######## servo_slew_scheduler ########
### Metal 1, servo_slew_scheduler

Bar = 100 um.
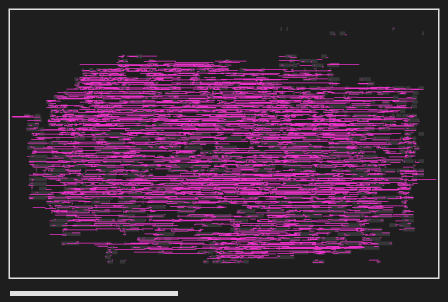

`src/rtl/servo_slew_scheduler.sv`:
```
// Round-robin scheduler that hands one enabled servo at a time to the duty mux and slews its duty toward target once per PWM period.
// Optional per-servo watchdog is compiled in with `define SERVO_WATCHDOG_EN.
module servo_slew_scheduler #(
  parameter int DUTY_W      = 21,
  parameter int DUTY_MIN    = 100000,
  parameter int DUTY_MAX    = 200000,
  parameter int DUTY_INIT   = 150000,
  parameter int DUTY_STEP   = 1000,
  parameter int TIMEOUT_CYC = 2500000
) (
  input  logic              clk,
  input  logic              reset,
  input  logic [3:0]        Enable,
  input  logic              WrEn,
  input  logic [1:0]        WrAddr,
  input  logic [DUTY_W-1:0] WrData,
  input  logic              ActivePeriodFinished,
  output logic [1:0]        ServoNum,
  output logic [DUTY_W-1:0] ActiveServoDuty,
  output logic              Busy,
  output logic              Settled,
  output logic [3:0]        Fault
);

  typedef enum logic [1:0] {StIdle, StSelect, StWait, StUpdate} stateT;

  localparam logic [DUTY_W-1:0] DutyMin  = DUTY_W'(DUTY_MIN);
  localparam logic [DUTY_W-1:0] DutyMax  = DUTY_W'(DUTY_MAX);
  localparam logic [DUTY_W-1:0] DutyInit = DUTY_W'(DUTY_INIT);
  localparam logic [DUTY_W-1:0] DutyStep = DUTY_W'(DUTY_STEP);
  localparam logic signed [DUTY_W:0] StepS = $signed({1'b0, DutyStep});

  stateT state, stateNext;
  logic [1:0] ptr, sel, selScan;
  logic selFound;
  logic prevPf, risingPf, timeout, wdExpire, settledNext;
  logic [DUTY_W-1:0] target [4];
  logic [DUTY_W-1:0] current [4];
  logic [DUTY_W-1:0] wrClamped, stepped;
  logic signed [DUTY_W:0] diff;

  // Scan starts just past the last serviced servo so every enabled channel gets a fair turn.
  always_comb begin
    selScan  = ptr;
    selFound = 1'b0;
    for (int k = 1; k <= 4; k++) begin
      if (!selFound && Enable[ptr + 2'(k)]) begin
        selScan  = ptr + 2'(k);
        selFound = 1'b1;
      end
    end
  end

  always_comb begin
    wrClamped = WrData;
    if (WrData < DutyMin)      wrClamped = DutyMin;
    else if (WrData > DutyMax) wrClamped = DutyMax;
  end

  always_comb begin
    diff = $signed({1'b0, target[sel]}) - $signed({1'b0, current[sel]});
    if (diff > StepS)       stepped = current[sel] + DutyStep;
    else if (diff < -StepS) stepped = current[sel] - DutyStep;
    else                    stepped = target[sel];
  end

  assign risingPf = ActivePeriodFinished && !prevPf;
  assign wdExpire = (state == StWait) && Enable[sel] && !risingPf && timeout;
  assign Busy     = (state != StIdle);

  always_comb begin
    settledNext = 1'b1;
    for (int i = 0; i < 4; i++) begin
      if (Enable[i] && (current[i] != target[i])) settledNext = 1'b0;
    end
  end

  always_ff @(posedge clk) begin
    if (reset) state <= StIdle;
    else       state <= stateNext;
  end

  // A disabled servo abandons its slot before any period edge is honoured.
  always_comb begin
    stateNext = state;
    case (state)
      StIdle:   if (Enable != 4'b0000) stateNext = StSelect;
      StSelect: stateNext = StWait;
      StWait: begin
        if (!Enable[sel])  stateNext = StIdle;
        else if (risingPf) stateNext = StUpdate;
        else if (timeout)  stateNext = StIdle;
      end
      StUpdate: stateNext = StIdle;
      default:  stateNext = StIdle;
    endcase
  end

  always_ff @(posedge clk) begin
    if (reset) begin
      ptr             <= 2'd3;
      sel             <= 2'd0;
      prevPf          <= 1'b0;
      ServoNum        <= 2'd0;
      ActiveServoDuty <= DutyInit;
      Settled         <= 1'b1;
      for (int i = 0; i < 4; i++) begin
        target[i]  <= DutyInit;
        current[i] <= DutyInit;
      end
    end else begin
      if (WrEn) target[WrAddr] <= wrClamped;
      Settled <= settledNext;
      case (state)
        StIdle: if (Enable != 4'b0000) sel <= selScan;
        StSelect: begin
          ServoNum        <= sel;
          ActiveServoDuty <= current[sel];
          prevPf          <= 1'b1;
        end
        StWait: begin
          prevPf <= ActivePeriodFinished;
          if (wdExpire) ptr <= sel;
        end
        StUpdate: begin
          current[sel] <= stepped;
          ptr          <= sel;
        end
        default: ;
      endcase
    end
  end

`ifdef SERVO_WATCHDOG_EN
  localparam int WdW = $clog2(TIMEOUT_CYC);
  logic [WdW-1:0] wdCnt;
  logic [3:0] faultQ;

  always_ff @(posedge clk) begin
    if (reset) begin
      wdCnt  <= '0;
      faultQ <= 4'b0000;
    end else begin
      if (state == StSelect)    wdCnt <= '0;
      else if (state == StWait) wdCnt <= wdCnt + 1'b1;
      if (wdExpire) faultQ[sel] <= 1'b1;
    end
  end

  assign timeout = (wdCnt == WdW'(TIMEOUT_CYC - 1));
  assign Fault   = faultQ;
`else
  // Without the watchdog the limit has no effect; it is sunk here so the parameter stays referenced.
  logic unusedTimeout;
  assign unusedTimeout = ^TIMEOUT_CYC;
  assign timeout       = 1'b0;
  assign Fault         = 4'b0000;
`endif

endmodule

```
`config.mk`:
```
export PLATFORM = sky130hd
export DESIGN_NAME = servo_slew_scheduler
export DESIGN_NICKNAME = d
export VERILOG_FILES = /design/src/rtl/servo_slew_scheduler.sv
export SDC_FILE = /design/constraint.sdc
export NUM_CORES = 1
export LEC_CHECK = 0
export ABC_AREA = 0
export CAP_MARGIN = 20
export CORE_ASPECT_RATIO = 0.6
export CORE_MARGIN = 8
export CORE_UTILIZATION = 35
export CTS_BUF_LIST = sky130_fd_sc_hd__clkbuf_8
export DETAILED_ROUTE_END_ITERATION = 16
export SLEW_MARGIN = 20
export SYNTH_ARGS = -nofsm -noshare
export SYNTH_HDL_FRONTEND = slang
export SYNTH_SLANG_ARGS = --single-unit
```
`constraint.sdc`:
```
create_clock -name clk -period 5.2 [get_ports clk]
set_input_delay 1.04 -clock clk [delete_from_list [all_inputs] [get_ports clk]]
set_output_delay 1.04 -clock clk [all_outputs]
set_load 0.005 [all_outputs]
```
######## pll_reset_seq ########
$ cat src/rtl/pll_reset_seq.sv
// Reset sequencer behind the PLL: qualifies a synchronized lock flag and releases a clean,
// registered active-low reset. Short lock dropouts are filtered; long ones are counted.
module pll_reset_seq #(
  parameter int LOCK_STABLE_CYCLES = 1024,
  parameter int RELEASE_CYCLES     = 16,
  parameter int GLITCH_CYCLES      = 4,
  parameter int CNT_W              = 8
) (
  input  logic             pll_clk,
  input  logic             rst_n,
  input  logic             pll_lock,
  input  logic             clear_stat,
  output logic             rst_out_n,
  output logic             ready,
  output logic             lock_lost,
  output logic [CNT_W-1:0] loss_cnt,
  output logic [1:0]       state
);

  localparam int MAX_LR  = (LOCK_STABLE_CYCLES > RELEASE_CYCLES) ? LOCK_STABLE_CYCLES : RELEASE_CYCLES;
  localparam int MAX_CYC = (MAX_LR > GLITCH_CYCLES) ? MAX_LR : GLITCH_CYCLES;
  localparam int TW      = $clog2(MAX_CYC) + 1;

  localparam logic [TW-1:0] LOCK_LAST = TW'(LOCK_STABLE_CYCLES - 1);
  localparam logic [TW-1:0] REL_LAST  = TW'(RELEASE_CYCLES - 1);
  localparam logic [TW-1:0] GL_LAST   = TW'(GLITCH_CYCLES - 1);
  localparam logic [TW-1:0] ONE       = TW'(1);

  typedef enum logic [1:0] {
    WAIT_LOCK = 2'd0,
    HOLD      = 2'd1,
    RUN       = 2'd2,
    LOST      = 2'd3
  } state_e;

  state_e           state_q, state_d;
  logic [1:0]       sync_q, sync_d;
  logic [TW-1:0]    cnt_q, cnt_d;
  logic             rst_out_n_q, rst_out_n_d;
  logic             lock_lost_q, lock_lost_d;
  logic [CNT_W-1:0] loss_cnt_q, loss_cnt_d;
  logic             lock_s;
  logic             qual_loss;

  assign lock_s = sync_q[1];

  always_comb begin
    sync_d      = {sync_q[0], pll_lock};
    state_d     = state_q;
    cnt_d       = cnt_q;
    qual_loss   = 1'b0;
    lock_lost_d = lock_lost_q;
    loss_cnt_d  = loss_cnt_q;

    case (state_q)
      WAIT_LOCK: begin
        if (!lock_s) begin
          cnt_d = '0;
        end else if (cnt_q == LOCK_LAST) begin
          state_d = HOLD;
          cnt_d   = '0;
        end else begin
          cnt_d = cnt_q + ONE;
        end
      end
      HOLD: begin
        // A drop here is just an unfinished qualification, not a counted loss.
        if (!lock_s) begin
          state_d = WAIT_LOCK;
          cnt_d   = '0;
        end else if (cnt_q == REL_LAST) begin
          state_d = RUN;
          cnt_d   = '0;
        end else begin
          cnt_d = cnt_q + ONE;
        end
      end
      RUN: begin
        if (!lock_s) begin
          if (GLITCH_CYCLES == 1) begin
            qual_loss = 1'b1;
          end else begin
            state_d = LOST;
            cnt_d   = ONE;
          end
        end
      end
      LOST: begin
        if (lock_s) begin
          state_d = RUN;
          cnt_d   = '0;
        end else if (cnt_q == GL_LAST) begin
          qual_loss = 1'b1;
        end else begin
          cnt_d = cnt_q + ONE;
        end
      end
      default: begin
        state_d = WAIT_LOCK;
        cnt_d   = '0;
      end
    endcase

    if (qual_loss) begin
      state_d = WAIT_LOCK;
      cnt_d   = '0;
    end

    // Clear is applied first so a coinciding loss is still recorded.
    if (clear_stat) begin
      lock_lost_d = 1'b0;
      loss_cnt_d  = '0;
    end
    if (qual_loss) begin
      lock_lost_d = 1'b1;
      if (loss_cnt_d != {CNT_W{1'b1}}) loss_cnt_d = loss_cnt_d + 1'b1;
    end

    rst_out_n_d = (state_d == RUN) || (state_d == LOST);
  end

  always_ff @(posedge pll_clk) begin
    if (!rst_n) begin
      sync_q      <= '0;
      state_q     <= WAIT_LOCK;
      cnt_q       <= '0;
      rst_out_n_q <= 1'b0;
      lock_lost_q <= 1'b0;
      loss_cnt_q  <= '0;
    end else begin
      sync_q      <= sync_d;
      state_q     <= state_d;
      cnt_q       <= cnt_d;
      rst_out_n_q <= rst_out_n_d;
      lock_lost_q <= lock_lost_d;
      loss_cnt_q  <= loss_cnt_d;
    end
  end

  assign rst_out_n = rst_out_n_q;
  assign ready     = (state_q == RUN);
  assign lock_lost = lock_lost_q;
  assign loss_cnt  = loss_cnt_q;
  assign state     = state_q;

endmodule

$ cat config.mk
export PLATFORM = sky130hd
export DESIGN_NAME = pll_reset_seq
export DESIGN_NICKNAME = d
export VERILOG_FILES = /design/src/rtl/pll_reset_seq.sv
export SDC_FILE = /design/constraint.sdc
export NUM_CORES = 1
export LEC_CHECK = 0
export CELL_PAD_IN_SITES_DETAIL_PLACEMENT = 1
export CELL_PAD_IN_SITES_GLOBAL_PLACEMENT = 1
export CORE_UTILIZATION = 30
export DETAILED_ROUTE_END_ITERATION = 10
export PLACE_DENSITY = 0.64
export SYNTH_ARGS = -nofsm -noshare
export SYNTH_HDL_FRONTEND = slang
export SYNTH_SLANG_ARGS = --single-unit
$ cat constraint.sdc
create_clock -name pll_clk -period 2.2 [get_ports pll_clk]
set_clock_uncertainty 0.2 [all_clocks]
set_input_delay 0.33 -clock pll_clk [delete_from_list [all_inputs] [get_ports pll_clk]]
set_output_delay 0.33 -clock pll_clk [all_outputs]
set_load 0.005 [all_outputs]
######## key_tx_queue ########
$ cat src/rtl/key_uart_pkg.sv
// rtl/key_uart_pkg.sv - shared constants and state encoding for the key-to-UART byte path
package key_uart_pkg;

    localparam int BYTE_W      = 8;
    localparam int DEF_GAP_CYC = 16;
    localparam int DEF_TIMEOUT = 2000000;

    typedef enum logic [1:0] {
        ST_IDLE      = 2'd0,
        ST_LOAD      = 2'd1,
        ST_WAIT_DONE = 2'd2,
        ST_GAP       = 2'd3
    } tx_state_e;

    // Width of a counter that must hold values up to max_val; never narrower than one bit.
    function automatic int cnt_width(input int max_val);
        return (max_val > 0) ? $clog2(max_val + 1) : 1;
    endfunction

endpackage

$ cat src/rtl/byte_fifo.sv
// rtl/byte_fifo.sv - power-of-two byte FIFO with occupancy count and combinational head
module byte_fifo
    import key_uart_pkg::*;
#(
    parameter int DEPTH = 8,
    parameter int AW    = 3
) (
    input  logic              clk_i,
    input  logic              rst_i,
    input  logic              push_i,
    input  logic [BYTE_W-1:0] wr_data_i,
    input  logic              pop_i,
    output logic [BYTE_W-1:0] head_o,
    output logic              full_o,
    output logic              empty_o,
    output logic [AW:0]       count_o
);

    logic [BYTE_W-1:0] mem_q [DEPTH];
    logic [AW-1:0]     wr_ptr_q, wr_ptr_d;
    logic [AW-1:0]     rd_ptr_q, rd_ptr_d;
    logic [AW:0]       count_q, count_d;
    logic              push_ok;
    logic              pop_ok;

    assign full_o  = (count_q == (AW+1)'(DEPTH));
    assign empty_o = (count_q == '0);
    assign count_o = count_q;
    assign head_o  = mem_q[rd_ptr_q];

    // A full FIFO still takes a write when the same cycle frees the head slot.
    assign pop_ok  = pop_i && !empty_o;
    assign push_ok = push_i && (!full_o || pop_ok);

    always_comb begin
        wr_ptr_d = wr_ptr_q;
        rd_ptr_d = rd_ptr_q;
        count_d  = count_q;
        if (push_ok) begin
            wr_ptr_d = wr_ptr_q + 1'b1;
        end
        if (pop_ok) begin
            rd_ptr_d = rd_ptr_q + 1'b1;
        end
        case ({push_ok, pop_ok})
            2'b10:   count_d = count_q + 1'b1;
            2'b01:   count_d = count_q - 1'b1;
            default: count_d = count_q;
        endcase
    end

    always_ff @(posedge clk_i or posedge rst_i) begin
        if (rst_i) begin
            wr_ptr_q <= '0;
            rd_ptr_q <= '0;
            count_q  <= '0;
        end else begin
            wr_ptr_q <= wr_ptr_d;
            rd_ptr_q <= rd_ptr_d;
            count_q  <= count_d;
        end
    end

    // Storage needs no reset: the cleared pointers make old contents unreachable.
    always_ff @(posedge clk_i) begin
        if (push_ok) begin
            mem_q[wr_ptr_q] <= wr_data_i;
        end
    end

endmodule

$ cat src/rtl/key_tx_queue.sv
// rtl/key_tx_queue.sv - byte queue and send scheduler between key control and the UART transmitter
module key_tx_queue
    import key_uart_pkg::*;
#(
    parameter int DEPTH   = 8,
    parameter int AW      = 3,
    parameter int GAP_CYC = DEF_GAP_CYC,
    parameter int TIMEOUT = DEF_TIMEOUT
) (
    input  logic              clk_i,
    input  logic              rst_i,
    input  logic              wr_en_i,
    input  logic [BYTE_W-1:0] wr_data_i,
    input  logic              tx_done_i,
    input  logic              uart_state_i,
    output logic              send_en_o,
    output logic [BYTE_W-1:0] data_byte_o,
    output logic              full_o,
    output logic              empty_o,
    output logic [AW:0]       count_o,
    output logic              ovf_o,
    output logic              tmo_o
);

    localparam int GW = cnt_width(GAP_CYC);
    localparam int TW = cnt_width(TIMEOUT);
    localparam logic [GW-1:0] GAP_LAST = GW'((GAP_CYC > 0) ? GAP_CYC - 1 : 0);
    localparam logic [TW-1:0] TMO_LAST = TW'((TIMEOUT > 0) ? TIMEOUT - 1 : 0);

    tx_state_e         state_q, state_d;
    logic [GW-1:0]     gap_cnt_q, gap_cnt_d;
    logic [TW-1:0]     tmo_cnt_q, tmo_cnt_d;
    logic              send_en_q, send_en_d;
    logic [BYTE_W-1:0] data_byte_q, data_byte_d;
    logic              ovf_q, ovf_d;
    logic              tmo_q, tmo_d;

    logic              fifo_pop;
    logic              fifo_full;
    logic              fifo_empty;
    logic [BYTE_W-1:0] fifo_head;

    byte_fifo #(
        .DEPTH (DEPTH),
        .AW    (AW)
    ) u_fifo (
        .clk_i     (clk_i),
        .rst_i     (rst_i),
        .push_i    (wr_en_i),
        .wr_data_i (wr_data_i),
        .pop_i     (fifo_pop),
        .head_o    (fifo_head),
        .full_o    (fifo_full),
        .empty_o   (fifo_empty),
        .count_o   (count_o)
    );

    assign full_o      = fifo_full;
    assign empty_o     = fifo_empty;
    assign send_en_o   = send_en_q;
    assign data_byte_o = data_byte_q;
    assign ovf_o       = ovf_q;
    assign tmo_o       = tmo_q;

    always_comb begin
        state_d   = state_q;
        gap_cnt_d = gap_cnt_q;
        tmo_cnt_d = tmo_cnt_q;
        tmo_d     = tmo_q;
        fifo_pop  = 1'b0;
        case (state_q)
            ST_IDLE: begin
                if (!fifo_empty && !uart_state_i) begin
                    state_d = ST_LOAD;
                end
            end
            ST_LOAD: begin
                fifo_pop  = 1'b1;
                tmo_cnt_d = '0;
                state_d   = ST_WAIT_DONE;
            end
            ST_WAIT_DONE: begin
                if (tx_done_i) begin
                    gap_cnt_d = '0;
                    state_d   = (GAP_CYC == 0) ? ST_IDLE : ST_GAP;
                end else if (tmo_cnt_q == TMO_LAST) begin
                    // The aborted byte is already popped and is not retried.
                    tmo_d   = 1'b1;
                    state_d = ST_IDLE;
                end else begin
                    tmo_cnt_d = tmo_cnt_q + 1'b1;
                end
            end
            ST_GAP: begin
                if (gap_cnt_q == GAP_LAST) begin
                    state_d = ST_IDLE;
                end else begin
                    gap_cnt_d = gap_cnt_q + 1'b1;
                end
            end
            default: state_d = ST_IDLE;
        endcase
    end

    // Strobe and byte are registered on entry to LOAD so both are valid during that cycle.
    always_comb begin
        send_en_d   = (state_q == ST_IDLE) && (state_d == ST_LOAD);
        data_byte_d = send_en_d ? fifo_head : data_byte_q;
        ovf_d       = ovf_q | (wr_en_i & fifo_full & ~fifo_pop);
    end

    always_ff @(posedge clk_i or posedge rst_i) begin
        if (rst_i) begin
            state_q     <= ST_IDLE;
            gap_cnt_q   <= '0;
            tmo_cnt_q   <= '0;
            send_en_q   <= 1'b0;
            data_byte_q <= '0;
            ovf_q       <= 1'b0;
            tmo_q       <= 1'b0;
        end else begin
            state_q     <= state_d;
            gap_cnt_q   <= gap_cnt_d;
            tmo_cnt_q   <= tmo_cnt_d;
            send_en_q   <= send_en_d;
            data_byte_q <= data_byte_d;
            ovf_q       <= ovf_d;
            tmo_q       <= tmo_d;
        end
    end

endmodule

$ cat config.mk
export PLATFORM = sky130hd
export DESIGN_NAME = key_tx_queue
export DESIGN_NICKNAME = d
export VERILOG_FILES = /design/src/rtl/key_uart_pkg.sv /design/src/rtl/byte_fifo.sv /design/src/rtl/key_tx_queue.sv
export SDC_FILE = /design/constraint.sdc
export NUM_CORES = 1
export LEC_CHECK = 0
export ABC_CLOCK_PERIOD_IN_PS = 7200
export CAP_MARGIN = 20
export CORE_MARGIN = 4
export CORE_UTILIZATION = 40
export CTS_CLUSTER_DIAMETER = 50
export DETAILED_ROUTE_END_ITERATION = 7
export SLEW_MARGIN = 25
export SYNTH_ARGS = -nofsm -noshare
export SYNTH_HDL_FRONTEND = slang
export SYNTH_HIERARCHICAL = 1
export SYNTH_SLANG_ARGS = --single-unit
$ cat constraint.sdc
create_clock -name clk_i -period 7.2 [get_ports clk_i]
set_input_delay 1.8 -clock clk_i [delete_from_list [all_inputs] [get_ports clk_i]]
set_output_delay 1.8 -clock clk_i [all_outputs]
set_load 0.02 [all_outputs]
### Metal 1, key_tx_queue

Bar = 20 um.
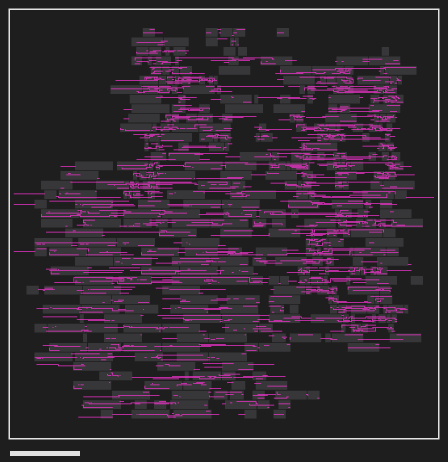
- share of all routed wire: 46%
- wire length on this layer: 4510 um
- nets with wire on the layer: 399
- longest straight run: 43.7 um
met1 track utilization from global routing: 0.190
vias after detailed routing: 3096
Routed Wire Length: 9760 um

==> Implementation_results.wiki, key_tx_queue <==
== Metrics ==
{| class="wikitable"
! Metric !! Value
|-
| Commonest non-fill, non-tap cells in the layout || sky130_fd_sc_hd__edfxtp_1 (64), sky130_fd_sc_hd__dfrtp_1 (49), sky130_fd_sc_hd__nand2_1 (30), sky130_fd_sc_hd__clkdlybuf4s50_1 (29), sky130_fd_sc_hd__mux2_2 (18)
|-
| Layout area overhead || 21.0%
|-
| Critical Path Start Type || register
|-
| Library cell with the highest instance count after synthesis || sky130_fd_sc_hd__edfxtp_1
|-
| Total cell area at the placement stage || 0.00561 mm^2
|-
| Routed met3 length || 460 um
|-
| Post-synth top area share || 0.370
|-
| Worst min path class || reg2reg
|-
| Total of endpoints with negative setup slack in the final report || 0
|-
| Switching power || 0.746 mW
|-
| Critical Path Sink Type || output port
|-
| Total power || 2.56 mW
|-
| Crit-path leading delay family || simple AND/OR/NAND/NOR gates
|-
| Hold path startpoint || tmo_o
|-
| Fin worst setup slack || 2.99 ns
|-
| Switching Fraction || 0.291
|-
| Slew headroom || 0.365
|-
| Outcome || complete, no violations
|-
| Area fraction in and, or, nand and nor cells after synthesis || 0.115
|-
| Met3 Track Usage GR || 0.0534
|-
| Fraction of synthesis flops using an asynchronous set or reset pin || 0.434
|-
| Comb. pwr || 0.646 mW
|-
| IR drop worst, VDD || 0.219 mV
|-
| Max FFs per register || 64
|-
| Complex Gates by Area || 0.0773
|-
| Primary flip-flop cell chosen by synthesis mapping || sky130_fd_sc_hd__edfxtp_1
|-
| P_clk || 0.941 mW
|-
| Min cycle time layout || 4.21 ns
|-
| Root cell of the clock tree || sky130_fd_sc_hd__clkbuf_16
|}
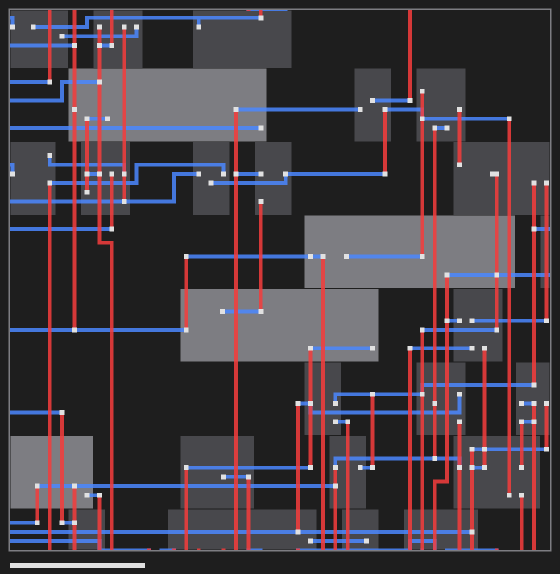
*Zoomed window, pll_reset_seq*
Bar = 5 um. Region (42, 42) to (62, 62) um. Cells in grey, sequential cells in the stronger grey; small squares are vias.
- met2: red
- met1: blue
- most frequent: nor2_1 (5), a21oi_1 (3)
- cells with their middle in the window: 24
- sequential cells in the window: 3
- netlist names of flops here include: state (2), loss_cnt (1)

==> Implementation_results.wiki, pll_reset_seq <==
== Metrics ==
{| class="wikitable"
! Metric !! Value
|-
| Share of power burned in registers || 0.589
|-
| Number of clock buffers in the layout || 4
|-
| Clock latency reported for the late side of the worst-skew pair || 0.27 ns
|-
| Root cell of the clock tree || sky130_fd_sc_hd__clkbuf_8
|-
| Antenna cell count || 0
|-
| Critical Path Sink Type || register
|-
| Global-route usage over all layers || 0.171
|-
| DR iter-0 viols || 49
|-
| Count of TritonRoute iterations in the first routing pass || 4
|-
| Vias/cell || 5.58
|-
| Count of non-filler cells in the finished layout || 237
|-
| Outcome || complete, no violations
|-
| Data arrival time of the critical path || 2.08 ns
|-
| Met3 Track Usage GR || 0.0245
|-
| Number of post-CTS setup repair buffers || 0
|-
| Internal power component || 0.601 mW
|-
| Commonest non-fill, non-tap cells in the layout || sky130_fd_sc_hd__dfxtp_1 (24), sky130_fd_sc_hd__clkdlybuf4s50_1 (16), sky130_fd_sc_hd__nor2_1 (14), sky130_fd_sc_hd__buf_4 (13), sky130_fd_sc_hd__nand2_1 (10)
|-
| Flip-flop and latch area || 502 um^2
|-
| Wire length per cell || 16.7 um
|-
| Most Crowded Layer GR || met2
|-
| Final non-filler cell area || 0.00173 mm^2
|-
| Post-synthesis chip area from yosys || 0.00139 mm^2
|-
| M2 GR Usage || 0.288
|-
| Hold path startpoint || sync_q[0]
|-
| Layout inverter count without the clock tree || 7
|}
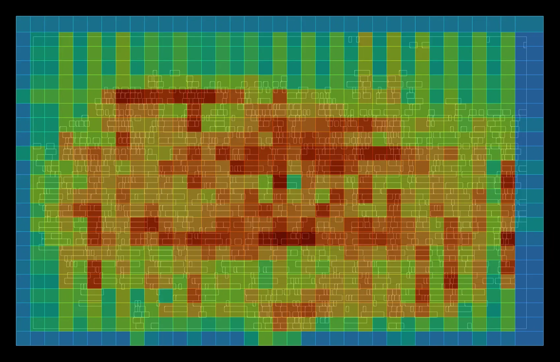
*Congestion heat map, servo_slew_scheduler*
Most Crowded Layer GR: met1
met3 Track Usage GR: 0.0967

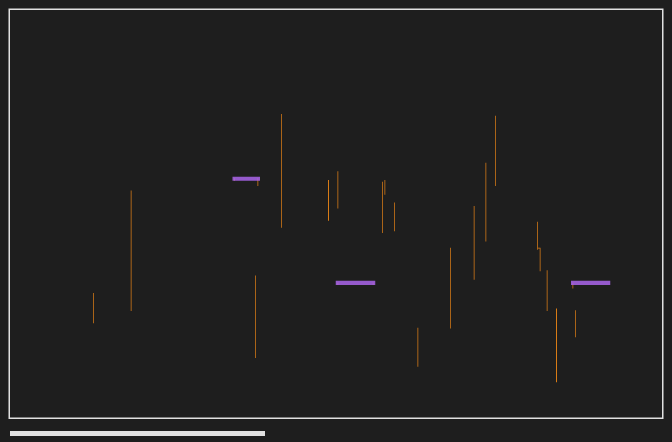
*Signal wires by layer, servo_slew_scheduler*
Bar = 100 um. Only two layers are drawn.
- met5: purple (wire length 36.8 um)
- met4: orange (wire length 414 um)

## Picture notes: 'Metal 1' of servo_slew_scheduler
- longest straight run: 60.9 um
- share of all routed wire: 47%
- main direction: horizontal
met1 track utilization from global routing: 0.320
Routed Wire Length: 43000 um
vias after detailed routing: 9785

==> Implementation_results.wiki, servo_slew_scheduler <==
== Metrics ==
{| class="wikitable"
! Metric !! Value
|-
| Outcome || complete, no violations
|-
| CP max stage cell || sky130_fd_sc_hd__mux4_2
|-
| DP HPWL || 34200 um
|-
| Synthesis warning total || 0
|-
| Layout inverter count without the clock tree || 42
|-
| IR drop worst, VDD || 0.238 mV
|-
| Pin count of the biggest net entering global routing || 32
|-
| Post-synthesis chip area from yosys || 0.0120 mm^2
|-
| DRC Markers || 0
|-
| Data arrival time of the critical path || 5.39 ns
|-
| Min cycle time layout || 5.09 ns
|-
| Hold Path Depth || 2
|-
| Grt ovf || 0
|-
| Count of non-filler cells in the finished layout || 1699
|-
| Fin worst setup slack || 0.110 ns
|-
| Library cell with the highest instance count after synthesis || sky130_fd_sc_hd__edfxtp_1
|-
| Cells resized by post-CTS repair || 0
|-
| Wire length per cell || 25.3 um
|-
| Post-Syn Area per Cell || 10.9 um^2
|-
| Final sum of negative setup slack || 0 ns
|-
| Finished Core Util || 0.420
|-
| FP Core Util || 0.356
|-
| Antenna violation net count after detailed routing || 0
|-
| Count of TritonRoute iterations in the first routing pass || 6
|-
| Post-synth top area share || 0.420
|-
| Most instantiated cells after synthesis || sky130_fd_sc_hd__edfxtp_1 (168), sky130_fd_sc_hd__nor2_1 (136), sky130_fd_sc_hd__nand2_1 (82), sky130_fd_sc_hd__xor2_1 (70), sky130_fd_sc_hd__nor3_1 (47)
|-
| Share of layout cells above drive strength 1 || 0.153
|-
| Multi-input combinational cell count || 821
|}

## Gallery

Signal metal coverage by tile.
Plate I
The die is cut into 14 by 14 equal tiles; white is low, dark blue is high, scaled to the fullest tile. Values are wire area over tile area, all layers added.
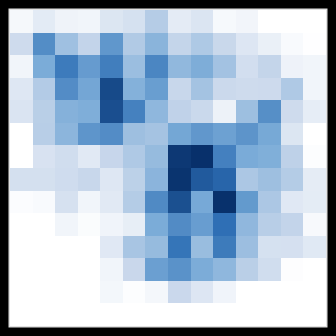
Plate II
The die is cut into 26 by 16 equal tiles; white is low, dark blue is high, scaled to the fullest tile. Values are wire area over tile area, all layers added.
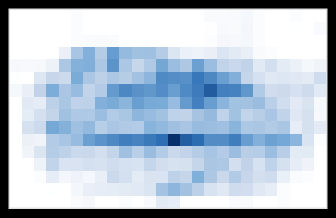
Plate III
The die is cut into 24 by 24 equal tiles; white is low, dark blue is high, scaled to the fullest tile. Values are wire area over tile area, all layers added.
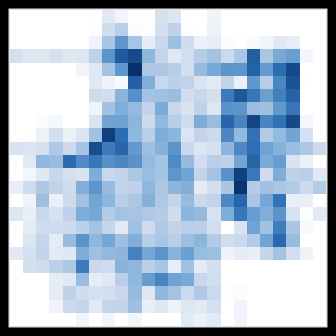
| picture | from |
|---|---|
| Plate I | pll_reset_seq |
| Plate III | key_tx_queue |
| Plate II | servo_slew_scheduler |


######## sm_neuron_accum ########
### Congestion heat map, sm_neuron_accum

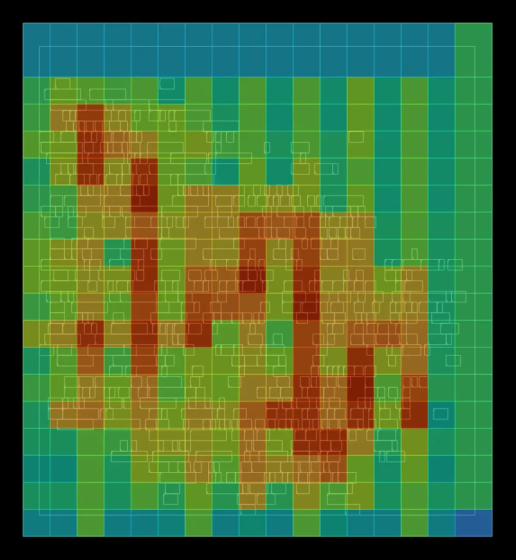

--- src/rtl/sm_neuron_accum.sv ---
// Sign-magnitude neuron accumulator: sums a stream of partial sums and presents a
// saturated result through a valid/ready handshake. Optional ReLU: SM_NEURON_ACCUM_RELU_EN.
module sm_neuron_accum #(
  parameter int IN_W  = 9,
  parameter int ACC_W = 16,
  parameter int OUT_W = 8,
  parameter int CNT_W = 8
) (
  input  logic             iClk,
  input  logic             iRst,
  input  logic [IN_W-1:0]  iData,
  input  logic             iValid,
  input  logic             iLast,
  output logic             oInReady,
  output logic [OUT_W-1:0] oResult,
  output logic             oValid,
  input  logic             iReady,
  output logic             oSat,
  output logic             oOvf,
  output logic [CNT_W-1:0] oCount
);

  localparam int MW = ACC_W - 1;

  typedef enum logic [1:0] {IDLE, ACC, HOLD} state_t;

  state_t           state;
  logic             acc_sign;
  logic [MW-1:0]    acc_mag;
  logic             ovf;
  logic [CNT_W-1:0] cnt;

  logic             accept;
  logic             base_sign;
  logic [MW-1:0]    base_mag;
  logic             term_sign;
  logic [MW-1:0]    term_mag;
  logic [MW:0]      sum_full;
  logic             nxt_sign;
  logic [MW-1:0]    nxt_mag;
  logic             nxt_ovf;
  logic [CNT_W-1:0] nxt_cnt;
  logic [OUT_W-1:0] nxt_result;
  logic             nxt_sat;
  logic             out_big;

  assign accept   = iValid && (state != HOLD);
  assign oInReady = (state != HOLD);
  assign oValid   = (state == HOLD);

  always_comb begin
    // Starting a new sum is the same as adding the first term to +0.
    base_sign = (state == IDLE) ? 1'b0 : acc_sign;
    base_mag  = (state == IDLE) ? '0 : acc_mag;
    term_sign = iData[IN_W-1];
    term_mag  = {{(ACC_W-IN_W){1'b0}}, iData[IN_W-2:0]};
    sum_full  = {1'b0, base_mag} + {1'b0, term_mag};
    nxt_sign  = 1'b0;
    nxt_mag   = '0;
    nxt_ovf   = (state == IDLE) ? 1'b0 : ovf;
    if (base_sign == term_sign) begin
      nxt_sign = base_sign;
      if (sum_full[MW]) begin
        nxt_mag = '1;
        nxt_ovf = 1'b1;
      end else begin
        nxt_mag = sum_full[MW-1:0];
      end
    end else if (base_mag > term_mag) begin
      nxt_sign = base_sign;
      nxt_mag  = base_mag - term_mag;
    end else if (term_mag > base_mag) begin
      nxt_sign = term_sign;
      nxt_mag  = term_mag - base_mag;
    end
    if (nxt_mag == '0) nxt_sign = 1'b0;

    if (state == IDLE)   nxt_cnt = {{(CNT_W-1){1'b0}}, 1'b1};
    else if (cnt == '1)  nxt_cnt = cnt;
    else                 nxt_cnt = cnt + 1'b1;

    out_big = |nxt_mag[MW-1:OUT_W-1];
    if (out_big) begin
      nxt_result = {nxt_sign, {(OUT_W-1){1'b1}}};
      nxt_sat    = 1'b1;
    end else begin
      nxt_result = {nxt_sign, nxt_mag[OUT_W-2:0]};
      nxt_sat    = 1'b0;
    end
`ifdef SM_NEURON_ACCUM_RELU_EN
    if (nxt_sign) begin
      nxt_result = '0;
      nxt_sat    = 1'b0;
    end
`endif
  end

  always_ff @(posedge iClk or posedge iRst) begin
    if (iRst) begin
      state    <= IDLE;
      acc_sign <= 1'b0;
      acc_mag  <= '0;
      ovf      <= 1'b0;
      cnt      <= '0;
      oResult  <= '0;
      oSat     <= 1'b0;
      oOvf     <= 1'b0;
      oCount   <= '0;
    end else begin
      case (state)
        IDLE, ACC: begin
          if (accept) begin
            acc_sign <= nxt_sign;
            acc_mag  <= nxt_mag;
            ovf      <= nxt_ovf;
            cnt      <= nxt_cnt;
            if (iLast) begin
              state   <= HOLD;
              oResult <= nxt_result;
              oSat    <= nxt_sat;
              oOvf    <= nxt_ovf;
              oCount  <= nxt_cnt;
            end else begin
              state <= ACC;
            end
          end
        end
        HOLD: begin
          if (iReady) state <= IDLE;
        end
        default: state <= IDLE;
      endcase
    end
  end

endmodule

--- config.mk ---
export PLATFORM = sky130hd
export DESIGN_NAME = sm_neuron_accum
export DESIGN_NICKNAME = d
export VERILOG_FILES = /design/src/rtl/sm_neuron_accum.sv
export SDC_FILE = /design/constraint.sdc
export NUM_CORES = 1
export LEC_CHECK = 0
export CAP_MARGIN = 15
export CORE_ASPECT_RATIO = 1.1
export CORE_MARGIN = 4
export CORE_UTILIZATION = 30
export CTS_CLUSTER_SIZE = 16
export DETAILED_ROUTE_END_ITERATION = 10
export SYNTH_ARGS = -nofsm -noshare
export SYNTH_HDL_FRONTEND = slang
export SYNTH_SLANG_ARGS = --single-unit
--- constraint.sdc ---
create_clock -name iClk -period 4.5 [get_ports iClk]
set_input_delay 0.9 -clock iClk [delete_from_list [all_inputs] [get_ports iClk]]
set_output_delay 0.9 -clock iClk [all_outputs]
set_load 0.02 [all_outputs]
######## mem_port_arbiter_flat ########
File: src/rtl/mem_port_arbiter_pkg.sv
// Shared definitions for the RAM port arbiter.
//   MNONE/MREAD/MWRITE/MILL : 2-bit RAM command encodings (MILL = illegal 11)
//   owner_t                 : current RAM port owner, also driven on the owner output
//   ram_cmd()               : maps a requester command onto the RAM command bus
package mem_port_arbiter_pkg;

    localparam logic [1:0] MNONE  = 2'b00;
    localparam logic [1:0] MREAD  = 2'b01;
    localparam logic [1:0] MWRITE = 2'b10;
    localparam logic [1:0] MILL   = 2'b11;

    typedef enum logic [1:0] {
        OWN_NONE = 2'b00,
        OWN_CPU  = 2'b01,
        OWN_DMA  = 2'b10
    } owner_t;

    // The illegal encoding must never reach the RAM; it becomes a no-op.
    function automatic logic [1:0] ram_cmd(input logic [1:0] cmd);
        return (cmd == MILL) ? MNONE : cmd;
    endfunction

endpackage

File: src/rtl/mem_port_arbiter_if.sv
// Bus bundle between the CPU/DMA requesters, the RAM and the arbiter.
//   cpu_* / dma_*      : request side (req, cmd, addr, wdata, lock) and responses (gnt, rvalid)
//   rdata              : read data shared by both requesters
//   mem_*              : RAM command/address/write data and RAM read data
//   owner, cmd_err     : arbiter status
// Modports: slave = arbiter view, master = requester/RAM view.
interface mem_port_arbiter_if #(
    parameter int ADDR_W = 9,
    parameter int DATA_W = 16
);
    logic              cpu_req;
    logic [1:0]        cpu_cmd;
    logic [ADDR_W-1:0] cpu_addr;
    logic [DATA_W-1:0] cpu_wdata;
    logic              cpu_lock;
    logic              cpu_gnt;
    logic              cpu_rvalid;

    logic              dma_req;
    logic [1:0]        dma_cmd;
    logic [ADDR_W-1:0] dma_addr;
    logic [DATA_W-1:0] dma_wdata;
    logic              dma_gnt;
    logic              dma_rvalid;

    logic [DATA_W-1:0] rdata;
    logic [1:0]        mem_cmd;
    logic [ADDR_W-1:0] mem_addr;
    logic [DATA_W-1:0] mem_wdata;
    logic [DATA_W-1:0] mem_rdata;
    logic [1:0]        owner;
    logic              cmd_err;

    modport slave (
        input  cpu_req, cpu_cmd, cpu_addr, cpu_wdata, cpu_lock,
        input  dma_req, dma_cmd, dma_addr, dma_wdata,
        input  mem_rdata,
        output cpu_gnt, cpu_rvalid, dma_gnt, dma_rvalid,
        output rdata, mem_cmd, mem_addr, mem_wdata, owner, cmd_err
    );

    modport master (
        output cpu_req, cpu_cmd, cpu_addr, cpu_wdata, cpu_lock,
        output dma_req, dma_cmd, dma_addr, dma_wdata,
        output mem_rdata,
        input  cpu_gnt, cpu_rvalid, dma_gnt, dma_rvalid,
        input  rdata, mem_cmd, mem_addr, mem_wdata, owner, cmd_err
    );

endinterface

File: src/rtl/mem_port_arbiter_rr_pick.sv
// Combinational next-owner selection.
//   req_i  : {dma_req, cpu_req}
//   last_i : port granted most recently (including a grant happening this cycle)
//   hold_i : CPU lock run continues; overrides round robin
//   next_o : owner for the next cycle
module arb_rr_pick
    import mem_port_arbiter_pkg::*;
(
    input  logic [1:0] req_i,
    input  owner_t     last_i,
    input  logic       hold_i,
    output owner_t     next_o
);

    always_comb begin
        next_o = OWN_NONE;
        if (hold_i) begin
            next_o = OWN_CPU;
        end else begin
            case (req_i)
                2'b01:   next_o = OWN_CPU;
                2'b10:   next_o = OWN_DMA;
                2'b11:   next_o = (last_i == OWN_CPU) ? OWN_DMA : OWN_CPU;
                default: next_o = OWN_NONE;
            endcase
        end
    end

endmodule

File: src/rtl/mem_port_arbiter.sv
// Shares a single-port synchronous RAM between the CPU and the DMA/loader port.
// Round-robin arbitration with a bounded CPU lock so fetch pairs stay back-to-back.
//   clk, rst_n : clock (rising edge), async active-low reset
//   bus        : mem_port_arbiter_if.slave (requests, grants, RAM side, status)
//   MAX_LOCK   : max consecutive locked CPU grants while the DMA is waiting (>=1)
//
// owner state | meaning
// ------------+-----------------------------------------------
// OWN_NONE    | nobody owns the RAM port, no grant possible
// OWN_CPU     | CPU request is granted whenever cpu_req is high
// OWN_DMA     | DMA request is granted whenever dma_req is high
module mem_port_arbiter
    import mem_port_arbiter_pkg::*;
#(
    parameter int MAX_LOCK = 4
) (
    input  logic                clk,
    input  logic                rst_n,
    mem_port_arbiter_if.slave   bus
);

    localparam int LOCK_W = $clog2(MAX_LOCK + 1);

    owner_t             owner_q, owner_d;
    owner_t             last_q, last_d;
    logic [LOCK_W-1:0]  lock_cnt_q, lock_cnt_d;
    logic               cpu_rvalid_q, cpu_rvalid_d;
    logic               dma_rvalid_q, dma_rvalid_d;
    logic               cmd_err_q, cmd_err_d;

    logic               cpu_gnt;
    logic               dma_gnt;
    logic               hold;
    owner_t             last_now;

    assign cpu_gnt = (owner_q == OWN_CPU) & bus.cpu_req;
    assign dma_gnt = (owner_q == OWN_DMA) & bus.dma_req;

    // Round robin must see the grant being taken this cycle, otherwise a
    // continuous dual request would hand the same port two grants in a row.
    assign last_now = cpu_gnt ? OWN_CPU : (dma_gnt ? OWN_DMA : last_q);

    // The lock only bounds CPU ownership while the DMA is actually waiting.
    assign hold = cpu_gnt & bus.cpu_lock &
                  (~bus.dma_req | (lock_cnt_q < LOCK_W'(MAX_LOCK - 1)));

    arb_rr_pick u_pick (
        .req_i  ({bus.dma_req, bus.cpu_req}),
        .last_i (last_now),
        .hold_i (hold),
        .next_o (owner_d)
    );

    always_comb begin
        last_d       = last_now;
        cpu_rvalid_d = cpu_gnt & (bus.cpu_cmd == MREAD);
        dma_rvalid_d = dma_gnt & (bus.dma_cmd == MREAD);
        cmd_err_d    = cmd_err_q |
                       (cpu_gnt & (bus.cpu_cmd == MILL)) |
                       (dma_gnt & (bus.dma_cmd == MILL));
        // Any grant outside a lock run ends the run, so the count restarts.
        lock_cnt_d   = '0;
        if (hold) begin
            lock_cnt_d = bus.dma_req ? (lock_cnt_q + LOCK_W'(1)) : lock_cnt_q;
        end
    end

    always_ff @(posedge clk or negedge rst_n) begin
        if (!rst_n) begin
            owner_q      <= OWN_NONE;
            last_q       <= OWN_DMA;
            lock_cnt_q   <= '0;
            cpu_rvalid_q <= 1'b0;
            dma_rvalid_q <= 1'b0;
            cmd_err_q    <= 1'b0;
        end else begin
            owner_q      <= owner_d;
            last_q       <= last_d;
            lock_cnt_q   <= lock_cnt_d;
            cpu_rvalid_q <= cpu_rvalid_d;
            dma_rvalid_q <= dma_rvalid_d;
            cmd_err_q    <= cmd_err_d;
        end
    end

    always_comb begin
        bus.mem_cmd   = MNONE;
        bus.mem_addr  = '0;
        bus.mem_wdata = '0;
        if (cpu_gnt) begin
            bus.mem_cmd   = ram_cmd(bus.cpu_cmd);
            bus.mem_addr  = bus.cpu_addr;
            bus.mem_wdata = bus.cpu_wdata;
        end else if (dma_gnt) begin
            bus.mem_cmd   = ram_cmd(bus.dma_cmd);
            bus.mem_addr  = bus.dma_addr;
            bus.mem_wdata = bus.dma_wdata;
        end
    end

    assign bus.cpu_gnt    = cpu_gnt;
    assign bus.dma_gnt    = dma_gnt;
    assign bus.cpu_rvalid = cpu_rvalid_q;
    assign bus.dma_rvalid = dma_rvalid_q;
    assign bus.rdata      = bus.mem_rdata;
    assign bus.owner      = owner_q;
    assign bus.cmd_err    = cmd_err_q;

endmodule

File: src/flat_wrapper.sv
// flat-port wrapper written by rule: the top's interface ports become plain ports
module mem_port_arbiter_flat import mem_port_arbiter_pkg::*;
#(
    parameter int MAX_LOCK = 4
)
  (clk, rst_n, bus_cpu_req, bus_cpu_cmd, bus_cpu_addr, bus_cpu_wdata, bus_cpu_lock, bus_dma_req, bus_dma_cmd, bus_dma_addr, bus_dma_wdata, bus_mem_rdata, bus_cpu_gnt, bus_cpu_rvalid, bus_dma_gnt, bus_dma_rvalid, bus_rdata, bus_mem_cmd, bus_mem_addr, bus_mem_wdata, bus_owner, bus_cmd_err);
  mem_port_arbiter_if #(.ADDR_W(9), .DATA_W(16)) bus_i ();
  input  logic clk;
  input  logic rst_n;
  input wire logic [$bits(bus_i.cpu_req)-1:0] bus_cpu_req;
  input wire logic [$bits(bus_i.cpu_cmd)-1:0] bus_cpu_cmd;
  input wire logic [$bits(bus_i.cpu_addr)-1:0] bus_cpu_addr;
  input wire logic [$bits(bus_i.cpu_wdata)-1:0] bus_cpu_wdata;
  input wire logic [$bits(bus_i.cpu_lock)-1:0] bus_cpu_lock;
  input wire logic [$bits(bus_i.dma_req)-1:0] bus_dma_req;
  input wire logic [$bits(bus_i.dma_cmd)-1:0] bus_dma_cmd;
  input wire logic [$bits(bus_i.dma_addr)-1:0] bus_dma_addr;
  input wire logic [$bits(bus_i.dma_wdata)-1:0] bus_dma_wdata;
  input wire logic [$bits(bus_i.mem_rdata)-1:0] bus_mem_rdata;
  output wire logic [$bits(bus_i.cpu_gnt)-1:0] bus_cpu_gnt;
  output wire logic [$bits(bus_i.cpu_rvalid)-1:0] bus_cpu_rvalid;
  output wire logic [$bits(bus_i.dma_gnt)-1:0] bus_dma_gnt;
  output wire logic [$bits(bus_i.dma_rvalid)-1:0] bus_dma_rvalid;
  output wire logic [$bits(bus_i.rdata)-1:0] bus_rdata;
  output wire logic [$bits(bus_i.mem_cmd)-1:0] bus_mem_cmd;
  output wire logic [$bits(bus_i.mem_addr)-1:0] bus_mem_addr;
  output wire logic [$bits(bus_i.mem_wdata)-1:0] bus_mem_wdata;
  output wire logic [$bits(bus_i.owner)-1:0] bus_owner;
  output wire logic [$bits(bus_i.cmd_err)-1:0] bus_cmd_err;
  assign bus_i.cpu_req = bus_cpu_req;
  assign bus_i.cpu_cmd = bus_cpu_cmd;
  assign bus_i.cpu_addr = bus_cpu_addr;
  assign bus_i.cpu_wdata = bus_cpu_wdata;
  assign bus_i.cpu_lock = bus_cpu_lock;
  assign bus_i.dma_req = bus_dma_req;
  assign bus_i.dma_cmd = bus_dma_cmd;
  assign bus_i.dma_addr = bus_dma_addr;
  assign bus_i.dma_wdata = bus_dma_wdata;
  assign bus_i.mem_rdata = bus_mem_rdata;
  assign bus_cpu_gnt = bus_i.cpu_gnt;
  assign bus_cpu_rvalid = bus_i.cpu_rvalid;
  assign bus_dma_gnt = bus_i.dma_gnt;
  assign bus_dma_rvalid = bus_i.dma_rvalid;
  assign bus_rdata = bus_i.rdata;
  assign bus_mem_cmd = bus_i.mem_cmd;
  assign bus_mem_addr = bus_i.mem_addr;
  assign bus_mem_wdata = bus_i.mem_wdata;
  assign bus_owner = bus_i.owner;
  assign bus_cmd_err = bus_i.cmd_err;
  mem_port_arbiter #(.MAX_LOCK(MAX_LOCK)) u_core (.clk(clk), .rst_n(rst_n), .bus(bus_i));
endmodule
File: config.mk
export PLATFORM = sky130hd
export DESIGN_NAME = mem_port_arbiter_flat
export DESIGN_NICKNAME = d
export VERILOG_FILES = /design/src/rtl/mem_port_arbiter_pkg.sv /design/src/rtl/mem_port_arbiter_if.sv /design/src/rtl/mem_port_arbiter_rr_pick.sv /design/src/rtl/mem_port_arbiter.sv /design/src/flat_wrapper.sv
export SDC_FILE = /design/constraint.sdc
export NUM_CORES = 1
export LEC_CHECK = 0
export CORE_MARGIN = 3
export CORE_UTILIZATION = 26
export CTS_CLUSTER_SIZE = 12
export DETAILED_ROUTE_END_ITERATION = 10
export GPL_TIMING_DRIVEN = 0
export PLACE_DENSITY = 0.87
export SYNTH_ARGS = -nofsm -noshare
export SYNTH_HDL_FRONTEND = slang
export SYNTH_HIERARCHICAL = 1
export SYNTH_SLANG_ARGS = --single-unit
File: constraint.sdc
create_clock -name clk -period 3.65 [get_ports clk]
set_input_delay 0.5475 -clock clk [delete_from_list [all_inputs] [get_ports clk]]
set_output_delay 0.5475 -clock clk [all_outputs]
set_load 0.02 [all_outputs]
######## key_event_scheduler ########
File: src/rtl/bytetype_pkg.sv
// Shared byte type and output-sequencer state encoding for the key event path.
package bytetype_pkg;

    typedef logic [7:0] myByte_t;

    typedef enum logic [1:0] {
        IDLE = 2'd0,
        SEND = 2'd1,
        GAP  = 2'd2
    } sched_state_t;

endpackage

File: src/rtl/byte_fifo.sv
// Byte-wide circular FIFO with a combinational head read and an occupancy count.
// The caller guarantees pop only when not empty; the accept-when-full-with-pop
// decision is made by the parent, so push here is always honoured.
module byte_fifo
    import bytetype_pkg::*;
#(
    parameter int DEPTH = 8
) (
    input  logic                       clk,
    input  logic                       srst,
    input  logic                       push,
    input  logic                       pop,
    input  myByte_t                    din,
    output myByte_t                    dout,
    output logic [$clog2(DEPTH+1)-1:0] count,
    output logic                       full,
    output logic                       empty
);

    localparam int PTR_W = $clog2(DEPTH);
    localparam int CNT_W = $clog2(DEPTH + 1);

    myByte_t            mem [DEPTH];
    logic [PTR_W-1:0]   wr_ptr_reg;
    logic [PTR_W-1:0]   rd_ptr_reg;
    logic [CNT_W-1:0]   count_reg;

    // Storage write; contents need no reset since count gates every read.
    always_ff @(posedge clk) begin
        if (push) begin
            mem[wr_ptr_reg] <= din;
        end
    end

    // Pointer and occupancy bookkeeping; pointers wrap naturally at DEPTH.
    always_ff @(posedge clk) begin
        if (srst) begin
            wr_ptr_reg <= '0;
            rd_ptr_reg <= '0;
            count_reg  <= '0;
        end else begin
            if (push) begin
                wr_ptr_reg <= wr_ptr_reg + PTR_W'(1);
            end
            if (pop) begin
                rd_ptr_reg <= rd_ptr_reg + PTR_W'(1);
            end
            if (push && !pop) begin
                count_reg <= count_reg + CNT_W'(1);
            end else if (pop && !push) begin
                count_reg <= count_reg - CNT_W'(1);
            end
        end
    end

    assign dout  = mem[rd_ptr_reg];
    assign count = count_reg;
    assign full  = (count_reg == CNT_W'(DEPTH));
    assign empty = (count_reg == '0);

endmodule

File: src/rtl/key_event_scheduler.sv
// Paces keyboard debounce sampling with a scan tick, queues key bytes and
// releases them one at a time over valid/ready with an idle gap after each.
module key_event_scheduler
    import bytetype_pkg::*;
#(
    parameter int DEPTH      = 8,
    parameter int TICK_DIV   = 1000,
    parameter int GAP_CYCLES = 4
) (
    input  logic                       clk,
    input  logic                       RST,
    input  logic                       enable,
    output logic                       scan_tick,
    input  logic                       key_ready,
    input  logic [7:0]                 key_byte,
    output logic                       out_valid,
    output logic [7:0]                 out_byte,
    input  logic                       out_ready,
    output logic [$clog2(DEPTH+1)-1:0] count,
    output logic                       overflow,
    input  logic                       clear_overflow
);

    localparam int CNT_W  = $clog2(DEPTH + 1);
    localparam int SCAN_W = $clog2(TICK_DIV);
    localparam int GAP_W  = (GAP_CYCLES > 1) ? $clog2(GAP_CYCLES) : 1;

    localparam logic [SCAN_W-1:0] SCAN_LAST = SCAN_W'(TICK_DIV - 1);
    localparam logic [GAP_W-1:0]  GAP_LOAD  = (GAP_CYCLES > 0) ? GAP_W'(GAP_CYCLES - 1) : '0;

    logic [SCAN_W-1:0] scan_cnt_reg;
    logic              scan_tick_reg;

    sched_state_t      state_reg;
    sched_state_t      state_next;
    logic [GAP_W-1:0]  gap_cnt_reg;
    logic [GAP_W-1:0]  gap_cnt_next;

    myByte_t           out_byte_reg;
    logic              overflow_reg;

    logic              capture;
    logic              push;
    logic              pop;
    logic              drop;

    myByte_t           fifo_dout;
    logic [CNT_W-1:0]  fifo_count;
    logic              fifo_full;
    logic              fifo_empty;

    // A full FIFO still accepts a byte when the sequencer frees a slot in the same cycle.
    assign capture = key_ready && enable;
    assign push    = capture && (!fifo_full || pop);
    assign drop    = capture && fifo_full && !pop;

    byte_fifo #(
        .DEPTH (DEPTH)
    ) u_fifo (
        .clk   (clk),
        .srst  (RST),
        .push  (push),
        .pop   (pop),
        .din   (key_byte),
        .dout  (fifo_dout),
        .count (fifo_count),
        .full  (fifo_full),
        .empty (fifo_empty)
    );

    // Free-running scan divider that freezes while disabled; tick follows the terminal count.
    always_ff @(posedge clk) begin
        if (RST) begin
            scan_cnt_reg  <= '0;
            scan_tick_reg <= 1'b0;
        end else begin
            scan_tick_reg <= enable && (scan_cnt_reg == SCAN_LAST);
            if (enable) begin
                scan_cnt_reg <= (scan_cnt_reg == SCAN_LAST) ? '0 : scan_cnt_reg + SCAN_W'(1);
            end
        end
    end

    // Output sequencer state and gap counter registers.
    always_ff @(posedge clk) begin
        if (RST) begin
            state_reg   <= IDLE;
            gap_cnt_reg <= '0;
        end else begin
            state_reg   <= state_next;
            gap_cnt_reg <= gap_cnt_next;
        end
    end

    // Sequencer next state: pop into the output register, hold until accepted, then idle out the gap.
    always_comb begin
        state_next   = state_reg;
        gap_cnt_next = gap_cnt_reg;
        pop          = 1'b0;
        out_valid    = 1'b0;
        case (state_reg)
            IDLE: begin
                if (!fifo_empty) begin
                    pop        = 1'b1;
                    state_next = SEND;
                end
            end
            SEND: begin
                out_valid = 1'b1;
                if (out_ready) begin
                    if (GAP_CYCLES == 0) begin
                        state_next = IDLE;
                    end else begin
                        state_next   = GAP;
                        gap_cnt_next = GAP_LOAD;
                    end
                end
            end
            GAP: begin
                if (gap_cnt_reg == '0) begin
                    state_next = IDLE;
                end else begin
                    gap_cnt_next = gap_cnt_reg - GAP_W'(1);
                end
            end
            default: begin
                state_next = IDLE;
            end
        endcase
    end

    // Output byte is loaded only on a pop so it stays stable through SEND and afterwards.
    always_ff @(posedge clk) begin
        if (RST) begin
            out_byte_reg <= '0;
        end else if (pop) begin
            out_byte_reg <= fifo_dout;
        end
    end

    // Sticky drop flag; a new drop takes priority over a clear in the same cycle.
    always_ff @(posedge clk) begin
        if (RST) begin
            overflow_reg <= 1'b0;
        end else if (drop) begin
            overflow_reg <= 1'b1;
        end else if (clear_overflow) begin
            overflow_reg <= 1'b0;
        end
    end

    assign scan_tick = scan_tick_reg;
    assign out_byte  = out_byte_reg;
    assign count     = fifo_count;
    assign overflow  = overflow_reg;

endmodule

File: config.mk
export PLATFORM = sky130hd
export DESIGN_NAME = key_event_scheduler
export DESIGN_NICKNAME = d
export VERILOG_FILES = /design/src/rtl/bytetype_pkg.sv /design/src/rtl/byte_fifo.sv /design/src/rtl/key_event_scheduler.sv
export SDC_FILE = /design/constraint.sdc
export NUM_CORES = 1
export LEC_CHECK = 0
export CAP_MARGIN = 20
export CORE_MARGIN = 1.5
export CORE_UTILIZATION = 55
export CTS_BUF_LIST = sky130_fd_sc_hd__clkbuf_4 sky130_fd_sc_hd__clkbuf_8 sky130_fd_sc_hd__clkbuf_16
export CTS_CLUSTER_SIZE = 14
export DETAILED_ROUTE_END_ITERATION = 10
export HOLD_SLACK_MARGIN = 0.02
export PLACE_DENSITY = 0.83
export RECOVER_POWER = 25
export SYNTH_ARGS = -nofsm -noshare
export SYNTH_HDL_FRONTEND = slang
export SYNTH_SLANG_ARGS = --single-unit
File: constraint.sdc
create_clock -name clk -period 8.72 [get_ports clk]
set_input_delay 2.616 -clock clk [delete_from_list [all_inputs] [get_ports clk]]
set_output_delay 2.616 -clock clk [all_outputs]
set_load 0.02 [all_outputs]
######## dct4_row_stage ########
### src/rtl/dct_pkg.sv
// dct_pkg: shared widths and types for the DCT datapath (row stage, column stage, coefficient FIFO)
package dct_pkg;
  localparam int DCT_OUT_W  = 36;
  localparam int DCT_ROWS   = 4;
  localparam int DCT_GROWTH = 3;
  typedef logic [1:0] row_idx_t;
  function automatic int dct_acc_w(input int in_w);
    return in_w + DCT_GROWTH;
  endfunction
endpackage

### src/rtl/dct4_butterfly.sv
// dct4_butterfly: one half of the 4-point transform; sum/difference stage or weighted output stage
module dct4_butterfly #(
  parameter int W         = 17,
  parameter bit OUT_STAGE = 1'b0
) (
  input  logic signed [W-1:0] a [4],
  output logic signed [W-1:0] b [4]
);
  // output stage expects a = {s0, s1, d0, d1}
  always_comb begin
    b[0] = OUT_STAGE ? a[0] + a[1] : a[0] + a[3];
    b[1] = OUT_STAGE ? (a[2] <<< 1) + a[3] : a[1] + a[2];
    b[2] = OUT_STAGE ? a[0] - a[1] : a[0] - a[3];
    b[3] = OUT_STAGE ? a[2] - (a[3] <<< 1) : a[1] - a[2];
  end
endmodule

### src/rtl/dct4_row_stage.sv
// dct4_row_stage: elastic two-stage 4-point integer DCT row transform with row/block tracking
module dct4_row_stage
  import dct_pkg::*;
#(
  parameter int IN_W  = 16,
  parameter int OUT_W = DCT_OUT_W
) (
  input  logic                    clk,
  input  logic                    rst,
  input  logic                    in_valid,
  output logic                    in_ready,
  input  logic signed [IN_W-1:0]  x0,
  input  logic signed [IN_W-1:0]  x1,
  input  logic signed [IN_W-1:0]  x2,
  input  logic signed [IN_W-1:0]  x3,
  output logic                    out_valid,
  input  logic                    out_ready,
  output logic signed [OUT_W-1:0] y0,
  output logic signed [OUT_W-1:0] y1,
  output logic signed [OUT_W-1:0] y2,
  output logic signed [OUT_W-1:0] y3,
  output row_idx_t                row_idx,
  output logic                    block_done
);
  localparam int S_W = IN_W + 1;
  localparam int Y_W = dct_acc_w(IN_W);
  logic                  r_v1;
  logic                  r_v2;
  logic                  r_done;
  row_idx_t              r_cnt;
  logic signed [S_W-1:0] r_sd [4];
  logic signed [Y_W-1:0] r_y [4];
  logic signed [S_W-1:0] w_x [4];
  logic signed [S_W-1:0] w_sd [4];
  logic signed [Y_W-1:0] w_sd_ext [4];
  logic signed [Y_W-1:0] w_y [4];
  logic                  w_ld1;
  logic                  w_ld2;
  logic                  w_xfer;
  assign w_xfer = r_v2 && out_ready;
  assign w_ld2 = !r_v2 || out_ready;
  assign w_ld1 = !r_v1 || w_ld2;
  assign in_ready = rst && w_ld1;
  assign w_x = '{S_W'(x0), S_W'(x1), S_W'(x2), S_W'(x3)};
  always_comb begin
    for (int i = 0; i < 4; i++) w_sd_ext[i] = Y_W'(r_sd[i]);
  end
  dct4_butterfly #(.W(S_W), .OUT_STAGE(1'b0)) u_bf_sd (.a(w_x), .b(w_sd));
  dct4_butterfly #(.W(Y_W), .OUT_STAGE(1'b1)) u_bf_y (.a(w_sd_ext), .b(w_y));
  always_ff @(posedge clk) begin
    if (!rst) begin
      r_v1 <= 1'b0;
      r_v2 <= 1'b0;
      r_cnt <= '0;
      r_done <= 1'b0;
      r_y <= '{default: '0};
    end else begin
      if (w_ld1) r_v1 <= in_valid;
      if (w_ld1 && in_valid) r_sd <= w_sd;
      if (w_ld2) r_v2 <= r_v1;
      if (w_ld2 && r_v1) r_y <= w_y;
      if (w_xfer) r_cnt <= r_cnt + 2'd1;
      r_done <= w_xfer && r_cnt == row_idx_t'(DCT_ROWS - 1);
    end
  end
  // signed casts sign-extend the Y_W-bit results to the FIFO word width
  assign y0 = OUT_W'(r_y[0]);
  assign y1 = OUT_W'(r_y[1]);
  assign y2 = OUT_W'(r_y[2]);
  assign y3 = OUT_W'(r_y[3]);
  assign out_valid = r_v2;
  assign row_idx = r_cnt;
  assign block_done = r_done;
endmodule

### config.mk
export PLATFORM = sky130hd
export DESIGN_NAME = dct4_row_stage
export DESIGN_NICKNAME = d
export VERILOG_FILES = /design/src/rtl/dct_pkg.sv /design/src/rtl/dct4_butterfly.sv /design/src/rtl/dct4_row_stage.sv
export SDC_FILE = /design/constraint.sdc
export NUM_CORES = 1
export LEC_CHECK = 0
export CAP_MARGIN = 10
export CORE_AREA = 2 2 134 202
export CTS_BUF_LIST = sky130_fd_sc_hd__clkbuf_4 sky130_fd_sc_hd__clkbuf_8
export CTS_CLUSTER_SIZE = 25
export DETAILED_ROUTE_END_ITERATION = 10
export DIE_AREA = 0 0 136 204
export GPL_TIMING_DRIVEN = 0
export PLACE_DENSITY = 0.78
export SLEW_MARGIN = 15
export SYNTH_ARGS = -nofsm -noshare
export SYNTH_HDL_FRONTEND = slang
export SYNTH_HIERARCHICAL = 1
export SYNTH_SLANG_ARGS = --single-unit
export TNS_END_PERCENT = 50
### constraint.sdc
create_clock -name clk -period 4 [get_ports clk]
set_clock_uncertainty 0.1 [all_clocks]
set_input_delay 0.8 -clock clk [delete_from_list [all_inputs] [get_ports clk]]
set_output_delay 0.8 -clock clk [all_outputs]
set_load 0.01 [all_outputs]
### Metal 1, dct4_row_stage

Bar = 50 um.
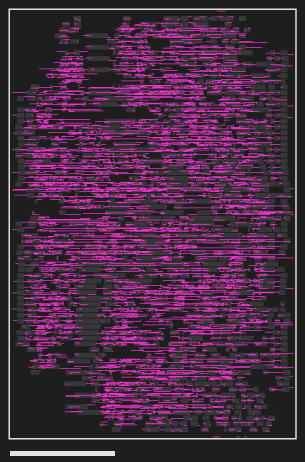
- longest straight run: 46.5 um
- main direction: horizontal
- share of all routed wire: 41%
Routed Wire Length: 34900 um
met1 track utilization from global routing: 0.299
vias after detailed routing: 11200

==> Implementation_results.wiki, dct4_row_stage <==
== Metrics ==
{| class="wikitable"
! Metric !! Value
|-
| Outcome || complete, no violations
|-
| Share of the clock period used by the worst path || 0.883
|-
| Max FFs per register || 68
|-
| Post-layout nets || 1942
|-
| Worst min path class || reg2reg
|-
| Tapcells inserted || 337
|-
| Number of non-clock buffers || 356
|-
| Multi-input combinational cell count || 1082
|-
| Synthesis warning total || 6
|-
| Endpoint of the worst-slack reg-to-reg timing path || y3[17]
|-
| Floorplan Nets || 1707
|-
| Total die size || 0.0277 mm^2
|-
| Number of global-route vias before repair || 11000
|-
| Number of buffer cells added on primary ports || 215
|-
| Comb/total area || 0.491
|-
| Fraction of the yosys area taken by sequential cells || 0.285
|-
| Clk pwr share || 0.234
|}
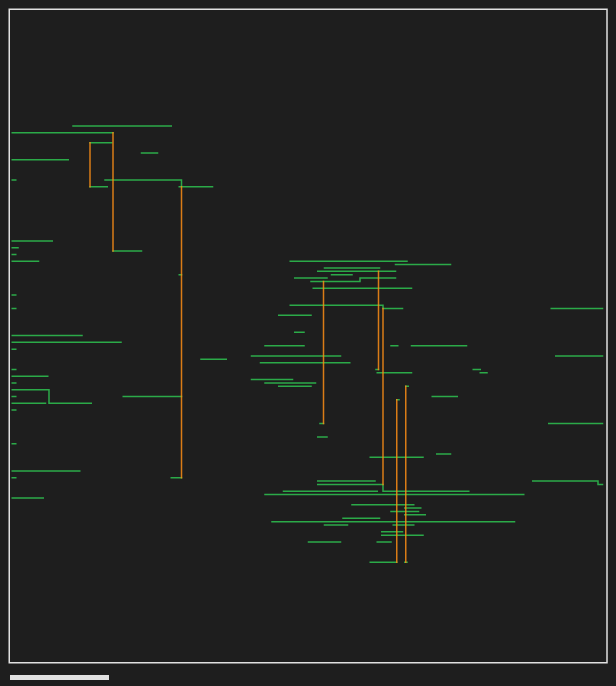
*Signal wires by layer, sm_neuron_accum*
Bar = 20 um. Only two layers are drawn.
- met3: green (wire length 750 um)
- met4: orange (wire length 243 um)
wire length per cell: 17.6 um
Routed Wire Length: 13300 um
vias after detailed routing: 4094
global-route usage over all layers: 0.167

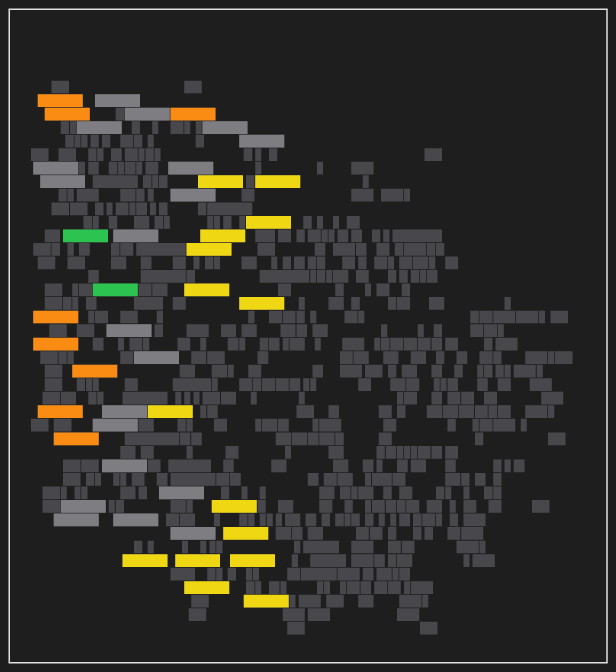
*Sequential cells grouped by signal name, sm_neuron_accum*
- state: green (flops 2)
- acc_mag: yellow (flops 15)
- oCount: orange (flops 8)
- not coloured: 20

About 'Congestion heat map' of sm_neuron_accum:
met3 Track Usage GR: 0.0245
M2 GR Usage: 0.274
Finished Core Util: 0.378
met1 track utilization from global routing: 0.232

==> Implementation_results.wiki, sm_neuron_accum <==
== Metrics ==
{| class="wikitable"
! Metric !! Value
|-
| Post-Syn Area per Cell || 7.95 um^2
|-
| Required time at the worst-slack endpoint || 4.66 ns
|-
| Outcome || complete, no violations
|-
| Routed met3 length || 749 um
|-
| Cell taking the most area after synthesis || sky130_fd_sc_hd__dfrtp_1
|-
| DP HPWL || 10400 um
|-
| Slew headroom || 0.372
|-
| IR drop worst, VDD || 0.344 mV
|-
| Final-report max-slew violation count || 0
|-
| Floorplan Nets || 563
|-
| Critical path start-end classification || in2reg
|-
| Count of non-filler cells in the finished layout || 755
|-
| Cell kind with the greatest summed area || logic gates
|-
| Chip Height || 131 um
|-
| Fin worst setup slack || 0.261 ns
|}
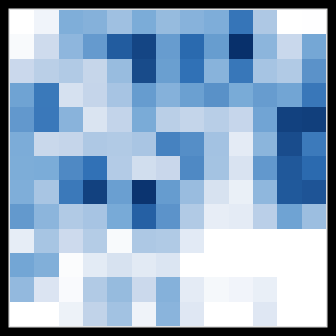
*Signal metal coverage by tile, mem_port_arbiter_flat*
The die is cut into 13 by 13 equal tiles; white is low, dark blue is high, scaled to the fullest tile. Values are wire area over tile area, all layers added.
- fullest tile: 0.37
- tiles over half the peak: 30%
- mean over tiles: 0.14
Routed Wire Length: 3320 um
vias after detailed routing: 1142
global-route usage over all layers: 0.167

==> Implementation_results.wiki, mem_port_arbiter_flat <==
== Metrics ==
{| class="wikitable"
! Metric !! Value
|-
| Root cell of the clock tree || sky130_fd_sc_hd__clkbuf_4
|-
| Post-synthesis chip area from yosys || 868 um^2
|-
| Primary flip-flop cell chosen by synthesis mapping || sky130_fd_sc_hd__dfrtp_1
|-
| Clock sink count || 10
|-
| Flops out of synthesis || 10
|-
| Adder share || 0.0144
|-
| Share of the clock period used by the worst path || 0.809
|-
| Outcome || complete, no violations
|-
| Upper clock frequency limit || 339 MHz
|-
| Top cells by area, synth || sky130_fd_sc_hd__dfrtp_1 (26%), sky130_fd_sc_hd__a22o_1 (25%), sky130_fd_sc_hd__buf_4 (14%), sky130_fd_sc_hd__buf_6 (5.2%), sky130_fd_sc_hd__nand2b_1 (3.6%)
|-
| Wire length per cell || 13.3 um
|-
| M2 GR Usage || 0.306
|-
| Switching Fraction || 0.356
|-
| Post-placement worst setup slack || 0.678 ns
|-
| Clock latency reported for the late side of the worst-skew pair || 0.26 ns
|-
| Placement row count || 20
|-
| Comb/total area || 0.211
|-
| CP max stage cell || sky130_fd_sc_hd__clkdlybuf4s50_1
|-
| Endpoint of the worst-slack reg-to-reg timing path || u_core/bus.owner[0]
|-
| Library cell with the highest instance count after synthesis || sky130_fd_sc_hd__a22o_1
|}
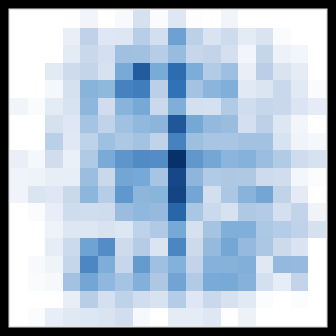
*Signal metal coverage by tile, key_event_scheduler*
The die is cut into 18 by 18 equal tiles; white is low, dark blue is high, scaled to the fullest tile. Values are wire area over tile area, all layers added.
- nearly empty tiles: 18%
- emptiest ninth of the die: top left
- mean over tiles: 0.15
- densest ninth of the die: middle
global-route usage over all layers: 0.200
vias after detailed routing: 2315
wire length per cell: 17.3 um

==> Implementation_results.wiki, key_event_scheduler <==
== Metrics ==
{| class="wikitable"
! Metric !! Value
|-
| CP max stage cell || sky130_fd_sc_hd__clkdlybuf4s50_1
|-
| Seq group || 0.574 mW
|-
| Most instantiated logic cell after routing || sky130_fd_sc_hd__edfxtp_1
|-
| Min cycle time layout || 4.89 ns
|-
| Post-layout nets || 330
|-
| Post-route clock skew || 0.00787 ns
|-
| Met1 track utilization from global routing || 0.245
|-
| Multi-input combinational cell count || 159
|-
| Layout non-clock buf frac || 0.0705
|-
| Hold Path Depth || 2
|-
| Cell taking the most area after synthesis || sky130_fd_sc_hd__edfxtp_1
|-
| Max FFs per register || 64
|-
| Post-synth top area share || 0.487
|-
| WL met1 || 2830 um
|-
| Outcome || complete, no violations
|-
| Met3 Track Usage GR || 0.0283
|-
| Layout area overhead || 14.2%
|-
| Cts bufs inserted || 9
|-
| DRC Markers || 0
|-
| Registers || 98
|-
| CTS tree || built
|-
| Share of power burned in registers || 0.478
|-
| Vias/cell || 5.66
|-
| IR drop worst, VDD || 0.0857 mV
|-
| Critical Path End || u_fifo.count[3]
|-
| Startpoint of the worst register-to-register path || u_fifo.count[0]
|-
| Adder share || 0.0273
|-
| Antenna cell count || 0
|-
| Cells resized by post-CTS repair || 0
|-
| Leakage dissipation || 1.50 nW
|}

######## core_alu_muldiv ########
### Congestion heat map, core_alu_muldiv

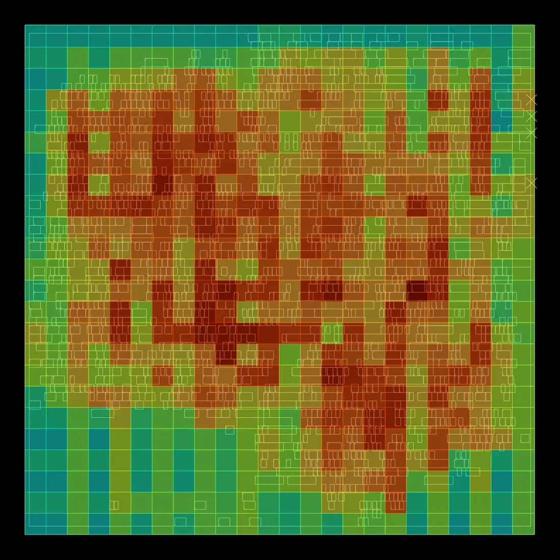

[src/rtl/core_alu_muldiv_pkg.sv]
// Shared op codes, FSM states and op classification for the execute-stage ALU.
package core_alu_muldiv_pkg;

  localparam logic [3:0] ALU_AND = 4'd0;
  localparam logic [3:0] ALU_ORR = 4'd1;
  localparam logic [3:0] ALU_XOR = 4'd2;
  localparam logic [3:0] ALU_SHL = 4'd3;
  localparam logic [3:0] ALU_SHR = 4'd4;
  localparam logic [3:0] ALU_ADD = 4'd5;
  localparam logic [3:0] ALU_SUB = 4'd6;
  localparam logic [3:0] ALU_ASR = 4'd7;
  localparam logic [3:0] ALU_MUL = 4'd8;
  localparam logic [3:0] ALU_DIV = 4'd9;
  localparam logic [3:0] ALU_MOD = 4'd10;

  typedef enum logic [1:0] {
    IDLE = 2'd0,
    ITER = 2'd1,
    DONE = 2'd2
  } state_e;

  function automatic logic is_multi(input logic [3:0] op);
    return (op == ALU_MUL) || (op == ALU_DIV) || (op == ALU_MOD);
  endfunction

endpackage

[src/rtl/core_muldiv_seq.sv]
// Iterative datapath: MSB-first shift-add multiply and restoring divide, one bit per step.
// result is the value after the current step, so the top can capture it on the last step.
module core_muldiv_seq
  import core_alu_muldiv_pkg::*;
#(
  parameter int W = 16
) (
  input  logic         clk,
  input  logic         rst_n,
  input  logic         load,
  input  logic         step,
  input  logic [3:0]   op,
  input  logic [W-1:0] a,
  input  logic [W-1:0] b,
  output logic         last,
  output logic [W-1:0] result
);

  localparam int CW = $clog2(W);

  logic [CW-1:0] cnt;
  logic [3:0]    op_q;
  logic [W-1:0]  hi, lo, dv;
  logic [W-1:0]  hi_n, lo_n, diff;
  logic [W:0]    trial;

  // hi is the product accumulator / partial remainder; lo shifts out the
  // multiplier or dividend bits and shifts in quotient bits.
  always_comb begin
    hi_n  = hi;
    lo_n  = lo;
    trial = {hi, lo[W-1]};
    diff  = trial[W-1:0] - dv;
    if (op_q == ALU_MUL) begin
      hi_n = {hi[W-2:0], 1'b0} + (lo[W-1] ? dv : '0);
      lo_n = {lo[W-2:0], 1'b0};
    end else if (trial >= {1'b0, dv}) begin
      // A zero divisor always lands here: quotient fills with ones and the
      // remainder ends up holding the dividend.
      hi_n = diff;
      lo_n = {lo[W-2:0], 1'b1};
    end else begin
      hi_n = trial[W-1:0];
      lo_n = {lo[W-2:0], 1'b0};
    end
  end

  assign last   = (cnt == CW'(W - 1));
  assign result = (op_q == ALU_DIV) ? lo_n : hi_n;

  always_ff @(posedge clk or negedge rst_n) begin
    if (!rst_n) begin
      cnt  <= '0;
      op_q <= ALU_MUL;
      hi   <= '0;
      lo   <= '0;
      dv   <= '0;
    end else if (load) begin
      cnt  <= '0;
      op_q <= op;
      hi   <= '0;
      lo   <= a;
      dv   <= b;
    end else if (step) begin
      cnt  <= cnt + 1'b1;
      hi   <= hi_n;
      lo   <= lo_n;
    end
  end

endmodule

[src/rtl/core_alu_muldiv.sv]
// Execute-stage ALU: single-cycle logic/arith/shift ops plus W+1-cycle mul/div/mod.
// Owns accept, writeback registers, busy and the pending-destination RAW mask.
module core_alu_muldiv
  import core_alu_muldiv_pkg::*;
#(
  parameter int W     = 16,
  parameter int IMM_W = 8,
  parameter int NREGS = 16
) (
  input  logic                     clk,
  input  logic                     rst_n,
  input  logic                     start,
  input  logic [3:0]               op,
  input  logic [$clog2(NREGS)-1:0] rd,
  input  logic [W-1:0]             a,
  input  logic [W-1:0]             b,
  input  logic [IMM_W-1:0]         imm,
  input  logic                     uses_imm,
  output logic                     busy,
  output logic                     wb_ready,
  output logic [$clog2(NREGS)-1:0] wb_rd,
  output logic [W-1:0]             wb_value,
  output logic [NREGS-1:0]         raw_mask
);

  localparam int SHW = $clog2(W);

  state_e                   state, state_n;
  logic [$clog2(NREGS)-1:0] lat_rd;
  logic [W-1:0]             bp, alu_res, seq_res;
  logic [SHW-1:0]           shamt;
  logic                     big, accept, multi, seq_last;

  assign bp     = uses_imm ? W'(imm) : b;
  assign busy   = (state != IDLE);
  assign accept = start && (state == IDLE);
  assign multi  = is_multi(op);
  assign shamt  = bp[SHW-1:0];
  assign big    = |bp[W-1:SHW];

  always_comb begin
    alu_res = '0;
    case (op)
      ALU_AND: alu_res = a & bp;
      ALU_ORR: alu_res = a | bp;
      ALU_XOR: alu_res = a ^ bp;
      ALU_ADD: alu_res = a + bp;
      ALU_SUB: alu_res = a - bp;
      ALU_SHL: alu_res = big ? '0 : (a << shamt);
      ALU_SHR: alu_res = big ? '0 : (a >> shamt);
      ALU_ASR: alu_res = big ? {W{a[W-1]}} : $unsigned($signed(a) >>> shamt);
      default: alu_res = '0;
    endcase
  end

  core_muldiv_seq #(.W(W)) u_seq (
    .clk    (clk),
    .rst_n  (rst_n),
    .load   (accept && multi),
    .step   (state == ITER),
    .op     (op),
    .a      (a),
    .b      (bp),
    .last   (seq_last),
    .result (seq_res)
  );

  always_ff @(posedge clk or negedge rst_n) begin
    if (!rst_n) state <= IDLE;
    else        state <= state_n;
  end

  always_comb begin
    state_n = state;
    case (state)
      IDLE:    if (accept && multi) state_n = ITER;
      ITER:    if (seq_last) state_n = DONE;
      DONE:    state_n = IDLE;
      default: state_n = IDLE;
    endcase
  end

  // The iterative result is captured on the final step so the pulse lands in DONE.
  always_ff @(posedge clk or negedge rst_n) begin
    if (!rst_n) begin
      wb_ready <= 1'b0;
      wb_rd    <= '0;
      wb_value <= '0;
      lat_rd   <= '0;
    end else begin
      wb_ready <= 1'b0;
      if (accept && multi) begin
        lat_rd <= rd;
      end else if (accept) begin
        wb_ready <= 1'b1;
        wb_rd    <= rd;
        wb_value <= alu_res;
      end else if ((state == ITER) && seq_last) begin
        wb_ready <= 1'b1;
        wb_rd    <= lat_rd;
        wb_value <= seq_res;
      end
    end
  end

  always_comb begin
    raw_mask = '0;
    if (busy)       raw_mask = NREGS'(1) << lat_rd;
    else if (start) raw_mask = NREGS'(1) << rd;
  end

endmodule

[config.mk]
export PLATFORM = sky130hd
export DESIGN_NAME = core_alu_muldiv
export DESIGN_NICKNAME = d
export VERILOG_FILES = /design/src/rtl/core_alu_muldiv_pkg.sv /design/src/rtl/core_muldiv_seq.sv /design/src/rtl/core_alu_muldiv.sv
export SDC_FILE = /design/constraint.sdc
export NUM_CORES = 1
export LEC_CHECK = 0
export ABC_AREA = 1
export CORE_UTILIZATION = 37
export DETAILED_ROUTE_END_ITERATION = 8
export MAX_ROUTING_LAYER = met4
export PLACE_DENSITY = 0.66
export SYNTH_ARGS = -nofsm -noshare
export SYNTH_HDL_FRONTEND = slang
export SYNTH_SLANG_ARGS = --single-unit
[constraint.sdc]
create_clock -name clk -period 3.9 [get_ports clk]
set_input_delay 0.975 -clock clk [delete_from_list [all_inputs] [get_ports clk]]
set_output_delay 0.975 -clock clk [all_outputs]
set_load 0.1 [all_outputs]
######## alu_issue_unit_flat ########
$ cat src/rtl/alu_pkg.sv
// rtl/alu_pkg.sv - shared opcode/state types and sizes for the ALU issue unit
package alu_pkg;

    localparam int NREGS  = 8;
    localparam int REG_AW = 3;

    typedef enum logic [2:0] {
        OP_ADD  = 3'd0,
        OP_SUB  = 3'd1,
        OP_MUL  = 3'd2,
        OP_SHR  = 3'd3,
        OP_AND  = 3'd4,
        OP_OR   = 3'd5,
        OP_NOT  = 3'd6,
        OP_RSVD = 3'd7
    } op_e;

    typedef enum logic [1:0] {
        IDLE = 2'd0,
        EXEC = 2'd1,
        WB   = 2'd2
    } state_e;

endpackage

$ cat src/rtl/alu_issue_unit_if.sv
// rtl/alu_issue_unit_if.sv - instruction issue handshake between upstream and the issue unit
interface alu_issue_unit_if #(
    parameter int N = 32
);
    import alu_pkg::*;

    logic              in_valid;
    logic              in_ready;
    logic [2:0]        in_op;
    logic [REG_AW-1:0] in_rd;
    logic [REG_AW-1:0] in_rs1;
    logic [REG_AW-1:0] in_rs2;
    logic              in_imm_en;
    logic [N-1:0]      in_imm;

    // Upstream instruction source
    modport master (
        output in_valid, in_op, in_rd, in_rs1, in_rs2, in_imm_en, in_imm,
        input  in_ready
    );

    // Issue unit side
    modport slave (
        input  in_valid, in_op, in_rd, in_rs1, in_rs2, in_imm_en, in_imm,
        output in_ready
    );

endinterface

$ cat src/rtl/alu_issue_unit_regfile.sv
// rtl/alu_issue_unit_regfile.sv - 8-entry register file, two operand reads, one debug read, one write
module alu_issue_unit_regfile
    import alu_pkg::*;
#(
    parameter int N = 32
) (
    input  logic              clk,
    input  logic              rst,
    input  logic [REG_AW-1:0] raddr1,
    output logic [N-1:0]      rdata1,
    input  logic [REG_AW-1:0] raddr2,
    output logic [N-1:0]      rdata2,
    input  logic [REG_AW-1:0] dbg_addr,
    output logic [N-1:0]      dbg_data,
    input  logic              we,
    input  logic [REG_AW-1:0] waddr,
    input  logic [N-1:0]      wdata
);

    logic [N-1:0] mem [NREGS];

    // Clear all entries on reset; r0 is never written so it stays zero
    always_ff @(posedge clk or posedge rst) begin
        if (rst) begin
            for (int i = 0; i < NREGS; i++) begin
                mem[i] <= '0;
            end
        end else if (we && (waddr != '0)) begin
            mem[waddr] <= wdata;
        end
    end

    // r0 reads as zero regardless of array contents
    always_comb begin
        rdata1   = (raddr1   == '0) ? '0 : mem[raddr1];
        rdata2   = (raddr2   == '0) ? '0 : mem[raddr2];
        dbg_data = (dbg_addr == '0) ? '0 : mem[dbg_addr];
    end

endmodule

$ cat src/rtl/alu_issue_unit.sv
// rtl/alu_issue_unit.sv - issue/execute/writeback sequencer in front of an external combinational ALU
module alu_issue_unit
    import alu_pkg::*;
#(
    parameter int N = 32
) (
    input  logic              clk,
    input  logic              rst,
    alu_issue_unit_if.slave   in_if,
    output logic [N-1:0]      alu_op1,
    output logic [N-1:0]      alu_op2,
    output logic [2:0]        alu_sel,
    input  logic [N-1:0]      alu_q,
    output logic              done,
    output logic [N-1:0]      result,
    output logic              zero,
    output logic              err,
    input  logic [REG_AW-1:0] dbg_addr,
    output logic [N-1:0]      dbg_data
);

    state_e            state_q;
    state_e            state_d;
    op_e               op_q;
    logic [REG_AW-1:0] rd_q;
    logic [N-1:0]      op1_q;
    logic [N-1:0]      op2_q;
    logic [N-1:0]      result_q;
    logic              zero_q;
    logic              err_q;

    logic [N-1:0]      rf_rdata1;
    logic [N-1:0]      rf_rdata2;
    logic              rf_we;
    logic              accept;

    assign accept = (state_q == IDLE) && in_if.in_valid;

    alu_issue_unit_regfile #(
        .N (N)
    ) u_regfile (
        .clk      (clk),
        .rst      (rst),
        .raddr1   (in_if.in_rs1),
        .rdata1   (rf_rdata1),
        .raddr2   (in_if.in_rs2),
        .rdata2   (rf_rdata2),
        .dbg_addr (dbg_addr),
        .dbg_data (dbg_data),
        .we       (rf_we),
        .waddr    (rd_q),
        .wdata    (result_q)
    );

    // State register; reset abandons any in-flight instruction
    always_ff @(posedge clk or posedge rst) begin
        if (rst) begin
            state_q <= IDLE;
        end else begin
            state_q <= state_d;
        end
    end

    // Next-state and control outputs: fixed three-cycle IDLE -> EXEC -> WB walk
    always_comb begin
        state_d         = state_q;
        in_if.in_ready  = 1'b0;
        done            = 1'b0;
        rf_we           = 1'b0;
        case (state_q)
            IDLE: begin
                in_if.in_ready = 1'b1;
                if (in_if.in_valid) begin
                    state_d = EXEC;
                end
            end
            EXEC: begin
                state_d = WB;
            end
            WB: begin
                done    = 1'b1;
                rf_we   = !err_q;
                state_d = IDLE;
            end
            default: begin
                state_d = IDLE;
            end
        endcase
    end

    // Operand latch at accept; register-form op2 comes from rs2, else from the immediate
    always_ff @(posedge clk or posedge rst) begin
        if (rst) begin
            op_q  <= OP_ADD;
            rd_q  <= '0;
            op1_q <= '0;
            op2_q <= '0;
        end else if (accept) begin
            op_q  <= op_e'(in_if.in_op);
            rd_q  <= in_if.in_rd;
            op1_q <= rf_rdata1;
            op2_q <= in_if.in_imm_en ? in_if.in_imm : rf_rdata2;
        end
    end

    // Result capture during EXEC; the reserved opcode retires zero with the error flag
    always_ff @(posedge clk or posedge rst) begin
        if (rst) begin
            result_q <= '0;
            zero_q   <= 1'b0;
            err_q    <= 1'b0;
        end else if (state_q == EXEC) begin
            if (op_q == OP_RSVD) begin
                result_q <= '0;
                zero_q   <= 1'b1;
                err_q    <= 1'b1;
            end else begin
                result_q <= alu_q;
                zero_q   <= (alu_q == '0);
                err_q    <= 1'b0;
            end
        end
    end

    assign alu_op1 = op1_q;
    assign alu_op2 = op2_q;
    assign alu_sel = op_q;
    assign result  = result_q;
    assign zero    = zero_q;
    assign err     = err_q;

endmodule

$ cat src/flat_wrapper.sv
// flat-port wrapper written by rule: the top's interface ports become plain ports
module alu_issue_unit_flat import alu_pkg::*;
#(
    parameter int N = 32
)
  (clk, rst, alu_op1, alu_op2, alu_sel, alu_q, done, result, zero, err, dbg_addr, dbg_data, in_if_in_valid, in_if_in_op, in_if_in_rd, in_if_in_rs1, in_if_in_rs2, in_if_in_imm_en, in_if_in_imm, in_if_in_ready);
  alu_issue_unit_if #(.N(N)) in_if_i ();
  input  logic clk;
  input  logic rst;
  output logic [N-1:0] alu_op1;
  output logic [N-1:0] alu_op2;
  output logic [2:0] alu_sel;
  input  logic [N-1:0] alu_q;
  output logic done;
  output logic [N-1:0] result;
  output logic zero;
  output logic err;
  input  logic [REG_AW-1:0] dbg_addr;
  output logic [N-1:0] dbg_data;
  input wire logic [$bits(in_if_i.in_valid)-1:0] in_if_in_valid;
  input wire logic [$bits(in_if_i.in_op)-1:0] in_if_in_op;
  input wire logic [$bits(in_if_i.in_rd)-1:0] in_if_in_rd;
  input wire logic [$bits(in_if_i.in_rs1)-1:0] in_if_in_rs1;
  input wire logic [$bits(in_if_i.in_rs2)-1:0] in_if_in_rs2;
  input wire logic [$bits(in_if_i.in_imm_en)-1:0] in_if_in_imm_en;
  input wire logic [$bits(in_if_i.in_imm)-1:0] in_if_in_imm;
  output wire logic [$bits(in_if_i.in_ready)-1:0] in_if_in_ready;
  assign in_if_i.in_valid = in_if_in_valid;
  assign in_if_i.in_op = in_if_in_op;
  assign in_if_i.in_rd = in_if_in_rd;
  assign in_if_i.in_rs1 = in_if_in_rs1;
  assign in_if_i.in_rs2 = in_if_in_rs2;
  assign in_if_i.in_imm_en = in_if_in_imm_en;
  assign in_if_i.in_imm = in_if_in_imm;
  assign in_if_in_ready = in_if_i.in_ready;
  alu_issue_unit #(.N(N)) u_core (.clk(clk), .rst(rst), .in_if(in_if_i), .alu_op1(alu_op1), .alu_op2(alu_op2), .alu_sel(alu_sel), .alu_q(alu_q), .done(done), .result(result), .zero(zero), .err(err), .dbg_addr(dbg_addr), .dbg_data(dbg_data));
endmodule
$ cat config.mk
export PLATFORM = sky130hd
export DESIGN_NAME = alu_issue_unit_flat
export DESIGN_NICKNAME = d
export VERILOG_FILES = /design/src/rtl/alu_pkg.sv /design/src/rtl/alu_issue_unit_if.sv /design/src/rtl/alu_issue_unit_regfile.sv /design/src/rtl/alu_issue_unit.sv /design/src/flat_wrapper.sv
export SDC_FILE = /design/constraint.sdc
export NUM_CORES = 1
export LEC_CHECK = 0
export ABC_AREA = 1
export CAP_MARGIN = 20
export CORE_UTILIZATION = 35
export CTS_CLUSTER_SIZE = 8
export DETAILED_ROUTE_END_ITERATION = 6
export SLEW_MARGIN = 15
export SYNTH_ARGS = -nofsm -noshare
export SYNTH_HDL_FRONTEND = slang
export SYNTH_SLANG_ARGS = --single-unit
export TNS_END_PERCENT = 1
$ cat constraint.sdc
create_clock -name clk -period 20.5 [get_ports clk]
set_input_delay 5.125 -clock clk [delete_from_list [all_inputs] [get_ports clk]]
set_output_delay 5.125 -clock clk [all_outputs]
set_load 0.02 [all_outputs]
######## one_hot_rr_arbiter ########
$ cat config.mk
export PLATFORM = sky130hd
export DESIGN_NAME = one_hot_rr_arbiter
export DESIGN_NICKNAME = d
export VERILOG_FILES = /design/src/rtl/one_hot_rr_arbiter.sv
export SDC_FILE = /design/constraint.sdc
export NUM_CORES = 1
export LEC_CHECK = 0
export ABC_AREA = 1
export CAP_MARGIN = 20
export CORE_ASPECT_RATIO = 1.2
export CORE_UTILIZATION = 49
export CTS_BUF_LIST = sky130_fd_sc_hd__clkbuf_8 sky130_fd_sc_hd__clkbuf_16
export CTS_CLUSTER_SIZE = 20
export DETAILED_ROUTE_END_ITERATION = 10
export GPL_ROUTABILITY_DRIVEN = 0
export HOLD_SLACK_MARGIN = 0.06
export PLACE_DENSITY_LB_ADDON = 0.05
export REMOVE_ABC_BUFFERS = 1
export SETUP_SLACK_MARGIN = 0.15
export SLEW_MARGIN = 40
export SYNTH_ARGS = -nofsm -noshare
export SYNTH_HDL_FRONTEND = slang
export SYNTH_SLANG_ARGS = --single-unit
$ cat constraint.sdc
create_clock -name clk -period 1.61 [get_ports clk]
set_input_delay 0.161 -clock clk [delete_from_list [all_inputs] [get_ports clk]]
set_output_delay 0.161 -clock clk [all_outputs]
set_load 0.02 [all_outputs]
$ cat src/rtl/one_hot_rr_arbiter.sv
// Round-robin arbiter issuing registered one-hot grants to N requesters,
// with break-before-make hand-off and a maximum-hold timeout.
// Ports: clk, rst_n (sync, active-low), en, req[N] in;
//        gnt[N], gnt_valid, gnt_idx[IDX_W], timeout out (all registered).
module one_hot_rr_arbiter #(
    parameter int N        = 4,
    parameter int MAX_HOLD = 8,
    parameter int IDX_W    = $clog2(N)
) (
    input  logic             clk,
    input  logic             rst_n,
    input  logic             en,
    input  logic [N-1:0]     req,
    output logic [N-1:0]     gnt,
    output logic             gnt_valid,
    output logic [IDX_W-1:0] gnt_idx,
    output logic             timeout
);

    typedef enum logic [1:0] {
        IDLE  = 2'd0,
        GRANT = 2'd1,
        GAP   = 2'd2
    } state_t;

    state_t           state_q;
    state_t           state_d;
    logic [IDX_W-1:0] ptr;
    logic [7:0]       hold_cnt;

    logic [N-1:0]     gnt_d;
    logic [IDX_W-1:0] idx_d;
    logic             timeout_d;
    logic [IDX_W-1:0] ptr_d;
    logic [7:0]       hold_d;

    logic             win_found;
    logic [IDX_W-1:0] win_idx;
    logic             cur_req;
    logic             hold_max;
    logic             release_now;
    logic [IDX_W-1:0] ptr_next;

    // Scan ptr, ptr+1, ... wrapping mod N; first set request wins.
    always_comb begin
        int j;
        win_found = 1'b0;
        win_idx   = '0;
        j         = 0;
        for (int i = 0; i < N; i++) begin
            j = int'(ptr) + i;
            if (j >= N) begin
                j = j - N;
            end
            if (!win_found && req[j]) begin
                win_found = 1'b1;
                win_idx   = IDX_W'(j);
            end
        end
    end

    assign cur_req     = req[gnt_idx];
    assign hold_max    = (hold_cnt == 8'(MAX_HOLD));
    assign release_now = !cur_req || hold_max;
    // The releasing requester becomes lowest priority next round.
    assign ptr_next    = (gnt_idx == IDX_W'(N - 1)) ? '0
                                                    : gnt_idx + 1'b1;

    // State register together with the registered outputs.
    always_ff @(posedge clk) begin
        if (!rst_n) begin
            state_q   <= IDLE;
            gnt       <= '0;
            gnt_valid <= 1'b0;
            gnt_idx   <= '0;
            timeout   <= 1'b0;
            ptr       <= '0;
            hold_cnt  <= '0;
        end else begin
            state_q   <= state_d;
            gnt       <= gnt_d;
            gnt_valid <= |gnt_d;
            gnt_idx   <= idx_d;
            timeout   <= timeout_d;
            ptr       <= ptr_d;
            hold_cnt  <= hold_d;
        end
    end

    // Next-state logic; disabling always returns to IDLE.
    always_comb begin
        state_d = state_q;
        if (!en) begin
            state_d = IDLE;
        end else begin
            unique case (state_q)
                IDLE:    if (win_found) state_d = GRANT;
                GRANT:   if (release_now) state_d = GAP;
                GAP:     state_d = win_found ? GRANT : IDLE;
                default: state_d = IDLE;
            endcase
        end
    end

    // Next values of the registered outputs and bookkeeping.
    always_comb begin
        gnt_d     = '0;
        idx_d     = gnt_idx;
        timeout_d = 1'b0;
        ptr_d     = ptr;
        hold_d    = '0;
        if (en) begin
            unique case (state_q)
                IDLE, GAP: begin
                    if (win_found) begin
                        gnt_d[win_idx] = 1'b1;
                        idx_d          = win_idx;
                        hold_d         = 8'd1;
                    end
                end
                GRANT: begin
                    if (release_now) begin
                        ptr_d = ptr_next;
                        // Forced release only if the owner still wants it.
                        timeout_d = cur_req;
                    end else begin
                        gnt_d  = gnt;
                        hold_d = hold_cnt + 8'd1;
                    end
                end
                default: begin
                    gnt_d = '0;
                end
            endcase
        end
    end

endmodule
######## muldiv_seq ########
<file path="config.mk">
export PLATFORM = sky130hd
export DESIGN_NAME = muldiv_seq
export DESIGN_NICKNAME = d
export VERILOG_FILES = /design/src/rtl/muldiv_seq.sv
export SDC_FILE = /design/constraint.sdc
export NUM_CORES = 1
export LEC_CHECK = 0
export CORE_MARGIN = 5
export CORE_UTILIZATION = 56
export DETAILED_ROUTE_END_ITERATION = 6
export GPL_TIMING_DRIVEN = 1
export PLACE_DENSITY = 0.8
export SKIP_CTS_REPAIR_TIMING = 1
export SYNTH_ARGS = -nofsm -noshare
export SYNTH_HDL_FRONTEND = slang
export SYNTH_SLANG_ARGS = --single-unit
</file>
<file path="constraint.sdc">
create_clock -name clk -period 6.4 [get_ports clk]
set_input_delay 0.96 -clock clk [delete_from_list [all_inputs] [get_ports clk]]
set_output_delay 0.96 -clock clk [all_outputs]
set_load 0.005 [all_outputs]
</file>
<file path="src/rtl/muldiv_seq.sv">
// Sequential RV32M multiply/divide unit: radix-2 shift-add multiply and restoring
// divide, one bit per cycle, with a sign fix-up cycle and early-out divide corner cases.
module muldiv_seq #(
  parameter int XLEN = 32
) (
  input  logic            clk,
  input  logic            rst,
  input  logic            start,
  input  logic            flush,
  input  logic [2:0]      funct3,
  input  logic [XLEN-1:0] a,
  input  logic [XLEN-1:0] b,
  output logic            busy,
  output logic            stall,
  output logic            done,
  output logic [XLEN-1:0] result
);

  typedef enum logic [1:0] {
    S_IDLE,
    S_CALC,
    S_FIX,
    S_DONE
  } state_t;

  localparam logic [2:0] F_MUL    = 3'b000;
  localparam logic [2:0] F_MULH   = 3'b001;
  localparam logic [2:0] F_MULHSU = 3'b010;
  localparam logic [2:0] F_MULHU  = 3'b011;
  localparam logic [2:0] F_DIV    = 3'b100;
  localparam logic [2:0] F_DIVU   = 3'b101;
  localparam logic [2:0] F_REM    = 3'b110;
  localparam logic [2:0] F_REMU   = 3'b111;

  localparam logic [5:0] LAST_STEP = 6'(XLEN - 1);
  localparam logic [XLEN-1:0] MOST_NEG = {1'b1, {(XLEN-1){1'b0}}};

  state_t r_state;
  state_t w_next;

  logic [2:0]        r_f3;
  logic [5:0]        r_count;
  logic [XLEN-1:0]   r_opnd;     // multiplicand or divisor magnitude
  logic [2*XLEN-1:0] r_prod;     // upper half accumulates, lower half holds the multiplier
  logic [XLEN:0]     r_rem;
  logic [XLEN-1:0]   r_quo;      // dividend shifts out as quotient bits shift in
  logic              r_neg_res;
  logic              r_neg_rem;
  logic [XLEN-1:0]   r_result;

  logic              w_accept;
  logic              w_a_signed;
  logic              w_b_signed;
  logic              w_a_neg;
  logic              w_b_neg;
  logic [XLEN-1:0]   w_abs_a;
  logic [XLEN-1:0]   w_abs_b;
  logic              w_div_zero;
  logic              w_div_ovf;
  logic              w_special;
  logic [XLEN-1:0]   w_special_res;

  logic [XLEN:0]     w_add;
  logic [XLEN+1:0]   w_shift;
  logic [XLEN+1:0]   w_trial;
  logic              w_fits;

  logic [2*XLEN-1:0] w_prod_fix;
  logic [XLEN-1:0]   w_quo_fix;
  logic [XLEN-1:0]   w_rem_fix;
  logic [XLEN-1:0]   w_fix_res;

  // Operand decode, valid while idle
  assign w_accept   = (r_state == S_IDLE) & start & ~flush;
  assign w_a_signed = (funct3 == F_MULH) | (funct3 == F_MULHSU) |
                      (funct3 == F_DIV)  | (funct3 == F_REM);
  assign w_b_signed = (funct3 == F_MULH) | (funct3 == F_DIV) | (funct3 == F_REM);
  assign w_a_neg    = w_a_signed & a[XLEN-1];
  assign w_b_neg    = w_b_signed & b[XLEN-1];
  assign w_abs_a    = w_a_neg ? -a : a;
  assign w_abs_b    = w_b_neg ? -b : b;

  assign w_div_zero = funct3[2] & (b == '0);
  assign w_div_ovf  = ((funct3 == F_DIV) | (funct3 == F_REM)) &
                      (a == MOST_NEG) & (b == '1);
  assign w_special  = w_div_zero | w_div_ovf;
  assign w_special_res = w_div_zero ? (funct3[1] ? a : '1)
                                    : (funct3[1] ? '0 : MOST_NEG);

  // One radix-2 step of each algorithm
  assign w_add   = r_prod[0] ? ({1'b0, r_prod[2*XLEN-1:XLEN]} + {1'b0, r_opnd})
                             : {1'b0, r_prod[2*XLEN-1:XLEN]};
  assign w_shift = {r_rem, r_quo[XLEN-1]};
  assign w_trial = w_shift - {2'b00, r_opnd};
  assign w_fits  = ~w_trial[XLEN+1];

  assign w_prod_fix = r_neg_res ? -r_prod : r_prod;
  assign w_quo_fix  = r_neg_res ? -r_quo : r_quo;
  assign w_rem_fix  = r_neg_rem ? -r_rem[XLEN-1:0] : r_rem[XLEN-1:0];

  always_comb begin
    w_fix_res = w_prod_fix[XLEN-1:0];
    case (r_f3)
      F_MUL:                      w_fix_res = w_prod_fix[XLEN-1:0];
      F_MULH, F_MULHSU, F_MULHU:  w_fix_res = w_prod_fix[2*XLEN-1:XLEN];
      F_DIV, F_DIVU:              w_fix_res = w_quo_fix;
      F_REM, F_REMU:              w_fix_res = w_rem_fix;
      default:                    w_fix_res = w_prod_fix[XLEN-1:0];
    endcase
  end

  // NOTE: non-blocking assignments so every register samples pre-edge values.
  always_ff @(posedge clk or posedge rst) begin
    if (rst) r_state <= S_IDLE;
    else     r_state <= w_next;
  end

  // NOTE: w_next gets a default first so no path through the case infers a latch.
  always_comb begin
    w_next = r_state;
    if (flush) begin
      w_next = S_IDLE;
    end else begin
      case (r_state)
        S_IDLE:  if (start) w_next = w_special ? S_DONE : S_CALC;
        S_CALC:  if (r_count == LAST_STEP) w_next = S_FIX;
        S_FIX:   w_next = S_DONE;
        S_DONE:  w_next = S_IDLE;
        default: w_next = S_IDLE;
      endcase
    end
  end

  always_comb begin
    busy  = (r_state != S_IDLE);
    done  = (r_state == S_DONE);
    stall = w_accept | (r_state == S_CALC) | (r_state == S_FIX);
  end

  // NOTE: datapath registers are reset as well, so an aborted operation leaves no stale state.
  always_ff @(posedge clk or posedge rst) begin
    if (rst) begin
      r_f3      <= '0;
      r_count   <= '0;
      r_opnd    <= '0;
      r_prod    <= '0;
      r_rem     <= '0;
      r_quo     <= '0;
      r_neg_res <= 1'b0;
      r_neg_rem <= 1'b0;
      r_result  <= '0;
    end else if (w_accept) begin
      r_f3      <= funct3;
      r_count   <= '0;
      r_opnd    <= funct3[2] ? w_abs_b : w_abs_a;
      r_prod    <= {{XLEN{1'b0}}, w_abs_b};
      r_rem     <= '0;
      r_quo     <= w_abs_a;
      r_neg_res <= w_a_neg ^ w_b_neg;
      r_neg_rem <= w_a_neg;
      if (w_special) r_result <= w_special_res;
    end else if (!flush && r_state == S_CALC) begin
      r_count <= r_count + 6'd1;
      if (r_f3[2]) begin
        r_rem <= w_fits ? w_trial[XLEN:0] : w_shift[XLEN:0];
        r_quo <= {r_quo[XLEN-2:0], w_fits};
      end else begin
        r_prod <= {w_add, r_prod[XLEN-1:1]};
      end
    end else if (!flush && r_state == S_FIX) begin
      r_result <= w_fix_res;
    end
  end

  assign result = r_result;

endmodule
</file>
### Signal wires by layer, muldiv_seq

Bar = 50 um. Only two layers are drawn.
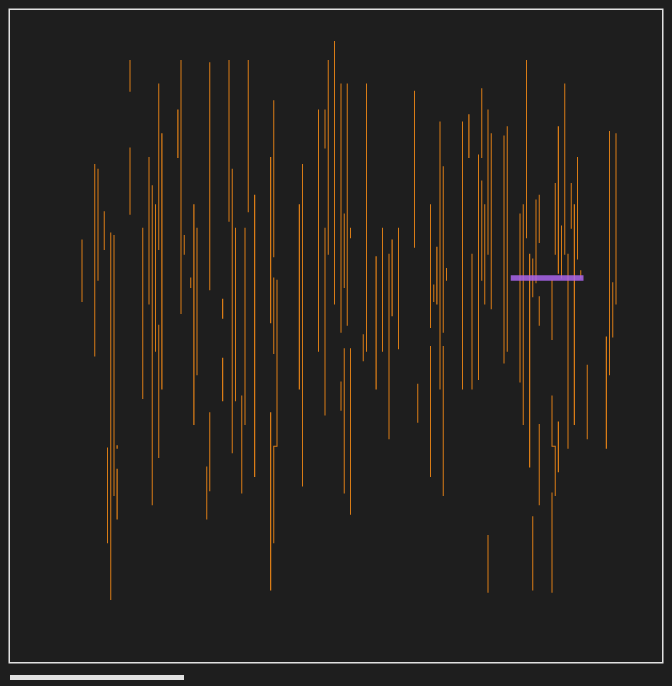
- met4: orange (wire length 4360 um)
- met5: purple (wire length 19.3 um)
Routed Wire Length: 64900 um
global-route usage over all layers: 0.355
wire length per cell: 24.1 um
vias after detailed routing: 18300

==> Implementation_results.wiki, muldiv_seq <==
== Metrics ==
{| class="wikitable"
! Metric !! Value
|-
| Outcome || complete, no violations
|-
| Comb. pwr || 7.14 mW
|-
| Critical Path Start Type || register
|-
| Number of hold-slack violations in the final timing report || 0
|-
| Met2 layer wire length in the routed design || 28600 um
|-
| Cell kind with the greatest summed area || logic gates
|-
| Multi-input combinational cell count || 1840
|-
| DRC Markers || 0
|-
| Critical Path Sink Type || register
|-
| CTS HTree Levels || 1
|-
| Layout non-clock buf frac || 0.0625
|-
| Placement row count || 65
|-
| Fraction of synthesis flops using an asynchronous set or reset pin || 1.00
|-
| Count of non-filler cells in the finished layout || 2690
|-
| Routed met3 length || 6430 um
|-
| Total power || 11.6 mW
|-
| Number of non-clock buffers || 128
|-
| Number of instances in the synthesized netlist || 2247
|-
| Internal power component || 5.67 mW
|-
| Post-synthesis chip area from yosys || 0.0177 mm^2
|-
| Highest routed layer || met5
|-
| Number of cell instances after yosys synthesis || 2247
|-
| Final sum of negative setup slack || 0 ns
|-
| Clock network area share || 0.0426
|-
| Comb gate area || 0.0118 mm^2
|-
| DR iter-0 viols || 2278
|-
| Final-report max-slew violation count || 0
|-
| Source of the critical timing path || r_prod[0]
|-
| Total of endpoints with negative setup slack in the final report || 0
|}
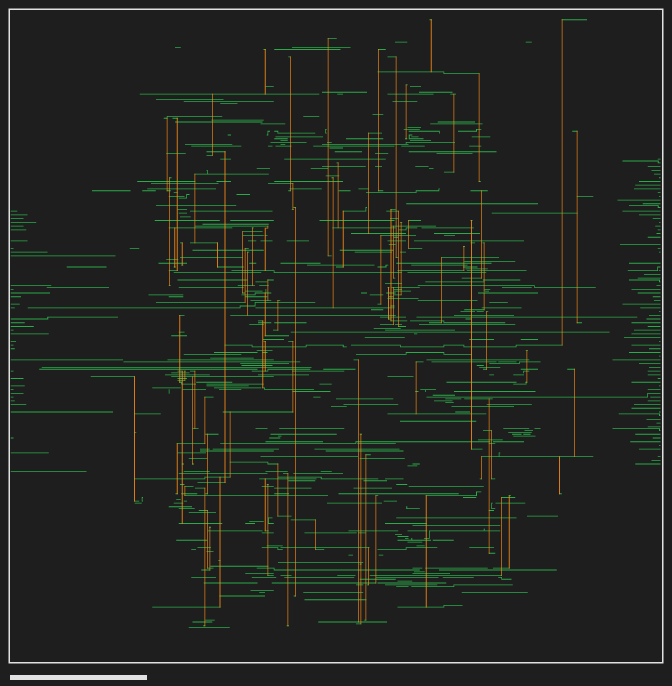
*Signal wires by layer, alu_issue_unit_flat*
Bar = 50 um. Only two layers are drawn.
- met3: green (wire length 7430 um)
- met4: orange (wire length 2810 um)

==> Implementation_results.wiki, alu_issue_unit_flat <==
== Metrics ==
{| class="wikitable"
! Metric !! Value
|-
| Outcome || complete, no violations
|-
| Post-placement worst setup slack || 6.64 ns
|-
| Critical Path Sink Type || output port
|-
| Upper clock frequency limit || 71.7 MHz
|-
| Post-layout nets || 2892
|-
| Number of distinct library cell variants in the gate-level netlist after synthesis || 21
|-
| Cts bufs inserted || 51
|-
| Top cells by area, synth || sky130_fd_sc_hd__dfrtp_1 (46%), sky130_fd_sc_hd__nand2_1 (13%), sky130_fd_sc_hd__o21ai_0 (11%), sky130_fd_sc_hd__nand3_1 (8.8%), sky130_fd_sc_hd__a21oi_1 (4.9%)
|-
| Total of endpoints with negative setup slack in the final report || 0
|-
| Highest routed layer || met4
|-
| Seq group || 1.13 mW
|-
| Met2 layer wire length in the routed design || 31800 um
|-
| Number of instances in the synthesized netlist || 2750
|-
| Total power || 2.77 mW
|-
| Count of TritonRoute iterations in the first routing pass || 6
|-
| Fraction of synthesis flops using an asynchronous set or reset pin || 1.00
|-
| Number of enable flip-flop cells || 0
|-
| Hold Path Depth || 0
|-
| Power Density || 119 mW/mm^2
|-
| Flip-flop and latch area || 0.00906 mm^2
|}
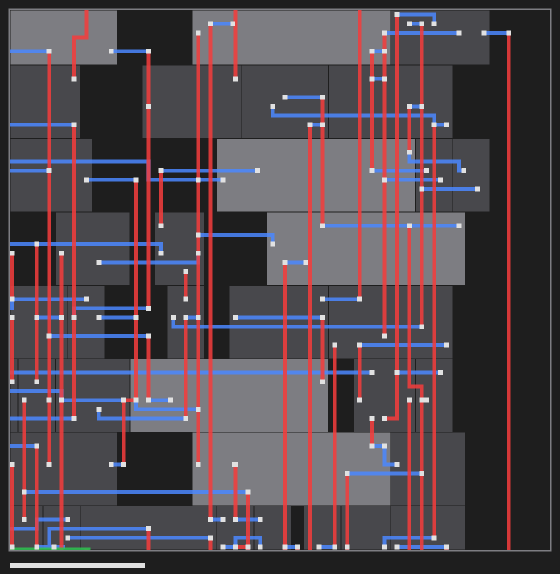
*Zoomed window, one_hot_rr_arbiter*
Bar = 5 um. Region (25, 31) to (45, 51) um. Cells in grey, sequential cells in the stronger grey; small squares are vias.
- met2: red
- met3: green
- met1: blue
- netlist names of flops here include: hold_cnt (4)
- cells with their middle in the window: 35
- sequential cells in the window: 6
- most frequent: dfxtp_1 (6), inv_1 (5)

==> Implementation_results.wiki, one_hot_rr_arbiter <==
== Metrics ==
{| class="wikitable"
! Metric !! Value
|-
| Min cycle time layout || 1.68 ns
|-
| Primary flip-flop cell chosen by synthesis mapping || sky130_fd_sc_hd__dfxtp_1
|-
| Violations in the final reports || setup timing
|-
| Clock network area share || 0.0423
|-
| Routed Wire Length || 3230 um
|-
| Number of hold-slack violations in the final timing report || 0
|-
| Stage delay of the slowest cell on the critical path || 0.35 ns
|-
| Worst Path Max Fanout || 10
|-
| Total of endpoints with negative setup slack in the final report || 2
|-
| Fin worst setup slack || -0.0711 ns
|-
| Critical path depth || 14
|-
| Outcome || complete, but fails checks
|-
| Cell taking the most area after synthesis || sky130_fd_sc_hd__dfxtp_1
|-
| Initial antenna violation count || 0
|-
| Critical Path End || gnt_valid
|-
| Worst hold slack || 0.510 ns
|-
| Final non-filler cell area || 0.00169 mm^2
|}
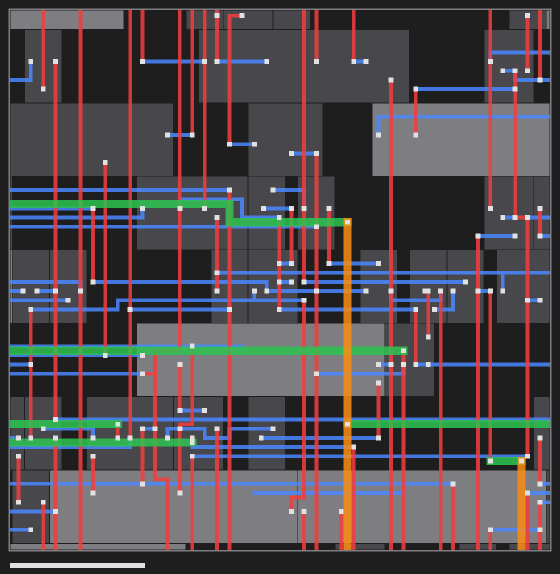
*Zoomed window, core_alu_muldiv*
Bar = 5 um. Region (114, 114) to (134, 134) um. Cells in grey, sequential cells in the stronger grey; small squares are vias.
- met2: red
- met1: blue
- met4: orange
- met3: green
- most frequent: nand2_1 (7), o21ai_0 (5)
- sequential cells in the window: 4
- netlist names of flops here include: u_seq.lo (3), lat_rd (1)
- cells with their middle in the window: 27

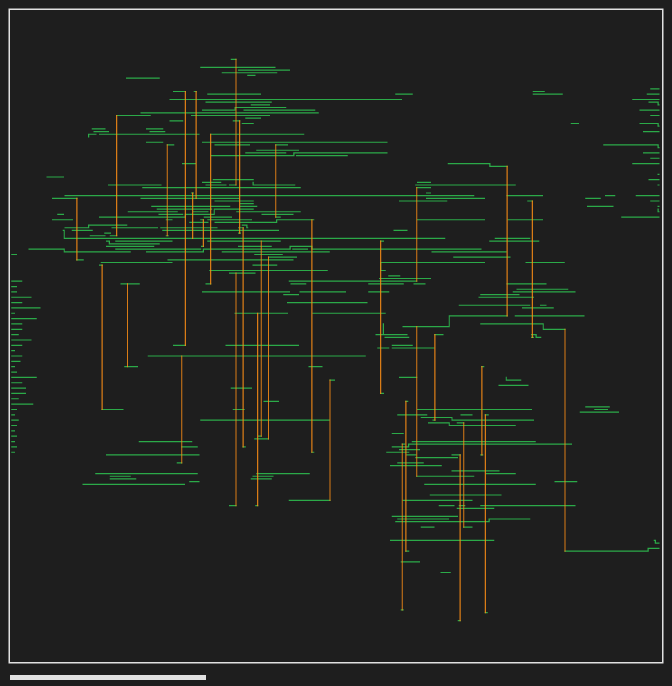
*Signal wires by layer, core_alu_muldiv*
Bar = 50 um. Only two layers are drawn.
- met4: orange (wire length 1200 um)
- met3: green (wire length 3010 um)

About 'Congestion heat map' of core_alu_muldiv:
Finished Core Util: 0.474
wire length per cell: 17.9 um

==> Implementation_results.wiki, core_alu_muldiv <==
== Metrics ==
{| class="wikitable"
! Metric !! Value
|-
| DRC Markers || 4
|-
| Met2 layer wire length in the routed design || 17800 um
|-
| Library cell with the highest instance count after synthesis || sky130_fd_sc_hd__nand2_1
|-
| Endpoint of the worst-slack reg-to-reg timing path || wb_value[7]
|-
| Total power || 9.30 mW
|-
| Layout area overhead || 24.9%
|-
| Primary flip-flop cell chosen by synthesis mapping || sky130_fd_sc_hd__dfrtp_1
|-
| Buffers plus inverters on the worst setup path || 2
|-
| Prevailing logic family in the synthesized netlist || simple AND/OR/NAND/NOR gates
|-
| Critical path start-end classification || in2reg
|-
| Number of post-CTS setup repair buffers || 2
|-
| Cell taking the most area after synthesis || sky130_fd_sc_hd__dfrtp_1
|-
| Leakage dissipation || 6.49 nW
|-
| Layout inverter count without the clock tree || 213
|-
| Floorplan Nets || 1791
|-
| Routed Wire Length || 38700 um
|-
| Highest routed layer || met4
|-
| Actual slew at the worst max-slew pin || 0.988 ns
|-
| Violations in the final reports || DRC
|-
| Source of the critical timing path || b[0]
|-
| Stage delay of the slowest cell on the critical path || 0.47 ns
|-
| Critical path depth || 21
|-
| M2 GR Usage || 0.469
|-
| Total cell area at the placement stage || 0.0120 mm^2
|-
| Outcome || complete, but fails checks
|-
| Global placer's final weighted congestion || 1.07
|-
| Seq group || 1.62 mW
|-
| Slew headroom || 0.339
|-
| Total die size || 0.0275 mm^2
|-
| Clk pwr share || 0.091
|}

==> notes/layouts.md <==
Pictures saved along the way, in no particular order.

Signal metal coverage by tile.
(a)
The die is cut into 38 by 38 equal tiles; white is low, dark blue is high, scaled to the fullest tile. Values are wire area over tile area, all layers added.
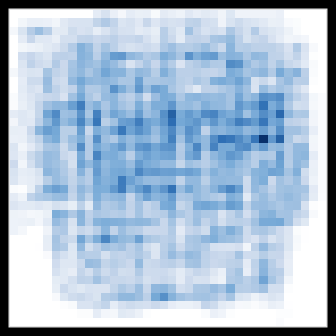
(b)
The die is cut into 33 by 33 equal tiles; white is low, dark blue is high, scaled to the fullest tile. Values are wire area over tile area, all layers added.
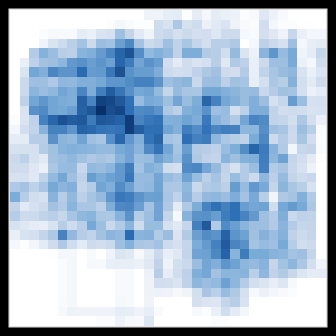
(c)
The die is cut into 9 by 11 equal tiles; white is low, dark blue is high, scaled to the fullest tile. Values are wire area over tile area, all layers added.
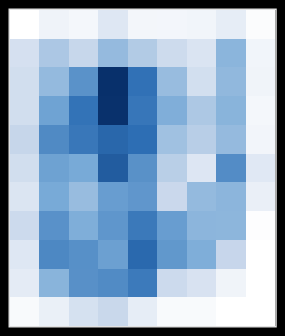
(d)
The die is cut into 24 by 24 equal tiles; white is low, dark blue is high, scaled to the fullest tile. Values are wire area over tile area, all layers added.
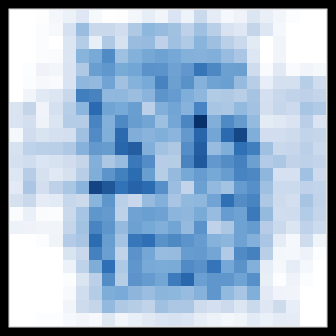
core_alu_muldiv is (b).
muldiv_seq is (a).
alu_issue_unit_flat is (d).
one_hot_rr_arbiter is (c).

Key to (d):
- nearly empty tiles: 12%
- densest ninth of the die: middle
- tiles over half the peak: 25%
- fullest tile: 0.70



==> gallery <==
Zoomed window.
image #1
Bar = 5 um. Region (81, 81) to (101, 101) um. Cells in grey, sequential cells in the stronger grey; small squares are vias.
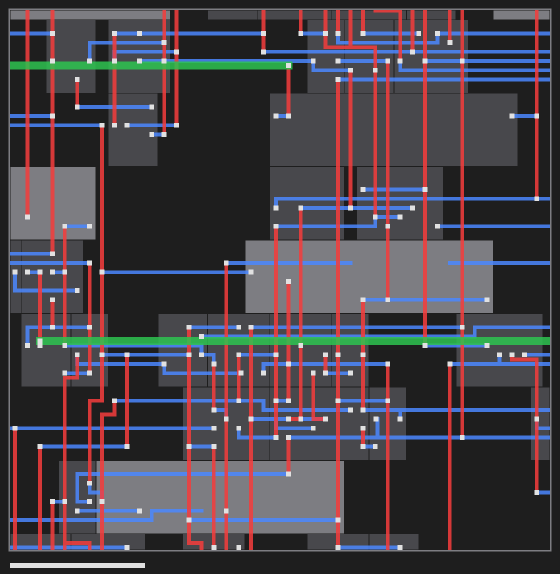
image #2
Bar = 5 um. Region (38, 38) to (58, 58) um. Cells in grey, sequential cells in the stronger grey; small squares are vias.
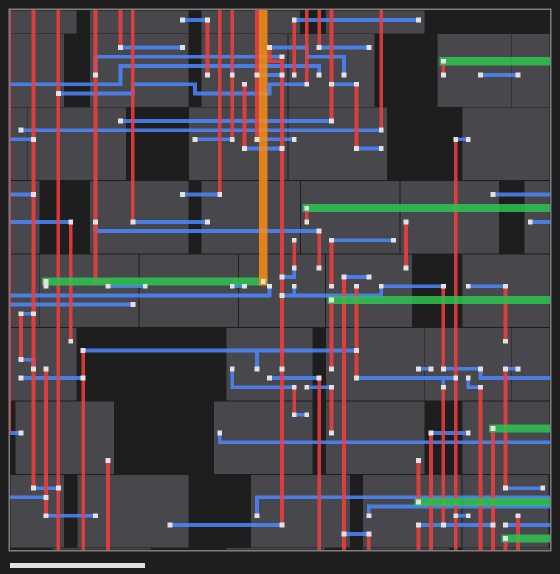
image #3
Bar = 5 um. Region (56, 56) to (76, 76) um. Cells in grey, sequential cells in the stronger grey; small squares are vias.
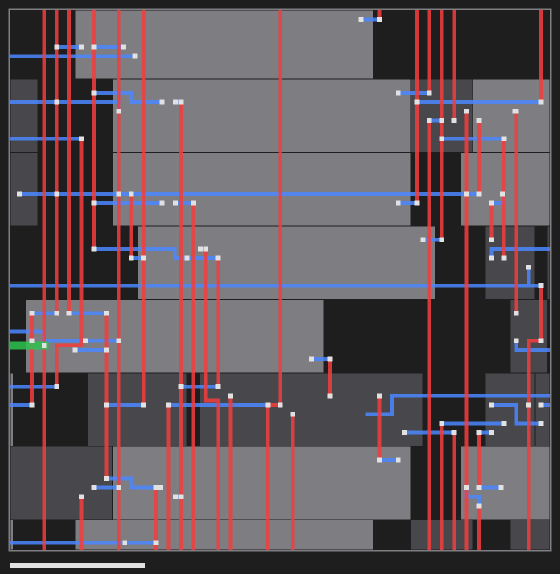
image #4
Bar = 5 um. Region (169, 169) to (189, 189) um. Cells in grey, sequential cells in the stronger grey; small squares are vias.
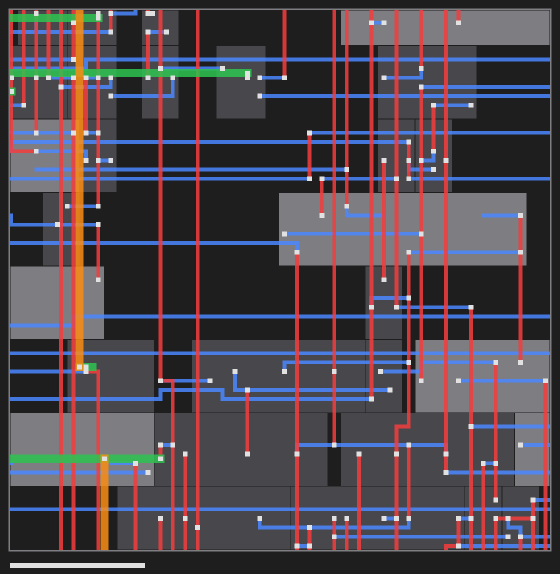
image #5
Bar = 5 um. Region (131, 131) to (151, 151) um. Cells in grey, sequential cells in the stronger grey; small squares are vias.
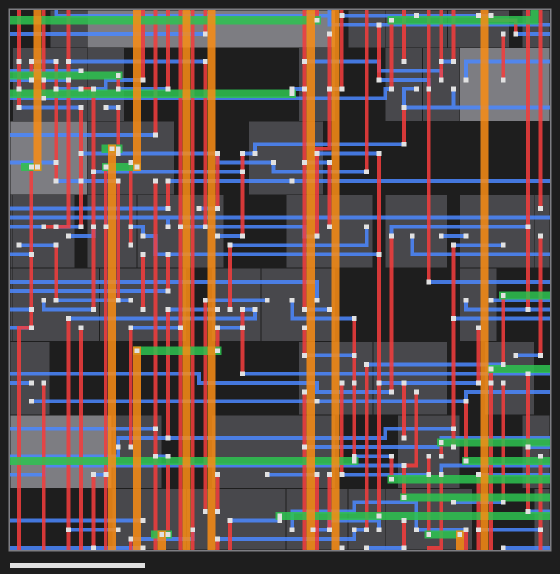
image #6
Bar = 5 um. Region (181, 110) to (201, 130) um. Cells in grey, sequential cells in the stronger grey; small squares are vias.
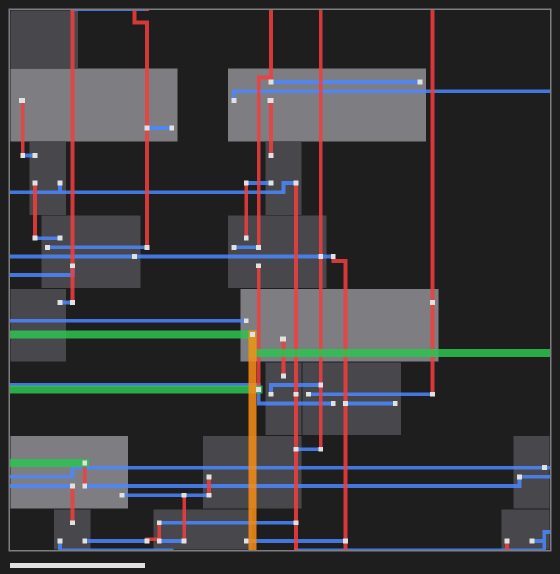
image #4: alu_issue_unit_flat
image #1: key_tx_queue
image #5: muldiv_seq
image #3: key_event_scheduler
image #6: servo_slew_scheduler
image #2: mem_port_arbiter_flat


==> screenshots <==
Congestion heat map.
panel A
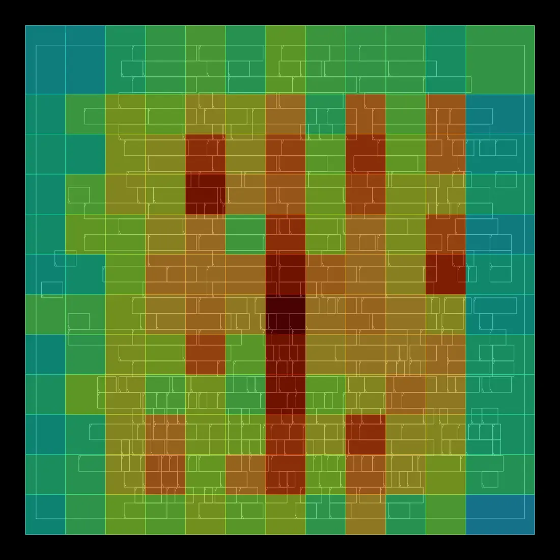
panel B
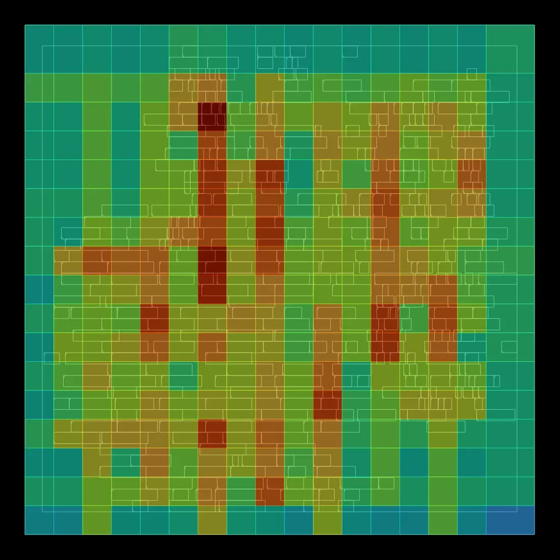
panel C
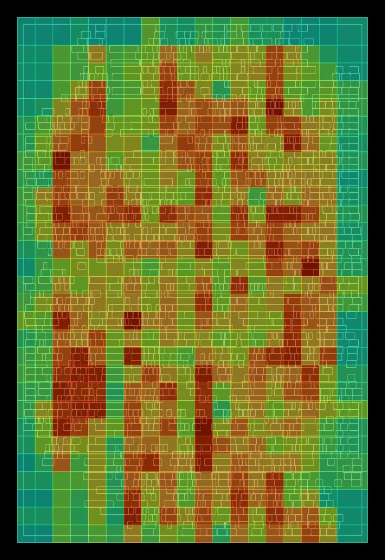
panel D
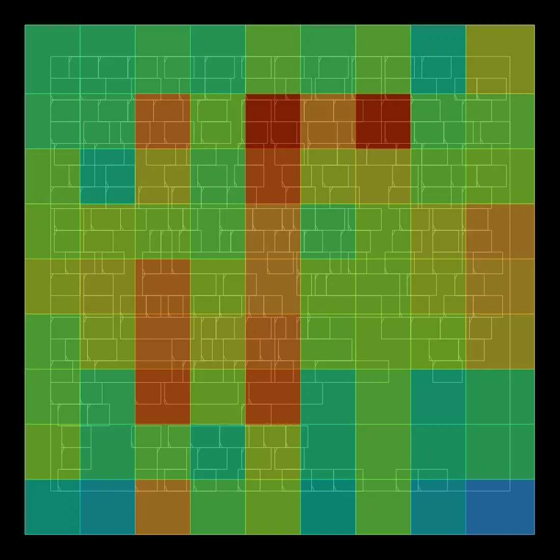
panel E
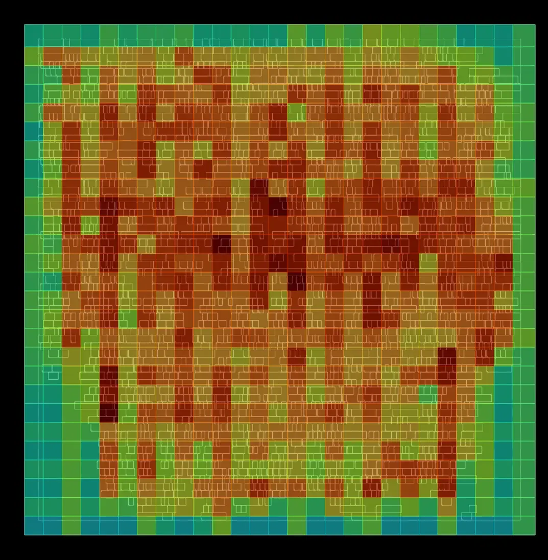
panel F
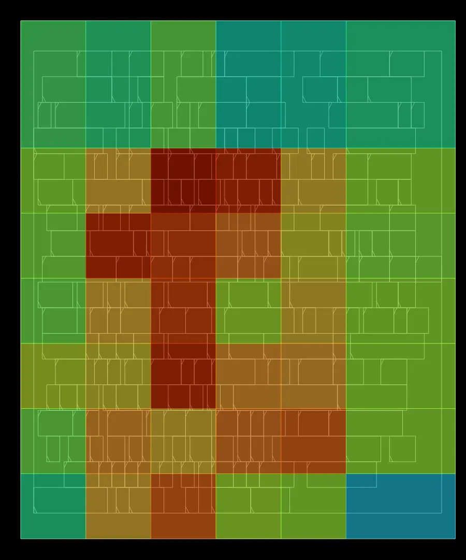
key_event_scheduler -> panel A
muldiv_seq -> panel E
dct4_row_stage -> panel C
mem_port_arbiter_flat -> panel D
one_hot_rr_arbiter -> panel F
key_tx_queue -> panel B
The one with the highest utilization is panel F.
The one with the lowest track usage is panel B.

No activity file was given, so power comes from the tool's default toggle rates.
